==================== screen_sequencer
screen_sequencer, pin map:
Pins as bars across the die edge, other pins in gray.
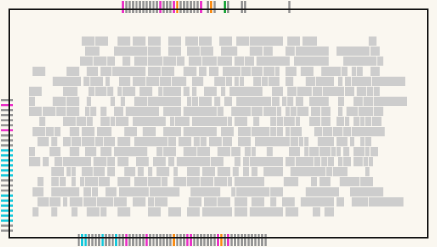

$ cat config.mk
export PLATFORM = sky130hd
export DESIGN_NAME = screen_sequencer
export DESIGN_NICKNAME = d
export VERILOG_FILES = /design/src/rtl/battleship_pkg.sv /design/src/rtl/screen_sequencer_frame_edge_det.sv /design/src/rtl/screen_sequencer.sv
export SDC_FILE = /design/constraint.sdc
export NUM_CORES = 1
export LEC_CHECK = 0
export CAP_MARGIN = 20
export CORE_ASPECT_RATIO = 0.5
export CORE_MARGIN = 5
export CORE_UTILIZATION = 41
export CTS_BUF_LIST = sky130_fd_sc_hd__clkbuf_4 sky130_fd_sc_hd__clkbuf_8
export CTS_CLUSTER_DIAMETER = 30
export DETAILED_ROUTE_END_ITERATION = 16
export GPL_TIMING_DRIVEN = 0
export PLACE_DENSITY = 0.82
export SETUP_SLACK_MARGIN = 0.1
export SLEW_MARGIN = 15
export SYNTH_ARGS = -nofsm -noshare
export SYNTH_HDL_FRONTEND = slang
export SYNTH_SLANG_ARGS = --single-unit
$ cat constraint.sdc
create_clock -name clk -period 2.01 [get_ports clk]
set_clock_uncertainty 0.05 [all_clocks]
set_input_delay 0.3015 -clock clk [delete_from_list [all_inputs] [get_ports clk]]
set_output_delay 0.3015 -clock clk [all_outputs]
set_load 0.05 [all_outputs]
$ cat src/rtl/battleship_pkg.sv
// Shared definitions for the battleship VGA display path: screen encodings,
// active-area bounds and fixed colours.
package battleship_pkg;

    typedef enum logic [2:0] {
        SCR_TITLE   = 3'd0,
        SCR_P1_TURN = 3'd1,
        SCR_P2_TURN = 3'd2,
        SCR_HANDOFF = 3'd3,
        SCR_P1_WINS = 3'd4,
        SCR_P2_WINS = 3'd5
    } screen_e;

    localparam logic [15:0] H_ACT_FIRST  = 16'd144;
    localparam logic [15:0] H_ACT_LAST   = 16'd783;
    localparam logic [15:0] V_ACT_FIRST  = 16'd35;
    localparam logic [15:0] V_ACT_LAST   = 16'd514;
    localparam logic [15:0] H_TOTAL      = 16'd800;
    localparam logic [15:0] V_TOTAL      = 16'd525;
    localparam logic [11:0] HANDOFF_GRAY = 12'h333;

    function automatic logic in_active(input logic [15:0] h, input logic [15:0] v);
        return (h >= H_ACT_FIRST) && (h <= H_ACT_LAST) &&
               (v >= V_ACT_FIRST) && (v <= V_ACT_LAST);
    endfunction

endpackage

$ cat src/rtl/screen_sequencer_frame_edge_det.sv
// Produces a single-cycle frame_start on the first clk where the VGA counters
// sit at the origin; the counters may dwell there for several cycles.
module frame_edge_det (
    input  logic        clk,
    input  logic        rst_n,
    input  logic [15:0] h_count,
    input  logic [15:0] v_count,
    output logic        frame_start
);

    logic at_origin;
    logic at_origin_reg;

    assign at_origin   = (h_count == 16'd0) && (v_count == 16'd0);
    assign frame_start = at_origin && !at_origin_reg;

    always_ff @(posedge clk or negedge rst_n) begin
        if (!rst_n) begin
            at_origin_reg <= 1'b0;
        end else begin
            at_origin_reg <= at_origin;
        end
    end

endmodule

$ cat src/rtl/screen_sequencer.sv
// Chooses which full-screen renderer drives the VGA pins. Game events are
// latched and acted on only at frame start so screen changes never tear.
module screen_sequencer
    import battleship_pkg::*;
#(
    parameter int HANDOFF_FRAMES = 120,
    parameter int WIN_FRAMES     = 600,
    parameter int FCNT_W         = 10
) (
    input  logic        clk,
    input  logic        rst_n,
    input  logic [15:0] H_Counter_Value,
    input  logic [15:0] V_Counter_Value,
    input  logic        start_game,
    input  logic        shot_done,
    input  logic        p1_win,
    input  logic        p2_win,
    input  logic [11:0] title_rgb,
    input  logic [11:0] p1_rgb,
    input  logic [11:0] p2_rgb,
    input  logic [11:0] p1w_rgb,
    input  logic [11:0] p2w_rgb,
    output logic [3:0]  Red,
    output logic [3:0]  Green,
    output logic [3:0]  Blue,
    output logic [2:0]  screen_id,
    output logic        frame_start,
    output logic        input_enable
);

    localparam logic [FCNT_W-1:0] HANDOFF_LAST = FCNT_W'(HANDOFF_FRAMES - 1);
    localparam logic [FCNT_W-1:0] WIN_LAST     = FCNT_W'(WIN_FRAMES - 1);

    screen_e           state_reg, state_next;
    logic [FCNT_W-1:0] fcnt_reg, fcnt_next;
    logic              next_p2_reg, next_p2_next;
    logic              start_pend_reg, start_pend_next;
    logic              shot_pend_reg, shot_pend_next;
    logic              p1w_pend_reg, p1w_pend_next;
    logic              p2w_pend_reg, p2w_pend_next;
    logic [11:0]       rgb_reg, rgb_next;
    logic [11:0]       src_rgb;

    frame_edge_det u_frame_edge_det (
        .clk         (clk),
        .rst_n       (rst_n),
        .h_count     (H_Counter_Value),
        .v_count     (V_Counter_Value),
        .frame_start (frame_start)
    );

    always_ff @(posedge clk or negedge rst_n) begin
        if (!rst_n) begin
            state_reg      <= SCR_TITLE;
            fcnt_reg       <= '0;
            next_p2_reg    <= 1'b1;
            start_pend_reg <= 1'b0;
            shot_pend_reg  <= 1'b0;
            p1w_pend_reg   <= 1'b0;
            p2w_pend_reg   <= 1'b0;
            rgb_reg        <= '0;
        end else begin
            state_reg      <= state_next;
            fcnt_reg       <= fcnt_next;
            next_p2_reg    <= next_p2_next;
            start_pend_reg <= start_pend_next;
            shot_pend_reg  <= shot_pend_next;
            p1w_pend_reg   <= p1w_pend_next;
            p2w_pend_reg   <= p2w_pend_next;
            rgb_reg        <= rgb_next;
        end
    end

    // Pulses arriving on the evaluating frame_start cycle survive into the next frame.
    always_comb begin
        start_pend_next = frame_start ? start_game : (start_pend_reg | start_game);
        shot_pend_next  = frame_start ? shot_done  : (shot_pend_reg  | shot_done);
        p1w_pend_next   = frame_start ? p1_win     : (p1w_pend_reg   | p1_win);
        p2w_pend_next   = frame_start ? p2_win     : (p2w_pend_reg   | p2_win);
    end

    always_comb begin
        state_next   = state_reg;
        next_p2_next = next_p2_reg;
        if (frame_start) begin
            case (state_reg)
                SCR_TITLE: begin
                    if (start_pend_reg) state_next = SCR_P1_TURN;
                end
                SCR_P1_TURN, SCR_P2_TURN: begin
                    if (p1w_pend_reg) begin
                        state_next = SCR_P1_WINS;
                    end else if (p2w_pend_reg) begin
                        state_next = SCR_P2_WINS;
                    end else if (shot_pend_reg) begin
                        state_next   = SCR_HANDOFF;
                        next_p2_next = (state_reg == SCR_P1_TURN);
                    end
                end
                SCR_HANDOFF: begin
                    if (p1w_pend_reg) begin
                        state_next = SCR_P1_WINS;
                    end else if (p2w_pend_reg) begin
                        state_next = SCR_P2_WINS;
                    end else if (fcnt_reg == HANDOFF_LAST) begin
                        state_next = next_p2_reg ? SCR_P2_TURN : SCR_P1_TURN;
                    end
                end
                SCR_P1_WINS, SCR_P2_WINS: begin
                    if (fcnt_reg == WIN_LAST) state_next = SCR_TITLE;
                end
                default: state_next = SCR_TITLE;
            endcase
        end
    end

    always_comb begin
        fcnt_next = fcnt_reg;
        if (state_next != state_reg) begin
            fcnt_next = '0;
        end else if (frame_start && (fcnt_reg != {FCNT_W{1'b1}})) begin
            fcnt_next = fcnt_reg + 1'b1;
        end
    end

    always_comb begin
        src_rgb = '0;
        case (state_reg)
            SCR_TITLE:   src_rgb = title_rgb;
            SCR_P1_TURN: src_rgb = p1_rgb;
            SCR_P2_TURN: src_rgb = p2_rgb;
            SCR_HANDOFF: src_rgb = HANDOFF_GRAY;
            SCR_P1_WINS: src_rgb = p1w_rgb;
            SCR_P2_WINS: src_rgb = p2w_rgb;
            default:     src_rgb = '0;
        endcase
        rgb_next = in_active(H_Counter_Value, V_Counter_Value) ? src_rgb : 12'h000;
    end

    assign Red          = rgb_reg[11:8];
    assign Green        = rgb_reg[7:4];
    assign Blue         = rgb_reg[3:0];
    assign screen_id    = state_reg;
    assign input_enable = (state_reg == SCR_P1_TURN) || (state_reg == SCR_P2_TURN);

endmodule

==================== piso_serial_tx
===== config.mk =====
export PLATFORM = sky130hd
export DESIGN_NAME = piso_serial_tx
export DESIGN_NICKNAME = d
export VERILOG_FILES = /design/src/rtl/piso_pkg.sv /design/src/rtl/piso_serial_tx_dff_srst.sv /design/src/rtl/piso_serial_tx.sv
export SDC_FILE = /design/constraint.sdc
export NUM_CORES = 1
export LEC_CHECK = 0
export CAP_MARGIN = 15
export CELL_PAD_IN_SITES_DETAIL_PLACEMENT = 0
export CELL_PAD_IN_SITES_GLOBAL_PLACEMENT = 1
export CORE_UTILIZATION = 49
export CTS_CLUSTER_DIAMETER = 120
export CTS_CLUSTER_SIZE = 10
export DETAILED_ROUTE_END_ITERATION = 12
export DONT_BUFFER_PORTS = 1
export HOLD_SLACK_MARGIN = 0.06
export PLACE_DENSITY = 0.79
export SETUP_SLACK_MARGIN = 0.1
export SYNTH_ARGS = -nofsm -noshare
export SYNTH_HDL_FRONTEND = slang
export SYNTH_SLANG_ARGS = --single-unit

===== constraint.sdc =====
create_clock -name clk -period 3.18 [get_ports clk]
set_input_delay 0.636 -clock clk [delete_from_list [all_inputs] [get_ports clk]]
set_output_delay 0.636 -clock clk [all_outputs]
set_load 0.01 [all_outputs]

===== src/rtl/piso_pkg.sv =====
// Purpose: shared types and helpers for the piso_serial_tx transmitter.
// Latency: n/a (package only).
// Backpressure: n/a (package only).
// Contents: state_t FSM encoding, cnt_width() bit-counter width helper.
// Build option: PARITY is only reachable when PISO_PARITY_EN is defined.
package piso_pkg;

  typedef enum logic [1:0] {
    IDLE   = 2'd0,
    SHIFT  = 2'd1,
    PARITY = 2'd2
  } state_t;

  // Counter covers bit indices 0..width-1; floor at 1 bit so a width of 1
  // never yields a zero-width vector.
  function automatic int cnt_width(input int width);
    return (width > 1) ? $clog2(width) : 1;
  endfunction

endpackage


===== src/rtl/piso_serial_tx_dff_srst.sv =====
// Purpose: single D flip-flop with synchronous active-low clear.
// Latency: 1 cycle from d to q.
// Backpressure: none; captures d on every rising edge.
// Ports: d (data in), clk (clock), rst (sync clear, active low), q (data out).
module dff_srst (
  input  logic d,
  input  logic clk,
  input  logic rst,
  output logic q
);

  always_ff @(posedge clk) begin
    if (!rst) q <= 1'b0;
    else      q <= d;
  end

endmodule


===== src/rtl/piso_serial_tx.sv =====
// Purpose: parallel-in serial-out transmitter built from a dff_srst chain.
// Latency: first bit on q the cycle after accept; frame lasts WIDTH cycles
//          (WIDTH+1 with PISO_PARITY_EN), done pulses in the next cycle.
// Backpressure: load_ready is high only in IDLE; load_valid is ignored otherwise.
// Ports: clk, rst (sync active-low), din/load_valid/load_ready (word handshake),
//        q (serial bit), frame (q carries a valid bit), done (end-of-frame pulse).
// Build option: define PISO_PARITY_EN to append an even-parity bit to each frame.
module piso_serial_tx
  import piso_pkg::*;
#(
  parameter int WIDTH     = 8,
  parameter bit LSB_FIRST = 1'b0
) (
  input  logic             clk,
  input  logic             rst,
  input  logic [WIDTH-1:0] din,
  input  logic             load_valid,
  output logic             load_ready,
  output logic             q,
  output logic             frame,
  output logic             done
);

  localparam int CW = cnt_width(WIDTH);

  state_t          state_q, state_d;
  logic [CW-1:0]   cnt_q, cnt_d;
  logic [WIDTH-1:0] sr_q, sr_d;
  logic [WIDTH-1:0] sr_shift;
  logic            fill_bit;
  logic            frame_d, done_d;
  logic            live_q;
  logic            accept;
  logic            last_bit;

  // live_q rises on the first edge that samples rst high, so load_ready
  // stays low throughout reset and a held load_valid cannot sneak in.
  dff_srst u_live (.d(1'b1), .clk(clk), .rst(rst), .q(live_q));

  assign load_ready = live_q && (state_q == IDLE);
  assign accept     = load_valid && load_ready;
  assign last_bit   = (cnt_q == CW'(WIDTH - 1));

  // q is the head of the shift chain itself, so it is registered and reads 0
  // whenever the chain has been emptied by shifting in zeros or by reset.
  assign q = LSB_FIRST ? sr_q[0] : sr_q[WIDTH-1];

`ifdef PISO_PARITY_EN
  // On the first shift the chain still holds the whole captured word, so its
  // XOR is injected as the fill bit; it reaches the head exactly one cycle
  // after the last data bit, which is the PARITY cycle.
  assign fill_bit = (state_q == SHIFT) && (cnt_q == '0) && (^sr_q);
`else
  assign fill_bit = 1'b0;
`endif

  generate
    if (LSB_FIRST) begin : g_lsb
      assign sr_shift = {fill_bit, sr_q[WIDTH-1:1]};
    end else begin : g_msb
      assign sr_shift = {sr_q[WIDTH-2:0], fill_bit};
    end
  endgenerate

  always_ff @(posedge clk) begin
    if (!rst) begin
      state_q <= IDLE;
      cnt_q   <= '0;
    end else begin
      state_q <= state_d;
      cnt_q   <= cnt_d;
    end
  end

  always_comb begin
    state_d = state_q;
    cnt_d   = cnt_q;
    sr_d    = sr_q;
    frame_d = 1'b0;
    done_d  = 1'b0;
    case (state_q)
      IDLE: begin
        if (accept) begin
          state_d = SHIFT;
          cnt_d   = '0;
          sr_d    = din;
          frame_d = 1'b1;
        end
      end
      SHIFT: begin
        sr_d = sr_shift;
        if (last_bit) begin
`ifdef PISO_PARITY_EN
          state_d = PARITY;
          frame_d = 1'b1;
`else
          state_d = IDLE;
          done_d  = 1'b1;
`endif
        end else begin
          cnt_d   = cnt_q + CW'(1);
          frame_d = 1'b1;
        end
      end
`ifdef PISO_PARITY_EN
      PARITY: begin
        sr_d    = sr_shift;
        state_d = IDLE;
        done_d  = 1'b1;
      end
`endif
      default: state_d = IDLE;
    endcase
  end

  generate
    for (genvar i = 0; i < WIDTH; i++) begin : g_chain
      dff_srst u_sr (.d(sr_d[i]), .clk(clk), .rst(rst), .q(sr_q[i]));
    end
  endgenerate

  dff_srst u_frame (.d(frame_d), .clk(clk), .rst(rst), .q(frame));
  dff_srst u_done  (.d(done_d),  .clk(clk), .rst(rst), .q(done));

endmodule


screen_sequencer, register map, names as in the netlist:
Other sequential cells in the stronger gray, the rest of the logic in the fainter gray.
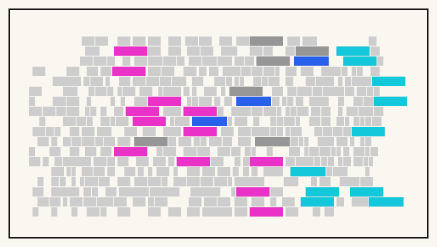
Key: screen_id = blue [flops 3]; fcnt_reg = cyan [flops 10]; rgb_reg = magenta [flops 12]
share of the final layout cell area in sequential cells: 21.3%
area used by sequential logic in the layout: 783 um^2

About 'pin map' of screen_sequencer:
Key: V_Counter_Value = cyan [pins 16, direction input, edge 12 west, 4 south]; Red = orange [pins 4, direction output, edge 2 north, 2 south]; p1_win = green [pins 1, direction input, edge north]; p1_rgb = magenta [pins 12, direction input, edge 6 south, 4 north, 2 west]
Chip Width: 113 um
Die Y: 61.5 um
IO buf count: 114

==> impl_metrics.ini, screen_sequencer <==
; yosys + openroad results
[floorplanning]
fp-utilization_pct = 43.3
well_tap_count = 70

[final_layout]
layout_top_cells_excl_fill_tap = 78 x sky130_fd_sc_hd__clkdlybuf4s50_1, 25 x sky130_fd_sc_hd__dfrtp_1, 21 x sky130_fd_sc_hd__nor2_1, 21 x sky130_fd_sc_hd__nand2_1, 20 x sky130_fd_sc_hd__a21oi_1
num-nonclk-inverters = 5
final_cell_count_no_fill = 448
fillCellCount = 370
num_antenna_cells = 0
comb_area_share_pct = 37.2
logic_gates = 189

[placed_design]
pre_cts_ws_ns = -1.17

[worst_setup_path]
path_cells = buf_2 > nor4_4 > nand4_1 > nor3_2 > nand2b_1 > buf_6 > clkinv_4 > buf_8 > buf_8
crit_path_max_incr_delay_ns = 0.27
path_common_cell = sky130_fd_sc_hd__buf_8
path_class = in2out
cp.buffers_inverters = 5
arrival_time_reported_for_the_critical_path_endpoint_ns = 1.61

[clock_tree]
path_clk_slew_ns = 0.07

[power]
power_frac_clock_pct = 37.9
power_report.internal_total_w = 0.00109
total_switching_power_w = 0.000312

[run_status]
status = finished clean

[drt]
viasPerCell = 5.70
routed-via-count = 2552

[global_route]
gr-max-usage-layer = met2
global_route.usage.met1_pct = 24.6

[timing]
layout_min_cycle_time_ns = 1.96
max_slew.worst_pin.slew_ns = 0.692

[logic_synthesis]
post_synth_ao_oa_area_fraction_pct = 22.8
synth_async_sr_flop_share_pct = 100
edff_count_synth = 0
ys_seq_share_pct = 35.8
==> screen_sequencer: routing by layer <==
layer  part of all wire, %  vias up  wire [um]
li1                      -     1191          -
met1                    37     1232       3060
met2                    55      108       4550
met3                   5.4       21        444
met4                   2.3        0        191
met5                     0        -          0
==> screen_sequencer: power by group through the flow <==
stage / clock network [W] / logic (W) / registers, W
2_1_floorplan: 0 / 0.0000420 / 0.000636
3_3_place_gp: 0 / 0.000247 / 0.000636
3_5_place_dp: 0 / 0.000254 / 0.000635
4_1_cts: 0.000537 / 0.000241 / 0.000624
5_1_grt: 0.000567 / 0.000262 / 0.000623
6_report: 0.000530 / 0.000245 / 0.000624
==> screen_sequencer: final timing paths <==
check / start / to / slack (ns) / cells past startpoint
worst max register to register: screen_id[1] / fcnt_reg[2] / 0.09 / 8
min in group clk: H_Counter_Value[1] / u_frame_edge_det.at_origin_reg / 0.29 / 4
max in group asynchronous: rst_n / screen_id[2] / 1.41 / 1
worst min-delay path: rst_n / rgb_reg[3] / 0.002 / 1
worst max-delay path: V_Counter_Value[12] / frame_start / 0.05 / 9
worst min register to register: start_pend_reg / start_pend_reg / 0.44 / 1
piso_serial_tx, congestion heat map:
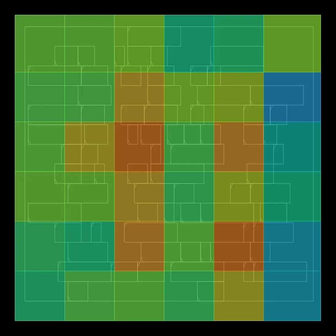
detail-routed net length per standard cell: 14.9 um
final cell utilization of the core: 52.5%
fraction of met1 tracks used by global routing: 21.7%
met2 usage in global routing: 24.3%
overall global routing resource usage: 16.3%

piso_serial_tx, the metal 3 layer:
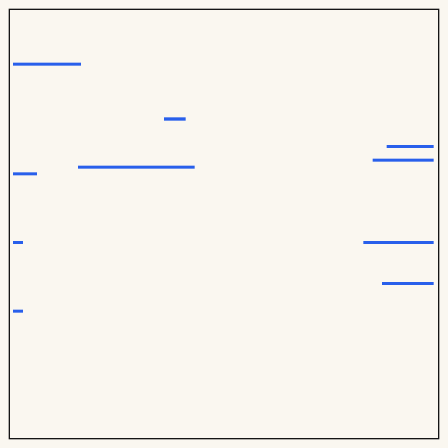
9 nets have wire on it. The layer holds 3.4% of the routed length. The longest straight run is 11.3 um. The wires run mostly horizontal.
total wire length after detailed routing: 1320 um
met3 layer usage reported by global route: 4.74%
via count: 573

==> impl_metrics.ini, piso_serial_tx <==
; yosys + openroad results
[timing]
timing.final.ws_setup_ns = 1.27
fin_setup_tns_ns = 0
layout_min_cycle_time_ns = 1.91

[worst_setup_path]
endpoint_kind = output pin
crit_required_ns = 2.54
critical_path_cell_count = 1
worstRegToRegCells = 3
crit_start = u_live.q

[drt]
detail_route.iter0.violations = 6

[final_layout]
final_layout_top_logic_cell = sky130_fd_sc_hd__dfxtp_1
postLayoutCellArea_um2 = 801

[clock_tree]
ctsResizeCount = 0
clkLatencyLatePin_ns = 0.28
cts_tree = done
clockBufferDepth = 2

[placed_design]
detailedPlacementHpwl_um = 847

[logic_synthesis]
yosysUniqueCellTypes = 20
netlist_area_um2 = 801
average_size_of_a_mapped_cell_um2 = 10.7

[hold_path]
holdPathEnd = u_live.q

[floorplanning]
die-height_um = 42.4

[run_status]
status = finished clean

[power]
vdd_drop_max_mv = 0.216
piso_serial_tx: final cells by class:
cell class              count  area [um^2]
clock buffers               4         26.3
fillers                   149          723
inverters                   8         30.0
multi-input cells          45          417
flip-flops and latches     15          300
well taps                  16         20.0
repair buffers              1         7.51
piso_serial_tx: kinds of logic (layout without fill, tap and decap cells):
group,count (synthesis),in the layout,synth area share [%]
multiplexers,2,2,2.50
AND-OR/OR-AND,21,21,26.4
AND/OR/NAND/NOR,18,18,17.3
flip-flops,15,15,37.5
buffers and inverters,15,13,10.5
XOR/XNOR,1,1,1.09
adder cells (fa/ha/maj),3,3,4.69
piso_serial_tx: report_power, final:
| part | internal (W) | leakage [nW] | total [W] | switching (W) |
|---|---|---|---|---|
| Combinational | 0.0000255 | 0.145 | 0.0000505 | 0.0000250 |
| Clock | 0.0000486 | 0.0150 | 0.000108 | 0.0000590 |
| Sequential | 0.000201 | 0.124 | 0.000215 | 0.0000138 |
| Total | 0.000275 | 0.284 | 0.000373 | 0.0000978 |
piso_serial_tx: sequential cells by signal, indices dropped and copies added, names as in the netlist:
name	count
cnt_q	3
g_chain.u_sr.q	8
state_q	1
u_done.q	1
u_frame.q	1
u_live.q	1

==================== op_trans_ext_arb
op_trans_ext_arb, congestion heat map:
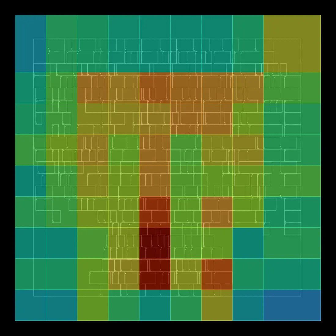

<file path="src/rtl/op_trans_pkg.sv">
// Shared types and helpers for the op_trans stage: arbiter state encoding,
// default word widths and a width-parameterised sign-extension function.
package op_trans_pkg;

  localparam int unsigned OP_IN_W   = 10;
  localparam int unsigned OP_OUT_W  = 14;
  localparam int unsigned EXT_MAX_W = 64;

  typedef enum logic {
    IDLE,
    LOCKED
  } arb_state_t;

  // Replicates bit in_w-1 of word into every higher bit; callers truncate
  // the result to their own output width.
  function automatic logic [EXT_MAX_W-1:0] ext_sign(input logic [EXT_MAX_W-1:0] word,
                                                    input int unsigned          in_w);
    logic [EXT_MAX_W-1:0] r;
    r = word;
    for (int unsigned i = 0; i < EXT_MAX_W; i++) begin
      if (i >= in_w) r[i] = word[in_w-1];
    end
    return r;
  endfunction

endpackage

</file>
<file path="src/rtl/op_trans_rr_pick.sv">
// Combinational find-first-valid search starting at ptr and wrapping
// from NUM_REQ-1 back to 0.
module op_trans_rr_pick #(
  parameter int unsigned NUM_REQ  = 4,
  parameter int unsigned ID_WIDTH = 2
) (
  input  logic [NUM_REQ-1:0]  valid,
  input  logic [ID_WIDTH-1:0] ptr,
  output logic [ID_WIDTH-1:0] grant,
  output logic                any_valid
);

  always_comb begin
    int unsigned idx;
    grant     = '0;
    any_valid = 1'b0;
    for (int unsigned k = 0; k < NUM_REQ; k++) begin
      idx = (32'(ptr) + k) % NUM_REQ;
      if (!any_valid && valid[idx]) begin
        any_valid = 1'b1;
        grant     = ID_WIDTH'(idx);
      end
    end
  end

endmodule

</file>
<file path="src/rtl/op_trans_ext_arb.sv">
// Round-robin arbiter feeding one shared sign-extension lane with a
// registered output. Optional burst lock enabled by defining S2L_LOCK_EN.
module op_trans_ext_arb
  import op_trans_pkg::*;
#(
  parameter  int unsigned NUM_REQ      = 4,
  parameter  int unsigned INPUT_WIDTH  = OP_IN_W,
  parameter  int unsigned OUTPUT_WIDTH = OP_OUT_W,
  localparam int unsigned ID_WIDTH     = $clog2(NUM_REQ)
) (
  input  logic                           clk,
  input  logic                           rst,
  input  logic [NUM_REQ-1:0]             req_valid,
  input  logic [NUM_REQ*INPUT_WIDTH-1:0] req_data,
  input  logic [NUM_REQ-1:0]             req_last,
  output logic [NUM_REQ-1:0]             req_ready,
  output logic                           out_valid,
  output logic [OUTPUT_WIDTH-1:0]        out_data,
  output logic [ID_WIDTH-1:0]            out_id,
  output logic                           out_last,
  input  logic                           out_ready
);

  logic [ID_WIDTH-1:0]    ptr;
  logic [ID_WIDTH-1:0]    ptr_next;
  logic [ID_WIDTH-1:0]    grant;
  logic [NUM_REQ-1:0]     cand;
  logic                   any_valid;
  logic                   load;
  logic                   xfer;
  logic                   advance;
  logic                   last_bit;
  logic [INPUT_WIDTH-1:0] sel_word;

`ifdef S2L_LOCK_EN
  arb_state_t          state, state_d;
  logic [ID_WIDTH-1:0] lock_id, lock_id_d;

  // While locked only the burst owner is visible to the picker.
  always_comb begin
    cand = req_valid;
    if (state == LOCKED) cand = req_valid & (NUM_REQ'(1) << lock_id);
  end

  always_comb begin
    state_d   = state;
    lock_id_d = lock_id;
    if (xfer) begin
      case (state)
        IDLE: begin
          if (!req_last[grant]) begin
            state_d   = LOCKED;
            lock_id_d = grant;
          end
        end
        LOCKED: begin
          if (req_last[grant]) state_d = IDLE;
        end
        default: state_d = IDLE;
      endcase
    end
  end

  always_ff @(posedge clk) begin
    if (rst) begin
      state   <= IDLE;
      lock_id <= '0;
    end else begin
      state   <= state_d;
      lock_id <= lock_id_d;
    end
  end

  assign advance  = req_last[grant];
  assign last_bit = req_last[grant];
`else
  logic unused_last;

  assign cand        = req_valid;
  assign advance     = 1'b1;
  assign last_bit    = 1'b0;
  assign unused_last = ^req_last;
`endif

  op_trans_rr_pick #(
    .NUM_REQ (NUM_REQ),
    .ID_WIDTH(ID_WIDTH)
  ) u_pick (
    .valid    (cand),
    .ptr      (ptr),
    .grant    (grant),
    .any_valid(any_valid)
  );

  assign load      = ~out_valid | out_ready;
  assign xfer      = load & any_valid & ~rst;
  assign req_ready = xfer ? (NUM_REQ'(1) << grant) : '0;
  assign ptr_next  = (grant == ID_WIDTH'(NUM_REQ - 1)) ? '0 : grant + ID_WIDTH'(1);
  assign sel_word  = req_data[grant*INPUT_WIDTH +: INPUT_WIDTH];

  always_ff @(posedge clk) begin
    if (rst) begin
      ptr <= '0;
    end else if (xfer && advance) begin
      ptr <= ptr_next;
    end
  end

  always_ff @(posedge clk) begin
    if (rst) begin
      out_valid <= 1'b0;
      out_data  <= '0;
      out_id    <= '0;
      out_last  <= 1'b0;
    end else if (load) begin
      out_valid <= any_valid;
      if (any_valid) begin
        out_data <= OUTPUT_WIDTH'(ext_sign(EXT_MAX_W'(sel_word), INPUT_WIDTH));
        out_id   <= grant;
        out_last <= last_bit;
      end
    end
  end

endmodule
</file>
<file path="config.mk">
export PLATFORM = sky130hd
export DESIGN_NAME = op_trans_ext_arb
export DESIGN_NICKNAME = d
export VERILOG_FILES = /design/src/rtl/op_trans_pkg.sv /design/src/rtl/op_trans_rr_pick.sv /design/src/rtl/op_trans_ext_arb.sv
export SDC_FILE = /design/constraint.sdc
export NUM_CORES = 1
export LEC_CHECK = 0
export ABC_AREA = 1
export ABC_CLOCK_PERIOD_IN_PS = 2900
export CAP_MARGIN = 25
export CORE_MARGIN = 4
export CORE_UTILIZATION = 40
export CTS_CLUSTER_SIZE = 20
export DETAILED_ROUTE_END_ITERATION = 6
export PLACE_DENSITY = 0.8
export SYNTH_ARGS = -nofsm -noshare
export SYNTH_HDL_FRONTEND = slang
export SYNTH_HIERARCHICAL = 1
export SYNTH_SLANG_ARGS = --single-unit
</file>
<file path="constraint.sdc">
create_clock -name clk -period 2.9 [get_ports clk]
set_input_delay 0.58 -clock clk [delete_from_list [all_inputs] [get_ports clk]]
set_output_delay 0.58 -clock clk [all_outputs]
set_load 0.02 [all_outputs]
</file>
==================== decode_ctrl_pipe_flat
==> src/rtl/decode_ctrl_pipe_if.sv <==
// decode_ctrl_pipe_if: handshake, instruction and decoded-control bundle between fetch, decoder and execute
// master: fetch/execute side (drives in_valid, instr, flush, out_ready)
// slave : decoder side (drives in_ready, out_valid, ctrl_*, stall_cycles)
interface decode_ctrl_pipe_if #(
    parameter int REG_ADDR_W  = 5,
    parameter int STALL_CNT_W = 16
);
    logic                   in_valid;
    logic                   in_ready;
    logic [31:0]            instr;
    logic                   flush;
    logic                   out_valid;
    logic                   out_ready;
    logic [2:0]             ctrl_aluop;
    logic                   ctrl_regwrite;
    logic [REG_ADDR_W-1:0]  ctrl_dest;
    logic [1:0]             ctrl_jump;
    logic [1:0]             ctrl_branch;
    logic [1:0]             ctrl_mem_rw;
    logic                   ctrl_byte;
    logic                   ctrl_load;
    logic                   ctrl_store;
    logic                   ctrl_illegal;
    logic [STALL_CNT_W-1:0] stall_cycles;
    modport master (
        output in_valid, instr, flush, out_ready,
        input  in_ready, out_valid, ctrl_aluop, ctrl_regwrite, ctrl_dest, ctrl_jump, ctrl_branch,
               ctrl_mem_rw, ctrl_byte, ctrl_load, ctrl_store, ctrl_illegal, stall_cycles
    );
    modport slave (
        input  in_valid, instr, flush, out_ready,
        output in_ready, out_valid, ctrl_aluop, ctrl_regwrite, ctrl_dest, ctrl_jump, ctrl_branch,
               ctrl_mem_rw, ctrl_byte, ctrl_load, ctrl_store, ctrl_illegal, stall_cycles
    );
endinterface

==> src/rtl/decode_ctrl_pipe.sv <==
// decode_ctrl_pipe: registered control decoder with load-use hazard scoreboard and flush
// clk, rst    : clock, asynchronous active-high reset
// bus (slave) : in_valid/in_ready/instr/flush from fetch, out_valid/out_ready and ctrl_* to execute,
//               stall_cycles saturating count of hazard-stall cycles
module decode_ctrl_pipe #(
    parameter int REG_ADDR_W  = 5,
    parameter int LOAD_LAT    = 2,
    parameter int STALL_CNT_W = 16
) (
    input logic clk,
    input logic rst,
    decode_ctrl_pipe_if.slave bus
);
    localparam int NREG = 1 << REG_ADDR_W;
    logic [5:0]             op, fn;
    logic [REG_ADDR_W-1:0]  rs, rt, rd;
    logic [2:0]             d_aluop;
    logic                   d_regwrite;
    logic [REG_ADDR_W-1:0]  d_dest;
    logic [1:0]             d_jump, d_branch, d_mem_rw;
    logic                   d_byte, d_load, d_store, d_illegal;
    logic [2:0]             d_use;
    logic                   full, hazard, issue, accept;
    logic [2:0]             q_use;
    logic [REG_ADDR_W-1:0]  q_rs, q_rt, q_rd;
    logic [2:0]             q_aluop;
    logic                   q_regwrite;
    logic [REG_ADDR_W-1:0]  q_dest;
    logic [1:0]             q_jump, q_branch, q_mem_rw;
    logic                   q_byte, q_load, q_store, q_illegal;
    logic [STALL_CNT_W-1:0] stall;
    logic [2:0]             cnt [NREG];
    assign op = bus.instr[31:26];
    assign fn = bus.instr[5:0];
    assign rs = REG_ADDR_W'(bus.instr[25:21]);
    assign rt = REG_ADDR_W'(bus.instr[20:16]);
    assign rd = REG_ADDR_W'(bus.instr[15:11]);
    // d_use flags which of rs/rt/rd the instruction reads, checked later against the scoreboard
    always_comb begin
        d_aluop    = 3'd0;
        d_regwrite = 1'b0;
        d_dest     = '0;
        d_jump     = 2'b11;
        d_branch   = 2'b00;
        d_mem_rw   = 2'b00;
        d_byte     = 1'b0;
        d_load     = 1'b0;
        d_store    = 1'b0;
        d_illegal  = 1'b0;
        d_use      = 3'b000;
        case (op)
            6'h03:
                case (fn)
                    6'h08: begin d_jump = 2'b10; d_use = 3'b100; end
                    6'h21: begin d_regwrite = 1'b1; d_dest = rt; d_mem_rw = 2'b10; d_load = 1'b1; d_use = 3'b101; end
                    6'h13: begin d_mem_rw = 2'b01; d_store = 1'b1; d_use = 3'b111; end
                    default: begin d_regwrite = 1'b1; d_dest = rd; d_use = 3'b110; end
                endcase
            6'h02: d_jump = 2'b01;
            6'h07: begin d_jump = 2'b01; d_regwrite = 1'b1; d_dest = REG_ADDR_W'(31); d_aluop = 3'd1; end
            6'h09: begin d_aluop = 3'd1; d_regwrite = 1'b1; d_dest = rt; d_use = 3'b100; end
            6'h0c: begin d_aluop = 3'd3; d_regwrite = 1'b1; d_dest = rt; d_use = 3'b100; end
            6'h0e: begin d_aluop = 3'd4; d_regwrite = 1'b1; d_dest = rt; d_use = 3'b100; end
            6'h0f: begin d_regwrite = 1'b1; d_dest = rt; end
            6'h05: begin d_jump = 2'b00; d_branch = 2'b01; d_aluop = 3'd2; d_use = 3'b110; end
            6'h04: begin d_jump = 2'b00; d_branch = 2'b10; d_aluop = 3'd2; d_use = 3'b110; end
            6'h22: begin d_regwrite = 1'b1; d_dest = rt; d_mem_rw = 2'b10; d_load = 1'b1; d_byte = 1'b1; d_use = 3'b100; end
            6'h12: begin d_regwrite = 1'b1; d_dest = rt; d_mem_rw = 2'b10; d_load = 1'b1; d_use = 3'b100; end
            6'h28: begin d_mem_rw = 2'b01; d_store = 1'b1; d_byte = 1'b1; d_use = 3'b110; end
            6'h2b: begin d_mem_rw = 2'b01; d_store = 1'b1; d_use = 3'b110; end
            default: d_illegal = 1'b1;
        endcase
    end
    assign hazard = full && ((q_use[2] && q_rs != '0 && cnt[q_rs] != '0) ||
                             (q_use[1] && q_rt != '0 && cnt[q_rt] != '0) ||
                             (q_use[0] && q_rd != '0 && cnt[q_rd] != '0));
    assign bus.out_valid = full && !hazard && !bus.flush;
    assign issue         = bus.out_valid && bus.out_ready;
    assign bus.in_ready  = !bus.flush && (!full || issue);
    assign accept        = bus.in_valid && bus.in_ready;
    always_ff @(posedge clk or posedge rst) begin
        if (rst) begin
            full       <= 1'b0;
            q_use      <= '0;
            q_rs       <= '0;
            q_rt       <= '0;
            q_rd       <= '0;
            q_aluop    <= '0;
            q_regwrite <= 1'b0;
            q_dest     <= '0;
            q_jump     <= '0;
            q_branch   <= '0;
            q_mem_rw   <= '0;
            q_byte     <= 1'b0;
            q_load     <= 1'b0;
            q_store    <= 1'b0;
            q_illegal  <= 1'b0;
            stall      <= '0;
        end else begin
            full <= !bus.flush && (accept || (full && !issue));
            if (accept) begin
                q_use      <= d_use;
                q_rs       <= rs;
                q_rt       <= rt;
                q_rd       <= rd;
                q_aluop    <= d_aluop;
                q_regwrite <= d_regwrite;
                q_dest     <= d_dest;
                q_jump     <= d_jump;
                q_branch   <= d_branch;
                q_mem_rw   <= d_mem_rw;
                q_byte     <= d_byte;
                q_load     <= d_load;
                q_store    <= d_store;
                q_illegal  <= d_illegal;
            end
            if (hazard && !bus.flush && !(&stall))
                stall <= stall + STALL_CNT_W'(1);
        end
    end
    // A load issuing this cycle reloads its entry; that reload takes priority over the countdown
    always_ff @(posedge clk or posedge rst) begin
        if (rst)
            for (int i = 0; i < NREG; i++) cnt[i] <= '0;
        else
            for (int i = 0; i < NREG; i++)
                cnt[i] <= (issue && q_load && i != 0 && q_dest == REG_ADDR_W'(i)) ? 3'(LOAD_LAT)
                                                                               : cnt[i] - 3'(cnt[i] != '0);
    end
    assign bus.ctrl_aluop    = q_aluop;
    assign bus.ctrl_regwrite = q_regwrite;
    assign bus.ctrl_dest     = q_dest;
    assign bus.ctrl_jump     = q_jump;
    assign bus.ctrl_branch   = q_branch;
    assign bus.ctrl_mem_rw   = q_mem_rw;
    assign bus.ctrl_byte     = q_byte;
    assign bus.ctrl_load     = q_load;
    assign bus.ctrl_store    = q_store;
    assign bus.ctrl_illegal  = q_illegal;
    assign bus.stall_cycles  = stall;
endmodule

==> src/flat_wrapper.sv <==
// flat-port wrapper written by rule: the top's interface ports become plain ports
module decode_ctrl_pipe_flat 
#(
    parameter int REG_ADDR_W  = 5,
    parameter int LOAD_LAT    = 2,
    parameter int STALL_CNT_W = 16
)
  (clk, rst, bus_in_valid, bus_instr, bus_flush, bus_out_ready, bus_in_ready, bus_out_valid, bus_ctrl_aluop, bus_ctrl_regwrite, bus_ctrl_dest, bus_ctrl_jump, bus_ctrl_branch, bus_ctrl_mem_rw, bus_ctrl_byte, bus_ctrl_load, bus_ctrl_store, bus_ctrl_illegal, bus_stall_cycles);
  decode_ctrl_pipe_if #(.REG_ADDR_W(REG_ADDR_W), .STALL_CNT_W(STALL_CNT_W)) bus_i ();
  input logic clk;
  input logic rst;
  input wire logic [$bits(bus_i.in_valid)-1:0] bus_in_valid;
  input wire logic [$bits(bus_i.instr)-1:0] bus_instr;
  input wire logic [$bits(bus_i.flush)-1:0] bus_flush;
  input wire logic [$bits(bus_i.out_ready)-1:0] bus_out_ready;
  output wire logic [$bits(bus_i.in_ready)-1:0] bus_in_ready;
  output wire logic [$bits(bus_i.out_valid)-1:0] bus_out_valid;
  output wire logic [$bits(bus_i.ctrl_aluop)-1:0] bus_ctrl_aluop;
  output wire logic [$bits(bus_i.ctrl_regwrite)-1:0] bus_ctrl_regwrite;
  output wire logic [$bits(bus_i.ctrl_dest)-1:0] bus_ctrl_dest;
  output wire logic [$bits(bus_i.ctrl_jump)-1:0] bus_ctrl_jump;
  output wire logic [$bits(bus_i.ctrl_branch)-1:0] bus_ctrl_branch;
  output wire logic [$bits(bus_i.ctrl_mem_rw)-1:0] bus_ctrl_mem_rw;
  output wire logic [$bits(bus_i.ctrl_byte)-1:0] bus_ctrl_byte;
  output wire logic [$bits(bus_i.ctrl_load)-1:0] bus_ctrl_load;
  output wire logic [$bits(bus_i.ctrl_store)-1:0] bus_ctrl_store;
  output wire logic [$bits(bus_i.ctrl_illegal)-1:0] bus_ctrl_illegal;
  output wire logic [$bits(bus_i.stall_cycles)-1:0] bus_stall_cycles;
  assign bus_i.in_valid = bus_in_valid;
  assign bus_i.instr = bus_instr;
  assign bus_i.flush = bus_flush;
  assign bus_i.out_ready = bus_out_ready;
  assign bus_in_ready = bus_i.in_ready;
  assign bus_out_valid = bus_i.out_valid;
  assign bus_ctrl_aluop = bus_i.ctrl_aluop;
  assign bus_ctrl_regwrite = bus_i.ctrl_regwrite;
  assign bus_ctrl_dest = bus_i.ctrl_dest;
  assign bus_ctrl_jump = bus_i.ctrl_jump;
  assign bus_ctrl_branch = bus_i.ctrl_branch;
  assign bus_ctrl_mem_rw = bus_i.ctrl_mem_rw;
  assign bus_ctrl_byte = bus_i.ctrl_byte;
  assign bus_ctrl_load = bus_i.ctrl_load;
  assign bus_ctrl_store = bus_i.ctrl_store;
  assign bus_ctrl_illegal = bus_i.ctrl_illegal;
  assign bus_stall_cycles = bus_i.stall_cycles;
  decode_ctrl_pipe #(.REG_ADDR_W(REG_ADDR_W), .LOAD_LAT(LOAD_LAT), .STALL_CNT_W(STALL_CNT_W)) u_core (.clk(clk), .rst(rst), .bus(bus_i));
endmodule
==> config.mk <==
export PLATFORM = sky130hd
export DESIGN_NAME = decode_ctrl_pipe_flat
export DESIGN_NICKNAME = d
export VERILOG_FILES = /design/src/rtl/decode_ctrl_pipe_if.sv /design/src/rtl/decode_ctrl_pipe.sv /design/src/flat_wrapper.sv
export SDC_FILE = /design/constraint.sdc
export NUM_CORES = 1
export LEC_CHECK = 0
export ABC_AREA = 1
export CAP_MARGIN = 10
export CORE_MARGIN = 4
export CORE_UTILIZATION = 45
export CTS_CLUSTER_SIZE = 30
export DETAILED_ROUTE_END_ITERATION = 10
export PLACE_DENSITY_LB_ADDON = 0.15
export SETUP_SLACK_MARGIN = 0.3
export SLEW_MARGIN = 20
export SYNTH_ARGS = -nofsm -noshare
export SYNTH_HDL_FRONTEND = slang
export SYNTH_SLANG_ARGS = --single-unit
==> constraint.sdc <==
create_clock -name clk -period 13.46 [get_ports clk]
set_input_delay 2.692 -clock clk [delete_from_list [all_inputs] [get_ports clk]]
set_output_delay 2.692 -clock clk [all_outputs]
set_load 0.05 [all_outputs]
decode_ctrl_pipe_flat, register map, names as in the netlist:
Other sequential cells in the stronger gray, the rest of the logic in the fainter gray.
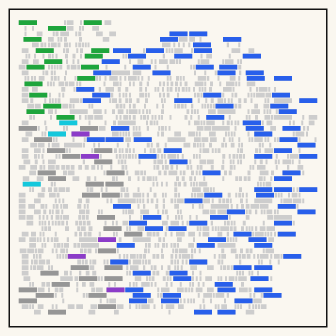
Key: u_core.bus.ctrl_aluop = cyan [flops 3]; u_core.cnt = blue [flops 96]; u_core.q_rs = purple [flops 5]; u_core.bus.stall_cycles = green [flops 16, where north-west]
Another 30 sequential cells are not colored.
final cell utilization of the core: 52.3%
sequential-cell power consumption: 0.000756 W
share of the final layout cell area in sequential cells: 34.0%

==> impl_metrics.ini, decode_ctrl_pipe_flat <==
; yosys + openroad results
[run_status]
status = finished clean

[power]
combinationalPower_w = 0.000945
register_share_of_total_power_pct = 35.0

[logic_synthesis]
ys_cells = 1313
top_cell = sky130_fd_sc_hd__nand2_1
synth_async_sr_flop_share_pct = 100
synth_flop_count = 150
edff_count_synth = 0
yosysTopAreaCellShare_pct = 38.9

[timing]
final-hold-violation-count = 0
count_of_endpoints_failing_setup_in_the_final_report = 0
max_slew.worst_pin.slew_ns = 1.08

[global_route]
grt_pass1_wl_um = 42000
first_global_vias = 8358

[clock_tree]
cts_setup_buffers = 0
clkLatencyLatePin_ns = 0.43

[final_layout]
postLayoutCellArea_um2 = 11000
layout_top_cells_excl_fill_tap = 393 x sky130_fd_sc_hd__nand2_1, 235 x sky130_fd_sc_hd__inv_1, 150 x sky130_fd_sc_hd__dfrtp_1

[floorplanning]
chip_area_um2 = 23900
num_io_pins = 74
placement_rows = 53

[hold_path]
hold_start = u_core.bus.ctrl_mem_rw[0]

[drt]
route.antenna.remaining_nets = 0

[placed_design]
pre_cts_ws_ns = 6.23

[worst_setup_path]
cp-start-kind = input pin
crit_start = bus_flush
cp.buffers_inverters = 2

[job]
log.warning_count = 31
==> decode_ctrl_pipe_flat: sequential cells by signal (all words and copies together), names as in the netlist, 2 cells and up <==
register                 count
u_core.bus.ctrl_aluop        3
u_core.bus.ctrl_branch       2
u_core.bus.ctrl_dest         5
u_core.bus.ctrl_jump         2
u_core.bus.ctrl_mem_rw       2
u_core.bus.stall_cycles     16
u_core.cnt                  96
u_core.q_rd                  5
u_core.q_rs                  5
u_core.q_rt                  5
u_core.q_use                 3
==> decode_ctrl_pipe_flat: area by class of cell <==
type	instances	share of cell area [%]
Clock buffer	18	3.98
Clock inverter	14	1.07
Inverter	240	8.23
Multi-Input combinational cell	880	42.9
Sequential cell	150	34.0
Tap cell	275	3.12
Timing Repair Buffer	76	6.71
==> decode_ctrl_pipe_flat: cells by family (layout without fill, tap and decap cells) <==
family	count (synthesis)	after routing	synth area share, %
and+or+nand+nor	715	715	33.5
buffers and inverters	283	348	12.1
DFF	150	150	38.9
adders and majority gates	65	65	8.43
AOI/OAI and AO/OA	57	57	3.19
xor gates and xnor gates	43	43	3.90
op_trans_ext_arb, routed metal, one color a layer:
Only two layers are drawn.
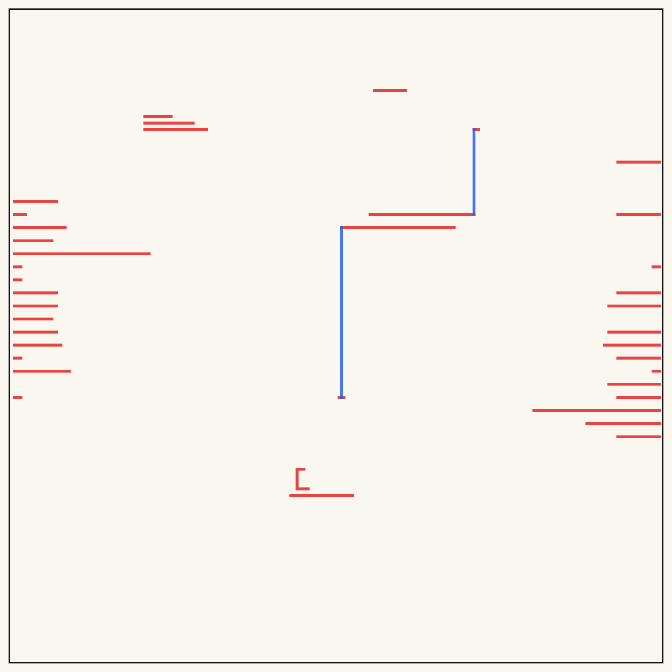
Key: met3 = red [wire length 180 um]; met4 = blue [wire length 26.5 um]
total wire length after detailed routing: 3860 um
detail-routed net length per standard cell: 10.9 um
overall global routing resource usage: 16.3%
via count: 1,617

Notes on 'congestion heat map' of op_trans_ext_arb above:
fraction of met1 tracks used by global routing: 20.2%
met3 layer usage reported by global route: 2.46%
met2 usage in global routing: 29.4%

==> impl_metrics.ini, op_trans_ext_arb <==
; yosys + openroad results
[run_status]
status = finished clean

[logic_synthesis]
ff_type = sky130_fd_sc_hd__dfxtp_1
post_synth_ao_oa_area_fraction_pct = 9.95
synthesis.nets = 288
yosysTopAreaCellShare_pct = 24.6
post_synth_most_frequent_cells = 94 x sky130_fd_sc_hd__nand2_1, 24 x sky130_fd_sc_hd__nand3_1, 22 x sky130_fd_sc_hd__inv_1, 15 x sky130_fd_sc_hd__dfxtp_1, 12 x sky130_fd_sc_hd__nand2_2
synth_async_sr_flop_share_pct = 0
netlist_area_um2 = 1430
synth_flop_count = 15

[final_layout]
largestRegisters = out_data (10), out_id (2), ptr (2)
postLayoutCellArea_um2 = 2220
logic_gates = 176
buffers = 85
ff_count = 15
num_antenna_cells = 0
num-nonclk-inverters = 27
layout.clock_buffers = 3

[clock_tree]
path_clk_slew_ns = 0.10
cts_tree = done
clock_tree.htree_level_count = 1
numCtsBuffers = 3

[hold_path]
holdPathEnd = out_id[1]
timing.hold.worst_path_depth = 2

[placed_design]
dp_cells = 347

[worst_setup_path]
cp-start-kind = register
endpoint_kind = output pin
crit_path_capture = req_ready[3]
timing.reg2reg.setup_slack_ns = 0.88

[job]
timing.max_cap.violations = 0

[drt]
detail_route.first_pass.iterations = 4
route.antenna.remaining_nets = 0

[global_route]
grt_overflow = 0
grt_start_max_net_pins = 21
grt_pass1_wl_um = 5840

[power]
cellLeakagePower_nw = 1.09
vdd_drop_max_mv = 0.768
power.density_cell_area_nw_per_um2 = 1110

[timing]
timing.final.ws_setup_ns = 0.151
layout_min_cycle_time_ns = 2.75

[floorplanning]
die_width_um = 67.9
op_trans_ext_arb: where the power goes:
group / internal (W) / switching (W)
clock: 0.0000514 / 0.0000743
combinational: 0.000851 / 0.00114
sequential: 0.000295 / 0.0000607
total: 0.00120 / 0.00127
op_trans_ext_arb: routing by layer:
layer	vias to the layer above	track usage (%)	wire length [um]	part of all wire [%]
met5	-	0	0	0
met4	0	3.72	26	0.67
met2	47	29.4	2010	52
met1	708	20.2	1650	43
li1	858	-	-	-
met3	4	2.46	179	4.6
op_trans_ext_arb: worst max-delay path: stages, from the launching register on:
cell	delay (ns)
sky130_fd_sc_hd__dfxtp_1	0.43
sky130_fd_sc_hd__inv_2	0.14
sky130_fd_sc_hd__nand2_1	0.11
sky130_fd_sc_hd__nand2_2	0.07
sky130_fd_sc_hd__nand2_2	0.09
sky130_fd_sc_hd__nand2_2	0.06
sky130_fd_sc_hd__nor2_4	0.14
sky130_fd_sc_hd__nand4_1	0.13
sky130_fd_sc_hd__nand3_2	0.11
sky130_fd_sc_hd__buf_4	0.13
sky130_fd_sc_hd__ha_1	0.13
sky130_fd_sc_hd__inv_1	0.05
sky130_fd_sc_hd__nor2_1	0.12
sky130_fd_sc_hd__buf_4	0.16

==> notes/layouts.md <==
Pictures saved along the way, in no particular order.

Pin map.
Pins as bars across the die edge, other pins in gray.
picture 1
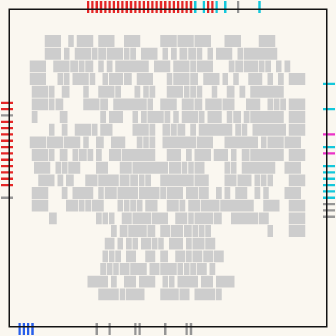
picture 2
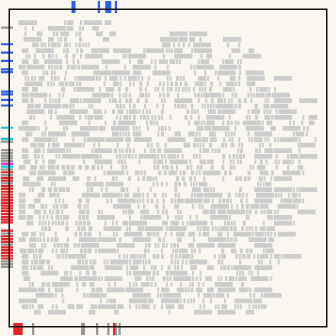
Picture 2 is decode_ctrl_pipe_flat.
Picture 1 is op_trans_ext_arb.

Key to picture 2:
Key: bus_instr = red [pins 32, direction input, edge 26 west, 6 south]; bus_in_ready = magenta [pins 1, direction output, edge west]; bus_stall_cycles = blue [pins 16, direction output, edge 9 west, 7 north]; bus_ctrl_aluop = cyan [pins 3, direction output, edge west]
All pins by edge: 54 west, 13 south, 7 north.


==================== lsu_mem_ctrl_flat
lsu_mem_ctrl_flat, pin map:
Pins as bars across the die edge, other pins in gray.
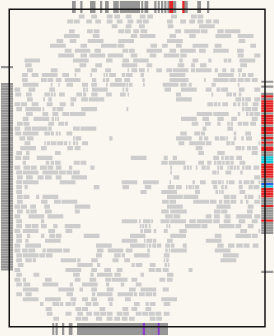

**src/rtl/lsu_mem_ctrl_pkg.sv**
```systemverilog
// Shared types and helpers for the load/store controller: size codes, FSM states,
// latched request layout, store lane masks and load extension.
package lsu_pkg;

  localparam logic [1:0] SZ_BYTE = 2'd0;
  localparam logic [1:0] SZ_HALF = 2'd1;
  localparam logic [1:0] SZ_WORD = 2'd2;

  typedef enum logic [1:0] {
    ST_IDLE,
    ST_ISSUE,
    ST_WAIT,
    ST_RESP
  } lsu_state_e;

  typedef struct packed {
    logic        wen;
    logic [31:0] addr;
    logic [31:0] wdata;
    logic [1:0]  size;
    logic        sgn;
  } lsu_req_t;

  // Size code 3 is illegal and always reported as an error.
  function automatic logic misaligned(input logic [1:0] size, input logic [1:0] off);
    case (size)
      SZ_BYTE: return 1'b0;
      SZ_HALF: return off[0];
      SZ_WORD: return |off;
      default: return 1'b1;
    endcase
  endfunction

  function automatic logic [3:0] store_mask(input logic [1:0] size, input logic [1:0] off);
    case (size)
      SZ_BYTE: return 4'b0001 << off;
      SZ_HALF: return 4'b0011 << off;
      default: return 4'b1111;
    endcase
  endfunction

  function automatic logic [31:0] load_extend(input logic [31:0] shifted, input logic [1:0] size,
                                              input logic sgn);
    logic signed [7:0]  b;
    logic signed [15:0] h;
    logic signed [31:0] bx;
    logic signed [31:0] hx;
    b  = shifted[7:0];
    h  = shifted[15:0];
    bx = b;
    hx = h;
    case (size)
      SZ_BYTE: return sgn ? $unsigned(bx) : {24'h0, shifted[7:0]};
      SZ_HALF: return sgn ? $unsigned(hx) : {16'h0, shifted[15:0]};
      default: return shifted;
    endcase
  endfunction

endpackage

```
**src/rtl/lsu_mem_ctrl_if.sv**
```systemverilog
// Request/response handshake plus RAM data port of the load/store controller.
// master = execute stage and RAM side, slave = the controller.
interface lsu_mem_ctrl_if;
  logic        req_valid;
  logic        req_ready;
  logic        req_wen;
  logic [31:0] req_addr;
  logic [31:0] req_wdata;
  logic [1:0]  req_size;
  logic        req_signed;
  logic        resp_valid;
  logic        resp_ready;
  logic [31:0] resp_data;
  logic        resp_err;
  logic        mem_valid;
  logic        mem_wen;
  logic [31:0] mem_waddr;
  logic [31:0] mem_wdata;
  logic [3:0]  mem_wmask;
  logic [31:0] mem_raddr;
  logic [31:0] mem_rdata;

  modport master (
    output req_valid, req_wen, req_addr, req_wdata, req_size, req_signed, resp_ready, mem_rdata,
    input  req_ready, resp_valid, resp_data, resp_err,
    input  mem_valid, mem_wen, mem_waddr, mem_wdata, mem_wmask, mem_raddr
  );

  modport slave (
    input  req_valid, req_wen, req_addr, req_wdata, req_size, req_signed, resp_ready, mem_rdata,
    output req_ready, resp_valid, resp_data, resp_err,
    output mem_valid, mem_wen, mem_waddr, mem_wdata, mem_wmask, mem_raddr
  );
endinterface

```
**src/rtl/lsu_mem_ctrl_load_align.sv**
```systemverilog
// Combinational extraction of a byte/half/word from the captured RAM word,
// followed by zero or sign extension to 32 bits.
module lsu_load_align
  import lsu_pkg::*;
(
  input  logic [31:0] word_i,
  input  logic [1:0]  off_i,
  input  logic [1:0]  size_i,
  input  logic        sgn_i,
  output logic [31:0] data_o
);

  logic [31:0] shifted;

  assign shifted = word_i >> {off_i, 3'b000};
  assign data_o  = load_extend(shifted, size_i, sgn_i);

endmodule

```
**src/rtl/lsu_mem_ctrl.sv**
```systemverilog
// Single-outstanding load/store controller in front of the fixed-latency data RAM:
// IDLE accepts, ISSUE strobes the RAM once, WAIT counts latency, RESP holds the answer.
module lsu_mem_ctrl
  import lsu_pkg::*;
#(
  parameter int unsigned MEM_LATENCY = 1,
  parameter logic [31:0] ERR_RDATA   = 32'h0000_0000
) (
  input logic           clock,
  input logic           reset,
  lsu_mem_ctrl_if.slave bus
);

  localparam int CNT_W = 3;

  lsu_state_e       state_q, state_d;
  lsu_req_t         req_q, req_d;
  logic [CNT_W-1:0] cnt_q, cnt_d;
  logic [31:0]      rdata_q, rdata_d;

  logic        mis;
  logic [31:0] load_data;

  logic        req_ready;
  logic        resp_valid;
  logic [31:0] resp_data;
  logic        resp_err;
  logic        mem_valid;
  logic        mem_wen;
  logic [31:0] mem_addr;
  logic [31:0] mem_wdata;
  logic [3:0]  mem_wmask;

  assign mis = misaligned(req_q.size, req_q.addr[1:0]);

  lsu_load_align u_align (
    .word_i (rdata_q),
    .off_i  (req_q.addr[1:0]),
    .size_i (req_q.size),
    .sgn_i  (req_q.sgn),
    .data_o (load_data)
  );

  always_ff @(posedge clock or negedge reset) begin
    if (!reset) begin
      state_q <= ST_IDLE;
      req_q   <= '0;
      cnt_q   <= '0;
      rdata_q <= '0;
    end else begin
      state_q <= state_d;
      req_q   <= req_d;
      cnt_q   <= cnt_d;
      rdata_q <= rdata_d;
    end
  end

  always_comb begin
    state_d    = state_q;
    req_d      = req_q;
    cnt_d      = cnt_q;
    rdata_d    = rdata_q;
    req_ready  = 1'b0;
    resp_valid = 1'b0;
    resp_data  = '0;
    resp_err   = 1'b0;
    mem_valid  = 1'b0;
    mem_wen    = 1'b0;
    mem_addr   = '0;
    mem_wdata  = '0;
    mem_wmask  = '0;

    case (state_q)
      ST_IDLE: begin
        req_ready = 1'b1;
        if (bus.req_valid) begin
          req_d = '{wen:   bus.req_wen,
                    addr:  bus.req_addr,
                    wdata: bus.req_wdata,
                    size:  bus.req_size,
                    sgn:   bus.req_signed};
          // Bad requests skip the RAM entirely and answer with an error.
          state_d = misaligned(bus.req_size, bus.req_addr[1:0]) ? ST_RESP : ST_ISSUE;
        end
      end
      ST_ISSUE: begin
        mem_valid = 1'b1;
        mem_wen   = req_q.wen;
        mem_addr  = {req_q.addr[31:2], 2'b00};
        mem_wdata = req_q.wdata << {req_q.addr[1:0], 3'b000};
        mem_wmask = req_q.wen ? store_mask(req_q.size, req_q.addr[1:0]) : 4'b0000;
        cnt_d     = CNT_W'(MEM_LATENCY - 1);
        state_d   = ST_WAIT;
      end
      ST_WAIT: begin
        if (cnt_q == '0) begin
          rdata_d = bus.mem_rdata;
          state_d = ST_RESP;
        end else begin
          cnt_d = cnt_q - CNT_W'(1);
        end
      end
      ST_RESP: begin
        resp_valid = 1'b1;
        if (mis) begin
          resp_err  = 1'b1;
          resp_data = ERR_RDATA;
        end else if (!req_q.wen) begin
          resp_data = load_data;
        end
        if (bus.resp_ready) state_d = ST_IDLE;
      end
      default: state_d = ST_IDLE;
    endcase
  end

  assign bus.req_ready  = req_ready;
  assign bus.resp_valid = resp_valid;
  assign bus.resp_data  = resp_data;
  assign bus.resp_err   = resp_err;
  assign bus.mem_valid  = mem_valid;
  assign bus.mem_wen    = mem_wen;
  assign bus.mem_waddr  = mem_addr;
  assign bus.mem_raddr  = mem_addr;
  assign bus.mem_wdata  = mem_wdata;
  assign bus.mem_wmask  = mem_wmask;

endmodule

```
**src/flat_wrapper.sv**
```systemverilog
// flat-port wrapper written by rule: the top's interface ports become plain ports
module lsu_mem_ctrl_flat import lsu_pkg::*;
#(
  parameter int unsigned MEM_LATENCY = 1,
  parameter logic [31:0] ERR_RDATA   = 32'h0000_0000
)
  (clock, reset, bus_req_valid, bus_req_wen, bus_req_addr, bus_req_wdata, bus_req_size, bus_req_signed, bus_resp_ready, bus_mem_rdata, bus_req_ready, bus_resp_valid, bus_resp_data, bus_resp_err, bus_mem_valid, bus_mem_wen, bus_mem_waddr, bus_mem_wdata, bus_mem_wmask, bus_mem_raddr);
  lsu_mem_ctrl_if bus_i ();
  input logic clock;
  input logic reset;
  input wire logic [$bits(bus_i.req_valid)-1:0] bus_req_valid;
  input wire logic [$bits(bus_i.req_wen)-1:0] bus_req_wen;
  input wire logic [$bits(bus_i.req_addr)-1:0] bus_req_addr;
  input wire logic [$bits(bus_i.req_wdata)-1:0] bus_req_wdata;
  input wire logic [$bits(bus_i.req_size)-1:0] bus_req_size;
  input wire logic [$bits(bus_i.req_signed)-1:0] bus_req_signed;
  input wire logic [$bits(bus_i.resp_ready)-1:0] bus_resp_ready;
  input wire logic [$bits(bus_i.mem_rdata)-1:0] bus_mem_rdata;
  output wire logic [$bits(bus_i.req_ready)-1:0] bus_req_ready;
  output wire logic [$bits(bus_i.resp_valid)-1:0] bus_resp_valid;
  output wire logic [$bits(bus_i.resp_data)-1:0] bus_resp_data;
  output wire logic [$bits(bus_i.resp_err)-1:0] bus_resp_err;
  output wire logic [$bits(bus_i.mem_valid)-1:0] bus_mem_valid;
  output wire logic [$bits(bus_i.mem_wen)-1:0] bus_mem_wen;
  output wire logic [$bits(bus_i.mem_waddr)-1:0] bus_mem_waddr;
  output wire logic [$bits(bus_i.mem_wdata)-1:0] bus_mem_wdata;
  output wire logic [$bits(bus_i.mem_wmask)-1:0] bus_mem_wmask;
  output wire logic [$bits(bus_i.mem_raddr)-1:0] bus_mem_raddr;
  assign bus_i.req_valid = bus_req_valid;
  assign bus_i.req_wen = bus_req_wen;
  assign bus_i.req_addr = bus_req_addr;
  assign bus_i.req_wdata = bus_req_wdata;
  assign bus_i.req_size = bus_req_size;
  assign bus_i.req_signed = bus_req_signed;
  assign bus_i.resp_ready = bus_resp_ready;
  assign bus_i.mem_rdata = bus_mem_rdata;
  assign bus_req_ready = bus_i.req_ready;
  assign bus_resp_valid = bus_i.resp_valid;
  assign bus_resp_data = bus_i.resp_data;
  assign bus_resp_err = bus_i.resp_err;
  assign bus_mem_valid = bus_i.mem_valid;
  assign bus_mem_wen = bus_i.mem_wen;
  assign bus_mem_waddr = bus_i.mem_waddr;
  assign bus_mem_wdata = bus_i.mem_wdata;
  assign bus_mem_wmask = bus_i.mem_wmask;
  assign bus_mem_raddr = bus_i.mem_raddr;
  lsu_mem_ctrl #(.MEM_LATENCY(MEM_LATENCY), .ERR_RDATA(ERR_RDATA)) u_core (.clock(clock), .reset(reset), .bus(bus_i));
endmodule
```
**config.mk**
```make
export PLATFORM = sky130hd
export DESIGN_NAME = lsu_mem_ctrl_flat
export DESIGN_NICKNAME = d
export VERILOG_FILES = /design/src/rtl/lsu_mem_ctrl_pkg.sv /design/src/rtl/lsu_mem_ctrl_if.sv /design/src/rtl/lsu_mem_ctrl_load_align.sv /design/src/rtl/lsu_mem_ctrl.sv /design/src/flat_wrapper.sv
export SDC_FILE = /design/constraint.sdc
export NUM_CORES = 1
export LEC_CHECK = 0
export CORE_ASPECT_RATIO = 1.25
export CORE_MARGIN = 2
export CORE_UTILIZATION = 25
export CTS_CLUSTER_DIAMETER = 40
export DETAILED_ROUTE_END_ITERATION = 10
export PLACE_DENSITY = 0.54
export SYNTH_ARGS = -nofsm -noshare
export SYNTH_HDL_FRONTEND = slang
export SYNTH_SLANG_ARGS = --single-unit
```
**constraint.sdc**
```tcl
create_clock -name clock -period 5.2 [get_ports clock]
set_input_delay 1.04 -clock clock [delete_from_list [all_inputs] [get_ports clock]]
set_output_delay 1.04 -clock clock [all_outputs]
set_load 0.01 [all_outputs]
```
==================== serial_logic_unit
==> src/rtl/serial_logic_pkg.sv <==
// Shared encodings for the serial logic unit: operation select codes and FSM states.
package serial_logic_pkg;

    localparam logic [1:0] OP_AND = 2'b00;
    localparam logic [1:0] OP_OR  = 2'b01;
    localparam logic [1:0] OP_XOR = 2'b10;
    localparam logic [1:0] OP_NOT = 2'b11;

    typedef enum logic [1:0] {
        IDLE,
        RUN,
        DONE
    } state_e;

endpackage

==> src/rtl/nand_logic_lane.sv <==
// One-bit logic lane: AND, OR, XOR and NOT built only from 2-input NAND gates,
// with a 4:1 select on op.
module nand_logic_lane (
    input  logic       x,
    input  logic       y,
    input  logic [1:0] op,
    output logic       r
);
    import serial_logic_pkg::*;

    logic nxy, nx, ny, and_r, or_r, xor_t1, xor_t2, xor_r;

    nand g_nxy (nxy, x, y);
    nand g_nx  (nx, x, x);
    nand g_ny  (ny, y, y);
    nand g_and (and_r, nxy, nxy);
    nand g_or  (or_r, nx, ny);
    // Classic four-NAND XOR sharing the x/y NAND term.
    nand g_xt1 (xor_t1, x, nxy);
    nand g_xt2 (xor_t2, y, nxy);
    nand g_xor (xor_r, xor_t1, xor_t2);

    always_comb begin
        r = 1'b0;
        unique case (op)
            OP_AND:  r = and_r;
            OP_OR:   r = or_r;
            OP_XOR:  r = xor_r;
            OP_NOT:  r = nx;
            default: r = 1'b0;
        endcase
    end

endmodule

==> src/rtl/serial_logic_unit.sv <==
// Multi-cycle bitwise logic unit: LANES result bits per clock, LSB-first,
// with a start/busy/done handshake and running parity of the result.
module serial_logic_unit
    import serial_logic_pkg::*;
#(
    parameter int unsigned WIDTH = 8,
    parameter int unsigned LANES = 1
) (
    input  logic             clock,
    input  logic             reset,
    input  logic             start,
    input  logic [1:0]       op,
    input  logic [WIDTH-1:0] a,
    input  logic [WIDTH-1:0] b,
    output logic             busy,
    output logic             done,
    output logic [WIDTH-1:0] result,
    output logic             parity
);

    localparam int unsigned STEPS = WIDTH / LANES;
    localparam int unsigned CW    = (STEPS > 1) ? $clog2(STEPS) : 1;
    localparam logic [CW-1:0] LAST = CW'(STEPS - 1);

    if (WIDTH < 1 || LANES < 1 || (WIDTH % LANES) != 0) begin : g_bad_cfg
        $error("serial_logic_unit: WIDTH must be >= 1 and a multiple of LANES");
    end

    state_e           state_q, state_d;
    logic [CW-1:0]    cnt_q, cnt_d;
    logic [WIDTH-1:0] a_q, b_q;
    logic [1:0]       op_q;
    logic [WIDTH-1:0] result_q, result_d;
    logic             parity_q, parity_d;
    logic             load;

    logic [31:0]      shamt;
    logic [LANES-1:0] lane_x, lane_y, lane_r;

    assign shamt  = 32'(cnt_q) * LANES;
    assign lane_x = LANES'(a_q >> shamt);
    assign lane_y = LANES'(b_q >> shamt);

    for (genvar i = 0; i < LANES; i++) begin : g_lane
        nand_logic_lane u_lane (
            .x  (lane_x[i]),
            .y  (lane_y[i]),
            .op (op_q),
            .r  (lane_r[i])
        );
    end

    always_comb begin
        state_d  = state_q;
        cnt_d    = cnt_q;
        result_d = result_q;
        parity_d = parity_q;
        load     = 1'b0;
        unique case (state_q)
            IDLE: begin
                if (start) begin
                    load     = 1'b1;
                    cnt_d    = '0;
                    result_d = '0;
                    parity_d = 1'b0;
                    state_d  = RUN;
                end
            end
            RUN: begin
                // Target bits are still zero, so OR-ing the new slice in is a write.
                result_d = result_q | (WIDTH'(lane_r) << shamt);
                parity_d = parity_q ^ (^lane_r);
                cnt_d    = cnt_q + CW'(1);
                if (cnt_q == LAST) begin
                    state_d = DONE;
                end
            end
            DONE: begin
                state_d = IDLE;
            end
            default: begin
                state_d = IDLE;
            end
        endcase
    end

    always_ff @(posedge clock or posedge reset) begin
        if (reset) begin
            state_q  <= IDLE;
            cnt_q    <= '0;
            a_q      <= '0;
            b_q      <= '0;
            op_q     <= OP_AND;
            result_q <= '0;
            parity_q <= 1'b0;
        end else begin
            state_q  <= state_d;
            cnt_q    <= cnt_d;
            result_q <= result_d;
            parity_q <= parity_d;
            if (load) begin
                a_q  <= a;
                b_q  <= b;
                op_q <= op;
            end
        end
    end

    assign busy   = (state_q == RUN);
    assign done   = (state_q == DONE);
    assign result = result_q;
    assign parity = parity_q;

endmodule
==> config.mk <==
export PLATFORM = sky130hd
export DESIGN_NAME = serial_logic_unit
export DESIGN_NICKNAME = d
export VERILOG_FILES = /design/src/rtl/serial_logic_pkg.sv /design/src/rtl/nand_logic_lane.sv /design/src/rtl/serial_logic_unit.sv
export SDC_FILE = /design/constraint.sdc
export NUM_CORES = 1
export LEC_CHECK = 0
export CAP_MARGIN = 20
export CORE_AREA = 2 2 72 74
export DETAILED_ROUTE_END_ITERATION = 16
export DIE_AREA = 0 0 74 76
export PLACE_DENSITY = 0.61
export SLEW_MARGIN = 20
export SYNTH_ARGS = -nofsm -noshare
export SYNTH_HDL_FRONTEND = slang
export SYNTH_SLANG_ARGS = --single-unit
==> constraint.sdc <==
create_clock -name clock -period 2.7 [get_ports clock]
set_input_delay 0.54 -clock clock [delete_from_list [all_inputs] [get_ports clock]]
set_output_delay 0.54 -clock clock [all_outputs]
set_load 0.05 [all_outputs]
==================== fco_sweep_flat
<file path="src/rtl/fco_sweep_if.sv">
// Control bundle between a sweep requester and the fco_sweep sequencer.
// The master side programs and starts sweeps; the slave side drives the cutoff.
interface fco_sweep_if #(
  parameter int BITWIDTH = 32,
  parameter int DWELL_W  = 16
);
  logic                start;
  logic                abort;
  logic [BITWIDTH-1:0] fco_start;
  logic [BITWIDTH-1:0] fco_stop;
  logic [BITWIDTH-1:0] fco_step;
  logic [DWELL_W-1:0]  dwell;
  logic [BITWIDTH-1:0] fco;
  logic                busy;
  logic                step_strobe;
  logic                done;

  modport master (
    output start, abort, fco_start, fco_stop, fco_step, dwell,
    input  fco, busy, step_strobe, done
  );

  modport slave (
    input  start, abort, fco_start, fco_stop, fco_step, dwell,
    output fco, busy, step_strobe, done
  );
endinterface

</file>
<file path="src/rtl/fco_sweep.sv">
// Cutoff-frequency sequencer: steps fco from a start to a stop value in fixed
// increments, holding each value for a programmed number of cycles.
module fco_sweep #(
  parameter int BITWIDTH = 32,
  parameter int DWELL_W  = 16
) (
  input  logic        clk,
  input  logic        rst,
  fco_sweep_if.slave  bus
);

  typedef enum logic {IDLE, SWEEP} state_t;

  state_t              state_reg;
  logic [BITWIDTH-1:0] fco_reg;
  logic [BITWIDTH-1:0] stop_reg;
  logic [BITWIDTH-1:0] step_reg;
  logic [DWELL_W-1:0]  dwell_m1_reg;
  logic [DWELL_W-1:0]  cnt_reg;
  logic                up_reg;
  logic                busy_reg;
  logic                strobe_reg;
  logic                done_reg;

  logic [BITWIDTH:0]   sum_ext;
  logic [BITWIDTH:0]   diff_ext;
  logic [BITWIDTH-1:0] fco_next;
  logic [DWELL_W-1:0]  dwell_m1;

  // A dwell of zero behaves like a dwell of one.
  assign dwell_m1 = (bus.dwell == '0) ? '0 : bus.dwell - DWELL_W'(1);

  // The extra top bit flags wrap-around (up) or underflow (down); either case,
  // a zero step, or passing stop all clamp the next value to stop.
  always_comb begin
    sum_ext  = {1'b0, fco_reg} + {1'b0, step_reg};
    diff_ext = {1'b0, fco_reg} - {1'b0, step_reg};
    fco_next = stop_reg;
    if (step_reg != '0) begin
      if (up_reg) begin
        if (!sum_ext[BITWIDTH] && (sum_ext[BITWIDTH-1:0] < stop_reg))
          fco_next = sum_ext[BITWIDTH-1:0];
      end else begin
        if (!diff_ext[BITWIDTH] && (diff_ext[BITWIDTH-1:0] > stop_reg))
          fco_next = diff_ext[BITWIDTH-1:0];
      end
    end
  end

  always_ff @(posedge clk or posedge rst) begin
    if (rst) begin
      state_reg    <= IDLE;
      fco_reg      <= '0;
      stop_reg     <= '0;
      step_reg     <= '0;
      dwell_m1_reg <= '0;
      cnt_reg      <= '0;
      up_reg       <= 1'b0;
      busy_reg     <= 1'b0;
      strobe_reg   <= 1'b0;
      done_reg     <= 1'b0;
    end else begin
      strobe_reg <= 1'b0;
      done_reg   <= 1'b0;
      case (state_reg)
        IDLE: begin
          if (bus.start && !bus.abort) begin
            stop_reg     <= bus.fco_stop;
            step_reg     <= bus.fco_step;
            dwell_m1_reg <= dwell_m1;
            up_reg       <= (bus.fco_stop >= bus.fco_start);
            fco_reg      <= bus.fco_start;
            cnt_reg      <= dwell_m1;
            strobe_reg   <= 1'b1;
            busy_reg     <= 1'b1;
            state_reg    <= SWEEP;
          end
        end
        SWEEP: begin
          if (bus.abort) begin
            busy_reg  <= 1'b0;
            state_reg <= IDLE;
          end else if (cnt_reg != '0) begin
            cnt_reg <= cnt_reg - DWELL_W'(1);
          end else if (fco_reg == stop_reg) begin
            busy_reg  <= 1'b0;
            done_reg  <= 1'b1;
            state_reg <= IDLE;
          end else begin
            fco_reg    <= fco_next;
            cnt_reg    <= dwell_m1_reg;
            strobe_reg <= 1'b1;
          end
        end
        default: begin
          busy_reg  <= 1'b0;
          state_reg <= IDLE;
        end
      endcase
    end
  end

  assign bus.fco         = fco_reg;
  assign bus.busy        = busy_reg;
  assign bus.step_strobe = strobe_reg;
  assign bus.done        = done_reg;

endmodule

</file>
<file path="src/flat_wrapper.sv">
// flat-port wrapper written by rule: the top's interface ports become plain ports
module fco_sweep_flat 
#(
  parameter int BITWIDTH = 32,
  parameter int DWELL_W  = 16
)
  (clk, rst, bus_start, bus_abort, bus_fco_start, bus_fco_stop, bus_fco_step, bus_dwell, bus_fco, bus_busy, bus_step_strobe, bus_done);
  fco_sweep_if #(.BITWIDTH(BITWIDTH), .DWELL_W(DWELL_W)) bus_i ();
  input  logic clk;
  input  logic rst;
  input wire logic [$bits(bus_i.start)-1:0] bus_start;
  input wire logic [$bits(bus_i.abort)-1:0] bus_abort;
  input wire logic [$bits(bus_i.fco_start)-1:0] bus_fco_start;
  input wire logic [$bits(bus_i.fco_stop)-1:0] bus_fco_stop;
  input wire logic [$bits(bus_i.fco_step)-1:0] bus_fco_step;
  input wire logic [$bits(bus_i.dwell)-1:0] bus_dwell;
  output wire logic [$bits(bus_i.fco)-1:0] bus_fco;
  output wire logic [$bits(bus_i.busy)-1:0] bus_busy;
  output wire logic [$bits(bus_i.step_strobe)-1:0] bus_step_strobe;
  output wire logic [$bits(bus_i.done)-1:0] bus_done;
  assign bus_i.start = bus_start;
  assign bus_i.abort = bus_abort;
  assign bus_i.fco_start = bus_fco_start;
  assign bus_i.fco_stop = bus_fco_stop;
  assign bus_i.fco_step = bus_fco_step;
  assign bus_i.dwell = bus_dwell;
  assign bus_fco = bus_i.fco;
  assign bus_busy = bus_i.busy;
  assign bus_step_strobe = bus_i.step_strobe;
  assign bus_done = bus_i.done;
  fco_sweep #(.BITWIDTH(BITWIDTH), .DWELL_W(DWELL_W)) u_core (.clk(clk), .rst(rst), .bus(bus_i));
endmodule
</file>
<file path="config.mk">
export PLATFORM = sky130hd
export DESIGN_NAME = fco_sweep_flat
export DESIGN_NICKNAME = d
export VERILOG_FILES = /design/src/rtl/fco_sweep_if.sv /design/src/rtl/fco_sweep.sv /design/src/flat_wrapper.sv
export SDC_FILE = /design/constraint.sdc
export NUM_CORES = 1
export LEC_CHECK = 0
export ABC_CLOCK_PERIOD_IN_PS = 7890
export CAP_MARGIN = 20
export CORE_MARGIN = 1
export CORE_UTILIZATION = 53
export DETAILED_ROUTE_END_ITERATION = 6
export GPL_TIMING_DRIVEN = 0
export MAX_ROUTING_LAYER = met4
export PLACE_DENSITY = 0.76
export SYNTH_ARGS = -nofsm -noshare
export SYNTH_HDL_FRONTEND = slang
export SYNTH_SLANG_ARGS = --single-unit
</file>
<file path="constraint.sdc">
create_clock -name clk -period 7.89 [get_ports clk]
set_input_delay 0.789 -clock clk [delete_from_list [all_inputs] [get_ports clk]]
set_output_delay 0.789 -clock clk [all_outputs]
set_load 0.005 [all_outputs]
</file>
==================== mem_access_unit
`src/rtl/mem_access_unit.sv`:
```
// MEM-stage load/store unit: one req/ack DATA_MEM transaction per access (3 cycles + ack wait), Stall_o freezes the pipe while busy.
// Define MEM_TIMEOUT_EN to abort an unacked request after TIMEOUT_CYC REQ cycles and pulse BusErr_o.
module mem_access_unit #(
    parameter int unsigned TIMEOUT_CYC = 255
) (
    input  logic        CLK,
    input  logic        RESET,
    input  logic [31:0] ALUresult_i,
    input  logic [31:0] RS2data_i,
    input  logic        MemRead_i,
    input  logic        MemWrite_i,
    input  logic [2:0]  Funct3_i,
    output logic        dmem_req_o,
    output logic        dmem_we_o,
    output logic [31:0] dmem_addr_o,
    output logic [3:0]  dmem_be_o,
    output logic [31:0] dmem_wdata_o,
    input  logic [31:0] dmem_rdata_i,
    input  logic        dmem_ack_i,
    output logic [31:0] MemData_o,
    output logic        Stall_o,
    output logic        Misalign_o,
    output logic        BusErr_o
);

    typedef enum logic [1:0] {
        IDLE = 2'd0,
        REQ  = 2'd1,
        DONE = 2'd2
    } state_t;

    state_t      state;
    state_t      state_nxt;

    logic        access;
    logic        is_store;
    logic        misaligned;
    logic        start;
    logic        timeout_hit;
    logic [3:0]  be_calc;
    logic [31:0] wdata_calc;
    logic [2:0]  funct3_q;
    logic [1:0]  lane_q;
    logic [7:0]  byte_sel;
    logic [15:0] half_sel;
    logic [31:0] load_data;

    // Access decode; a store with a load-only size code is treated as unsupported.
    always_comb begin
        access     = MemRead_i | MemWrite_i;
        is_store   = MemWrite_i;
        misaligned = 1'b0;
        case (Funct3_i)
            3'b000:  misaligned = 1'b0;
            3'b001:  misaligned = ALUresult_i[0];
            3'b010:  misaligned = |ALUresult_i[1:0];
            3'b100:  misaligned = is_store;
            3'b101:  misaligned = is_store | ALUresult_i[0];
            default: misaligned = 1'b1;
        endcase
    end

    assign start = (state == IDLE) && access && !misaligned;

    always_comb begin
        be_calc    = 4'b0000;
        wdata_calc = 32'h0;
        case (Funct3_i[1:0])
            2'b00: begin
                be_calc    = 4'b0001 << ALUresult_i[1:0];
                wdata_calc = {4{RS2data_i[7:0]}};
            end
            2'b01: begin
                be_calc    = ALUresult_i[1] ? 4'b1100 : 4'b0011;
                wdata_calc = {2{RS2data_i[15:0]}};
            end
            default: begin
                be_calc    = 4'b1111;
                wdata_calc = RS2data_i;
            end
        endcase
        if (!is_store) begin
            wdata_calc = 32'h0;
        end
    end

    // Load alignment uses the size/lane captured at request time, not the live EX_MEM inputs.
    always_comb begin
        byte_sel  = dmem_rdata_i[{lane_q, 3'b000} +: 8];
        half_sel  = lane_q[1] ? dmem_rdata_i[31:16] : dmem_rdata_i[15:0];
        load_data = dmem_rdata_i;
        case (funct3_q)
            3'b000:  load_data = {{24{byte_sel[7]}}, byte_sel};
            3'b001:  load_data = {{16{half_sel[15]}}, half_sel};
            3'b100:  load_data = {24'h0, byte_sel};
            3'b101:  load_data = {16'h0, half_sel};
            default: load_data = dmem_rdata_i;
        endcase
    end

    always_ff @(posedge CLK or posedge RESET) begin
        if (RESET) begin
            state <= IDLE;
        end else begin
            state <= state_nxt;
        end
    end

    always_comb begin
        state_nxt = state;
        case (state)
            IDLE:    if (start) state_nxt = REQ;
            REQ:     if (dmem_ack_i || timeout_hit) state_nxt = DONE;
            DONE:    state_nxt = IDLE;
            default: state_nxt = IDLE;
        endcase
    end

    always_comb begin
        Stall_o    = 1'b0;
        Misalign_o = 1'b0;
        case (state)
            IDLE: begin
                Stall_o    = start;
                Misalign_o = access & misaligned;
            end
            REQ:     Stall_o = 1'b1;
            default: Stall_o = 1'b0;
        endcase
    end

    // Bus-side registers: loaded on request start, held stable for the whole REQ phase.
    always_ff @(posedge CLK or posedge RESET) begin
        if (RESET) begin
            dmem_req_o   <= 1'b0;
            dmem_we_o    <= 1'b0;
            dmem_addr_o  <= 32'h0;
            dmem_be_o    <= 4'b0000;
            dmem_wdata_o <= 32'h0;
            MemData_o    <= 32'h0;
            funct3_q     <= 3'b000;
            lane_q       <= 2'b00;
        end else begin
            case (state)
                IDLE: begin
                    if (start) begin
                        dmem_req_o   <= 1'b1;
                        dmem_we_o    <= is_store;
                        dmem_addr_o  <= {ALUresult_i[31:2], 2'b00};
                        dmem_be_o    <= be_calc;
                        dmem_wdata_o <= wdata_calc;
                        funct3_q     <= Funct3_i;
                        lane_q       <= ALUresult_i[1:0];
                    end else if (access) begin
                        MemData_o <= 32'h0;
                    end
                end
                REQ: begin
                    if (dmem_ack_i) begin
                        dmem_req_o <= 1'b0;
                        MemData_o  <= dmem_we_o ? 32'h0 : load_data;
                    end else if (timeout_hit) begin
                        dmem_req_o <= 1'b0;
                        MemData_o  <= 32'h0;
                    end
                end
                default: begin
                end
            endcase
        end
    end

`ifdef MEM_TIMEOUT_EN
    localparam int unsigned CNT_W = ($clog2(TIMEOUT_CYC + 1) > 9) ? $clog2(TIMEOUT_CYC + 1) : 9;

    logic [CNT_W-1:0] tmo_cnt;

    // An ack arriving in the limit cycle takes priority over the abort.
    assign timeout_hit = (state == REQ) && !dmem_ack_i && (tmo_cnt == CNT_W'(TIMEOUT_CYC - 1));

    always_ff @(posedge CLK or posedge RESET) begin
        if (RESET) begin
            tmo_cnt  <= '0;
            BusErr_o <= 1'b0;
        end else begin
            BusErr_o <= timeout_hit;
            if (state != REQ) begin
                tmo_cnt <= '0;
            end else if (!dmem_ack_i) begin
                tmo_cnt <= tmo_cnt + 1'b1;
            end
        end
    end
`else
    assign timeout_hit = 1'b0;
    assign BusErr_o    = 1'b0;
`endif

endmodule
```
`config.mk`:
```
export PLATFORM = sky130hd
export DESIGN_NAME = mem_access_unit
export DESIGN_NICKNAME = d
export VERILOG_FILES = /design/src/rtl/mem_access_unit.sv
export SDC_FILE = /design/constraint.sdc
export NUM_CORES = 1
export LEC_CHECK = 0
export CORE_UTILIZATION = 25
export DETAILED_ROUTE_END_ITERATION = 6
export SLEW_MARGIN = 20
export SYNTH_ARGS = -nofsm -noshare
export SYNTH_HDL_FRONTEND = slang
export SYNTH_SLANG_ARGS = --single-unit
```
`constraint.sdc`:
```
create_clock -name CLK -period 5.2 [get_ports CLK]
set_clock_uncertainty 0.2 [all_clocks]
set_input_delay 1.56 -clock CLK [delete_from_list [all_inputs] [get_ports CLK]]
set_output_delay 1.56 -clock CLK [all_outputs]
set_load 0.03 [all_outputs]
```
lsu_mem_ctrl_flat, register map, names as in the netlist:
Other cells in gray.
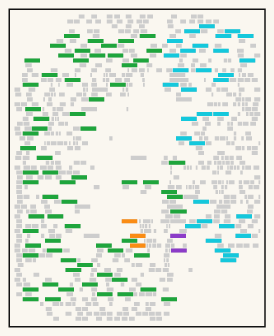
Key: u_core.cnt_q = orange [flops 3]; u_core.req_q = green [flops 68]; u_core.state_q = purple [flops 2]; u_core.rdata_q = cyan [flops 32, where a vertical strip on the right]
area used by sequential logic in the layout: 2630 um^2
share of the final layout cell area in sequential cells: 30.4%
sequential-cell power consumption: 0.00159 W
final cell utilization of the core: 36.7%

Notes on 'pin map' of lsu_mem_ctrl_flat above:
Key: bus_mem_wen = blue [pins 1, direction output, edge east]; bus_req_size = purple [pins 2, direction input, edge south]; bus_resp_data = red [pins 32, direction output, edge 29 east, 3 north]; bus_mem_wmask = cyan [pins 4, direction output, edge east]
All pins by edge: 78 west, 61 east, 60 south, 42 north.
IO buf count: 236
Die Y: 176 um
Chip Width: 142 um

==> impl_metrics.ini, lsu_mem_ctrl_flat <==
; yosys + openroad results
[power]
total_switching_power_w = 0.00183
report.power.total_w = 0.00485
netSwitchingFraction_pct = 37.8
comb_power_share_pct = 52.4

[global_route]
gr-max-usage-layer = met2
first_global_vias = 4876
grt_util_all_layers_pct = 14.4

[logic_synthesis]
yosysUniqueCellTypes = 41
ys_seq_share_pct = 44.2
mux_area_share_pct = 26.4
netlist_top_cells_area = sky130_fd_sc_hd__dfrtp_1 44%, sky130_fd_sc_hd__mux2_2 21%, sky130_fd_sc_hd__mux2i_1 5.4%

[floorplanning]
fp-utilization_pct = 25.2

[worst_setup_path]
worst_path_max_delay_cell = sky130_fd_sc_hd__or4_1
worst_path_dominant_cell_family = simple AND/OR/NAND/NOR gates
path_common_cell = sky130_fd_sc_hd__o21ai_1
cp-start-kind = register

[final_layout]
areaGrowthSynthToFinish_pct = 45.6
fillCellCount = 2391
postLayoutCellArea_um2 = 8650

[timing]
rsz0062_at_grt = no
final-max-slew-violation-count = 0

[drt]
detail_route.first_pass.iterations = 4
drc = 0

[run_status]
status = finished clean
==> lsu_mem_ctrl_flat: final timing paths <==
kind / to / cells after the start / from
worst max-delay path: bus_resp_data[16] / 5 / u_core.req_q[35]
worst min-delay path: u_core.req_q[43] / 1 / u_core.req_q[43]
worst max register to register: u_core.req_q[28] / 4 / u_core.state_q[1]
worst min register to register: u_core.req_q[43] / 1 / u_core.req_q[43]
max in group asynchronous: u_core.req_q[35] / 2 / reset
min in group asynchronous: u_core.req_q[38] / 1 / reset
==> lsu_mem_ctrl_flat: power groups by stage <==
stage,sequential [W],combinational [W],clock (W)
finish,0.00159,0.00254,0.000722
global route,0.00166,0.00277,0.000790
CTS,0.00159,0.00259,0.000761
detailed placement,0.00161,0.00257,0
global placement,0.00160,0.00257,0
floorplan,0.00142,0.00175,0
==> lsu_mem_ctrl_flat: layout make-up <==
cell class	instances	area share (%)
Timing Repair Buffer	244	28.0
Tap cell	292	4.22
Sequential cell	105	30.4
Clock buffer	9	2.60
Inverter	8	0.347
Multi-Input combinational cell	360	33.5
Clock inverter	7	0.983
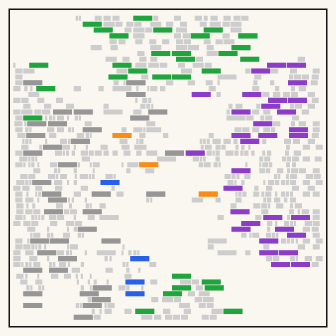
mem_access_unit: register map, names as in the netlist
Other sequential cells in the stronger gray, the rest of the logic in the fainter gray.
Key: dmem_addr_o = green [flops 30]; dmem_be_o = blue [flops 4, where south]; MemData_o = purple [flops 32]; funct3_q = orange [flops 3]
Another 38 sequential cells are not colored.
area used by sequential logic in the layout: 2680 um^2
final cell utilization of the core: 38.5%
share of the final layout cell area in sequential cells: 34.2%
sequential-cell power consumption: 0.00122 W

mem_access_unit, congestion heat map:
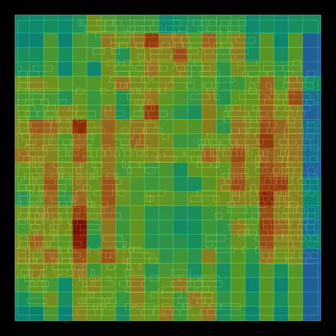
met2 usage in global routing: 23.7%
met3 layer usage reported by global route: 5.75%
detail-routed net length per standard cell: 16.9 um
fraction of met1 tracks used by global routing: 20.0%

==> impl_metrics.ini, mem_access_unit <==
; yosys + openroad results
[run_status]
status = finished clean

[floorplanning]
die_width_um = 147
die-height_um = 147
chip_area_um2 = 21500
well_tap_count = 270

[power]
total_switching_power_w = 0.00143
cellLeakagePower_nw = 3.34

[logic_synthesis]
top_cell = sky130_fd_sc_hd__dfrtp_1
yosysUniqueCellTypes = 36
yosysTopAreaCellShare_pct = 51.2

[final_layout]
comb_area_share_pct = 30.1
multi_input_comb_area_um2 = 2360
buffers = 219

[worst_setup_path]
cp-start-kind = input pin
crit_required_ns = 3.44
crit-reg2reg-capture = MemData_o[8]
worst-path-max-fanout = 3
crit_start = Funct3_i[0]
path_cells = clkdlybuf4s50_1 > or4_4 > a2111o_2 > nand2_1 > buf_4
critical_path_cell_count = 5

[hold_path]
timing.hold.worst_path_depth = 2

[timing]
layout_min_cycle_time_ns = 5.13
final-max-slew-violation-count = 0
layout_worst_path_cycle_share_pct = 98.6
timing.final.ws_setup_ns = 0.0724
final-hold-violation-count = 0
maxSlewHeadroom_pct = 37.4

[placed_design]
io_buffer_count = 205
gpl.final_weighted_congestion = 0.801
detailedPlacementHpwl_um = 11500

[clock_tree]
ctsResizeCount = 0
numCtsBuffers = 9

[drt]
routed_wirelength_um = 16300
==> mem_access_unit: placed cells by master, fill, tap and decap left out, drive strengths merged, types with 2 or more instances in the layout <==
| cell type | instances |
|---|---|
| mux2i | 9 |
| inv | 9 |
| a22oi | 2 |
| dfrtp | 107 |
| or3 | 8 |
| o31ai | 7 |
| nand2 | 95 |
| clkdlybuf4s50 | 202 |
| nor2b | 9 |
| clkinvlp | 2 |
| a32o | 16 |
| clkbuf | 10 |
| a21oi | 19 |
| nand2b | 20 |
| o21ai | 57 |
| nor2 | 9 |
| o221ai | 7 |
| a211o | 7 |
| buf | 16 |
| or2 | 3 |
| mux2 | 53 |
| a22o | 7 |
| conb | 3 |
==> mem_access_unit: layer usage <==
metal	share of wire [%]	vias up
li1	-	2115
met1	42	2093
met2	46	194
met3	11	17
met4	1.3	0
met5	0	-
==> mem_access_unit: cells by family (layout without fill, tap and decap cells) <==
group / after synthesis / count (layout)
DFF: 107 / 107
AOI/OAI and AO/OA: 127 / 127
other: 1 / 3
muxes: 62 / 62
and+or+nand+nor: 149 / 149
buffers and inverters: 44 / 241
fco_sweep_flat, the metal 3 layer:
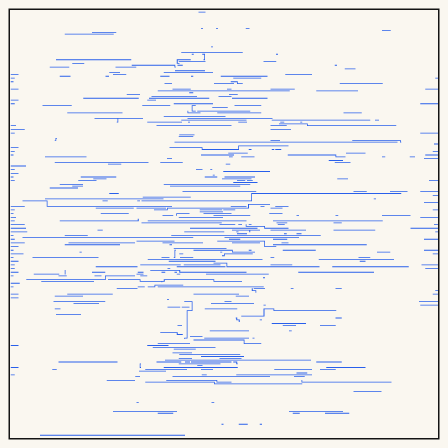
The layer carries 4,030 um of wire. 280 nets have wire on it. The layer holds 8.5% of the routed length.
via count: 13,400
total wire length after detailed routing: 47,700 um
met3 layer usage reported by global route: 6.61%

fco_sweep_flat, register map, names as in the netlist:
Other sequential cells in the stronger gray, the rest of the logic in the fainter gray.
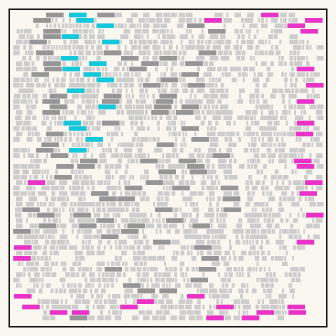
Key: u_core.step_reg = magenta [flops 32, where spread over the die]; u_core.cnt_reg = cyan [flops 16, where north-west]
Another 85 sequential cells are not colored.
sequential-cell power consumption: 0.000978 W
share of the final layout cell area in sequential cells: 21.3%
area used by sequential logic in the layout: 3330 um^2
final cell utilization of the core: 64.3%

==> impl_metrics.ini, fco_sweep_flat <==
; yosys + openroad results
[clock_tree]
cts_setup_buffers = 0
clkLatencyLatePin_ns = 0.44
hold_buffers = 0
clock_tree.htree_level_count = 4

[logic_synthesis]
synth-xor-area-share_pct = 7.65
ys_cells = 1637
average_size_of_a_mapped_cell_um2 = 7.97
edff_count_synth = 0
netlist_top_cells_area = sky130_fd_sc_hd__dfrtp_1 26%, sky130_fd_sc_hd__ha_1 16%, sky130_fd_sc_hd__o21ai_0 5.9%

[drt]
met1Wirelength_um = 20400
met2_wirelength_um = 21300
viasPerCell = 6.23
drc = 2

[final_layout]
areaGrowthSynthToFinish_pct = 19.5
post_route_cells_drive_above_1_share_pct = 5.60

[job]
timing.max_cap.violations = 0

[worst_setup_path]
crit_required_ns = 8.25
worst_path_dominant_cell_family = simple AND/OR/NAND/NOR gates
cp.buffers_inverters = 3
timing.reg2reg.setup_slack_ns = 0.46
path_class = reg2reg

[timing]
layout_worst_path_cycle_share_pct = 94.2
count_of_endpoints_failing_setup_in_the_final_report = 0
final-hold-violation-count = 0

[power]
vdd_drop_max_mv = 0.136

[floorplanning]
core_region_area_um2 = 24200
placement_rows = 57

[run_status]
status = complete, but fails checks
failed_checks = DRC

[hold_path]
holdPathEnd = u_core.dwell_m1_reg[11]
hold_start = u_core.dwell_m1_reg[11]
[fco_sweep_flat: metrics by stage]
| step | util (%) | power (W) | worst slack, ns |
|---|---|---|---|
| global placement | 61.7 | 0.00368 | 0.756 |
| floorplan | - | 0.00280 | 3.10 |
| detailed placement | 61.8 | 0.00371 | 0.861 |
| finish | 64.3 | 0.00465 | 0.459 |
| CTS | 64.3 | 0.00456 | 0.781 |
| global route | 64.3 | 0.00493 | 0.252 |
[fco_sweep_flat: logic make-up (layout without fill, tap and decap cells)]
kind of cell,Yosys count,count (layout)
simple gates,486,486
xor+xnor,114,114
fa+ha+maj,165,165
buf+inv,215,398
flops,133,133
mux,16,16
compound gates,508,508
[fco_sweep_flat: power by group]
part	total (W)	leakage (nW)	switching [W]	internal [W]
logic	0.00284	4.96	0.00175	0.00109
clock network	0.000832	0.290	0.000402	0.000430
registers	0.000978	1.63	0.000175	0.000803
total	0.00465	6.88	0.00233	0.00232
[fco_sweep_flat: area by class of cell]
cell class	count	area [um^2]
sequential	133	3330
fill	2169	8660
buffer	80	362
clock inverter	15	181
inverter	135	512
timing repair buffer	151	1530
multi-input combinational	1289	8850
tap	324	405
clock buffer	17	425
serial_logic_unit, register map, names as in the netlist:
Other sequential cells in the stronger gray, the rest of the logic in the fainter gray.
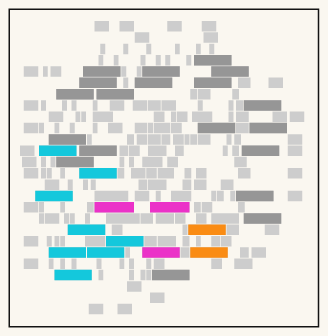
Key: b_q = cyan [flops 8]; cnt_q = magenta [flops 3]; state_q = orange [flops 2]
final cell utilization of the core: 43.3%
sequential-cell power consumption: 0.000900 W

==> impl_metrics.ini, serial_logic_unit <==
; yosys + openroad results
[placed_design]
detailedPlacementHpwl_um = 2390
gpl.final_weighted_congestion = 0.753
pre_cts_ws_ns = 0.0428

[job]
log.warning_count = 27

[drt]
routed-via-count = 1290
drc = 0
routed_wirelength_um = 3450
met1Wirelength_um = 1790
detail_route.first_pass.iterations = 4

[global_route]
first_global_vias = 1249
global_route.usage.met1_pct = 19.4
grt_use_met3_pct = 4.63
gr-max-usage-layer = met1

[run_status]
status = finished clean

[final_layout]
num_antenna_cells = 0
postLayoutCellArea_um2 = 2120
area_dominant_class = flip-flops and latches
layout.clock_buffers = 6
area.sequential_um2 = 803
seq_share_pct = 37.8

[logic_synthesis]
ys_seq_share_pct = 49.3
synth_async_sr_flop_share_pct = 100
synth_flop_count = 32
netlist_top_cells_area = sky130_fd_sc_hd__dfrtp_1 49%, sky130_fd_sc_hd__nand2_1 15%, sky130_fd_sc_hd__a32oi_1 4.3%
ys_area_um2 = 1620
mux_area_share_pct = 7.16
ff_type = sky130_fd_sc_hd__dfrtp_1
average_size_of_a_mapped_cell_um2 = 9.61

[worst_setup_path]
crit-reg2reg-capture = result[5]
timing.reg2reg.setup_slack_ns = 0.18
arrival_time_reported_for_the_critical_path_endpoint_ns = 1.98
worstRegToRegCells = 9

[timing]
finalHoldWorstSlack_ns = 0.470
max_slew.worst_pin.slew_ns = 0.562
layout_min_cycle_time_ns = 2.52

[floorplanning]
die_width_um = 74
die-height_um = 76

[clock_tree]
clock_tree.htree_level_count = 2
cts_setup_buffers = 0

[power]
total_switching_power_w = 0.00122
power_report.internal_total_w = 0.00152
serial_logic_unit: how the worst min path moves through the flow:
stage                     startpoint  endpoint  cells after the start
final                         b_q[5]    b_q[5]                      2
after CTS                     b_q[5]    b_q[5]                      2
after global placement        b_q[5]    b_q[5]                      2
after detailed placement      b_q[5]    b_q[5]                      2
after floorplan               b_q[7]    b_q[7]                      2
after global routing          b_q[4]    b_q[4]                      2
serial_logic_unit: layout by cell type (no fill, tap or decap), drive strengths merged, types with 2 or more instances in the layout:
cell type / netlist / final
mux2i: 6 / 6
clkbuf: 1 / 6
inv: 5 / 5
nor3b: 2 / 2
and2: 3 / 3
nand2b: 2 / 2
and2b: 2 / 2
buf: 5 / 8
o21bai: 2 / 2
clkdlybuf4s50: 0 / 31
nor2b: 2 / 2
a22o: 4 / 4
mux4: 2 / 2
nand3b: 2 / 2
a32oi: 8 / 8
nand2: 63 / 63
o21ai: 10 / 10
nor3: 2 / 2
nor2: 3 / 3
ha: 4 / 4
dfrtp: 32 / 32

==> screenshots <==
Pin map.
Pins as bars across the die edge, other pins in gray.
Plate I
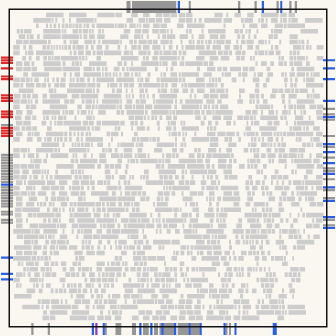
Plate II
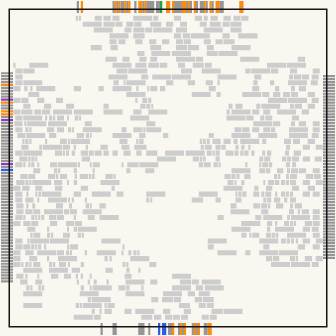
Plate III
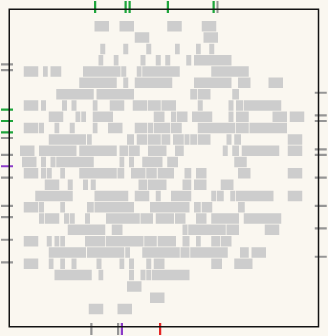
serial_logic_unit: Plate III
fco_sweep_flat: Plate I
mem_access_unit: Plate II

Key to Plate III:
Key: op = purple [pins 2, direction input, edge 1 south, 1 west]; busy = red [pins 1, direction output, edge south]; a = green [pins 8, direction input, edge 5 north, 3 west]
All pins by edge: 13 west, 9 east, 6 north, 4 south.



==> notes/layouts.md <==
Pictures saved along the way, in no particular order.

Routed metal, one color a layer.
Only two layers are drawn.
shot_01.png
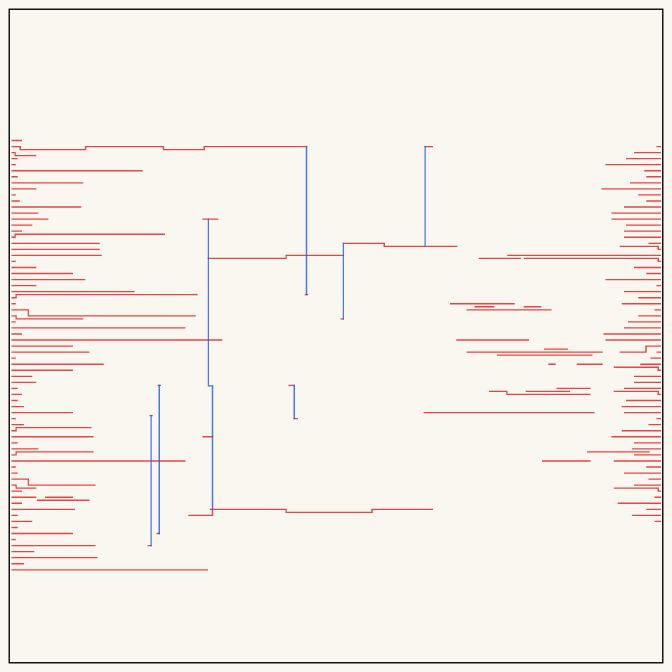
shot_02.png
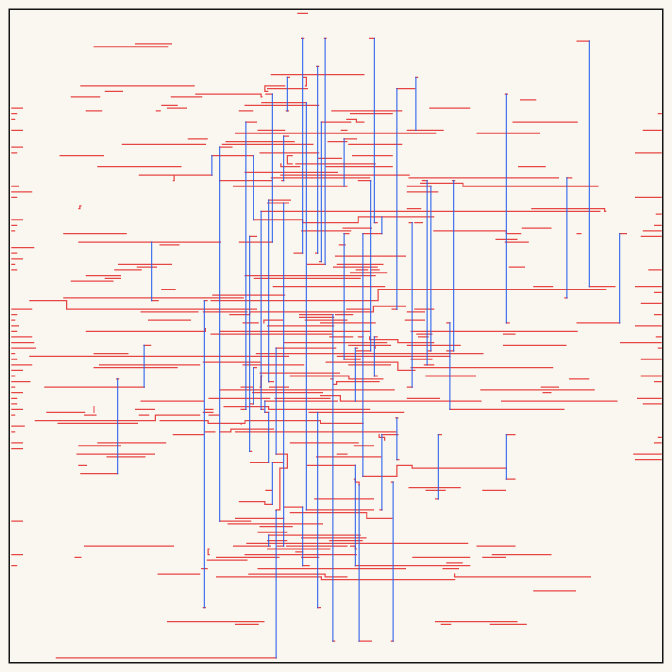
shot_03.png
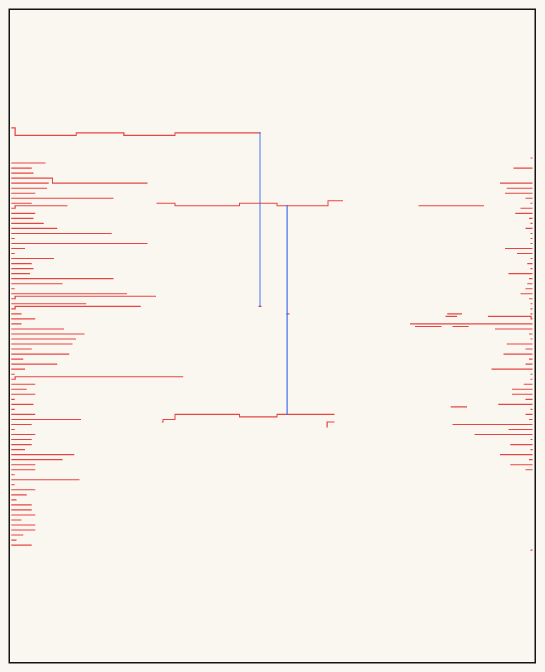
shot_04.png
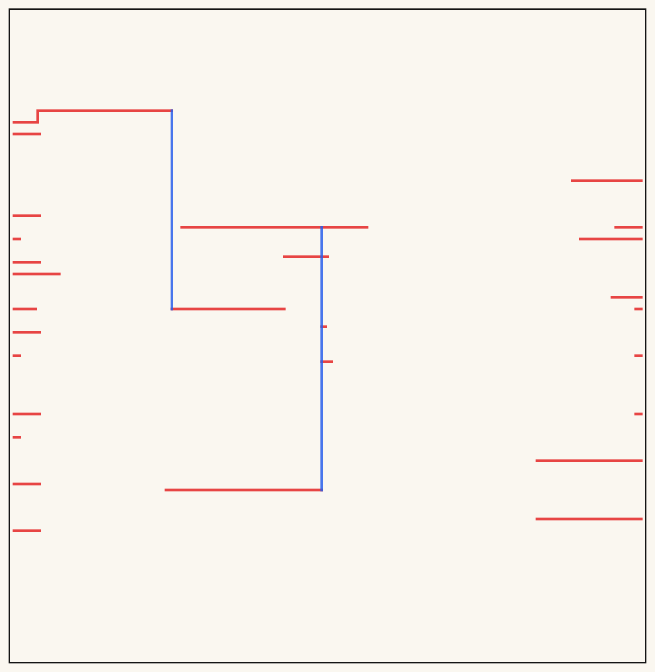
shot_05.png
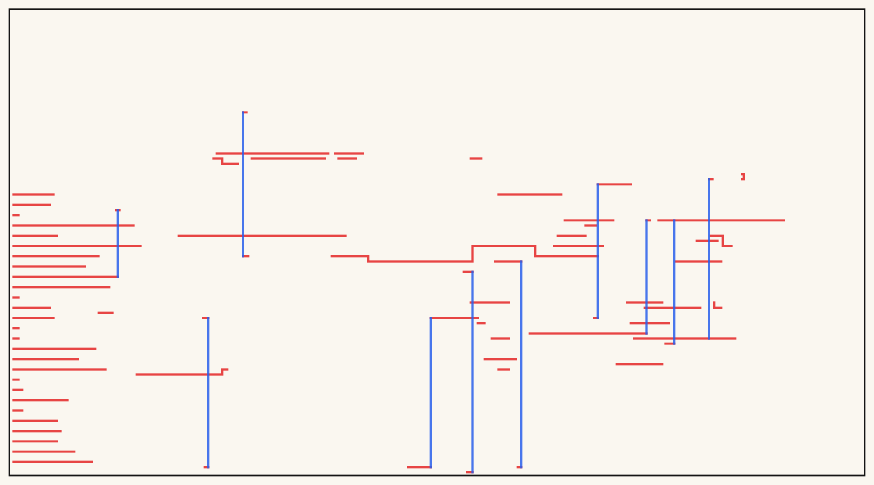
shot_06.png
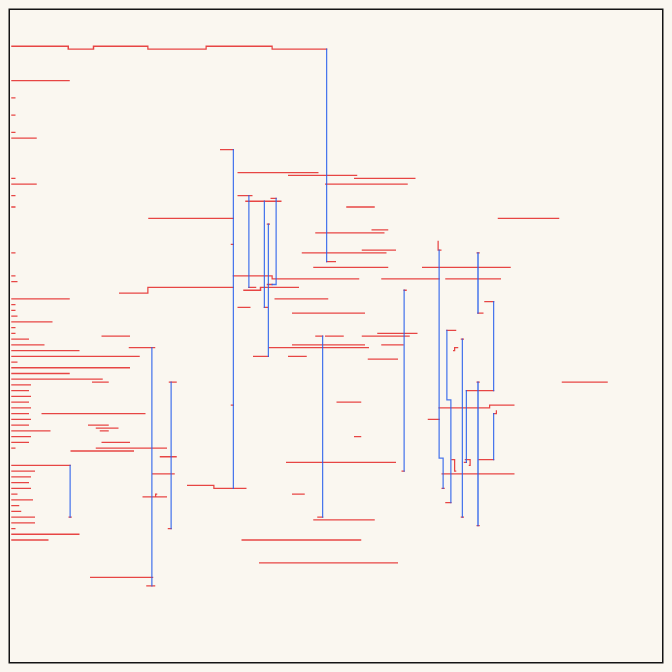
shot_02.png comes from fco_sweep_flat.
shot_04.png comes from serial_logic_unit.
shot_03.png comes from lsu_mem_ctrl_flat.
shot_05.png comes from screen_sequencer.
shot_01.png comes from mem_access_unit.
shot_06.png comes from decode_ctrl_pipe_flat.

Key to shot_04.png:
Key: met3 = red [wire length 158 um]; met4 = blue [wire length 53.7 um]


==> notes/layouts.md <==
Pictures saved along the way, in no particular order.

Congestion heat map.
(a)
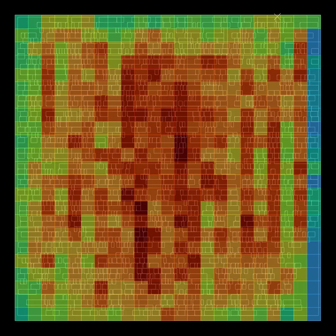
(b)
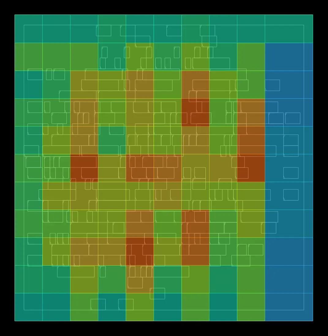
(c)
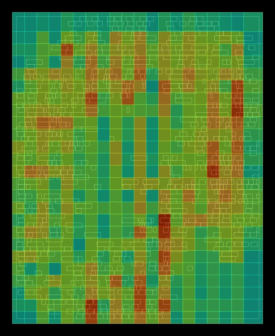
(d)
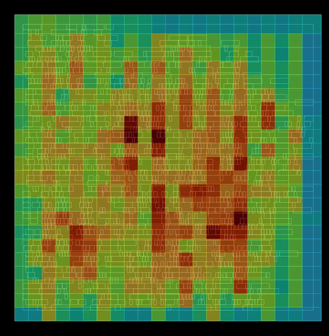
The one with the most wire per cell is (a).
The one with the highest utilization is (a).
lsu_mem_ctrl_flat -> (c)
serial_logic_unit -> (b)
fco_sweep_flat -> (a)
decode_ctrl_pipe_flat -> (d)

Power is estimated from default activity; no workload was simulated.
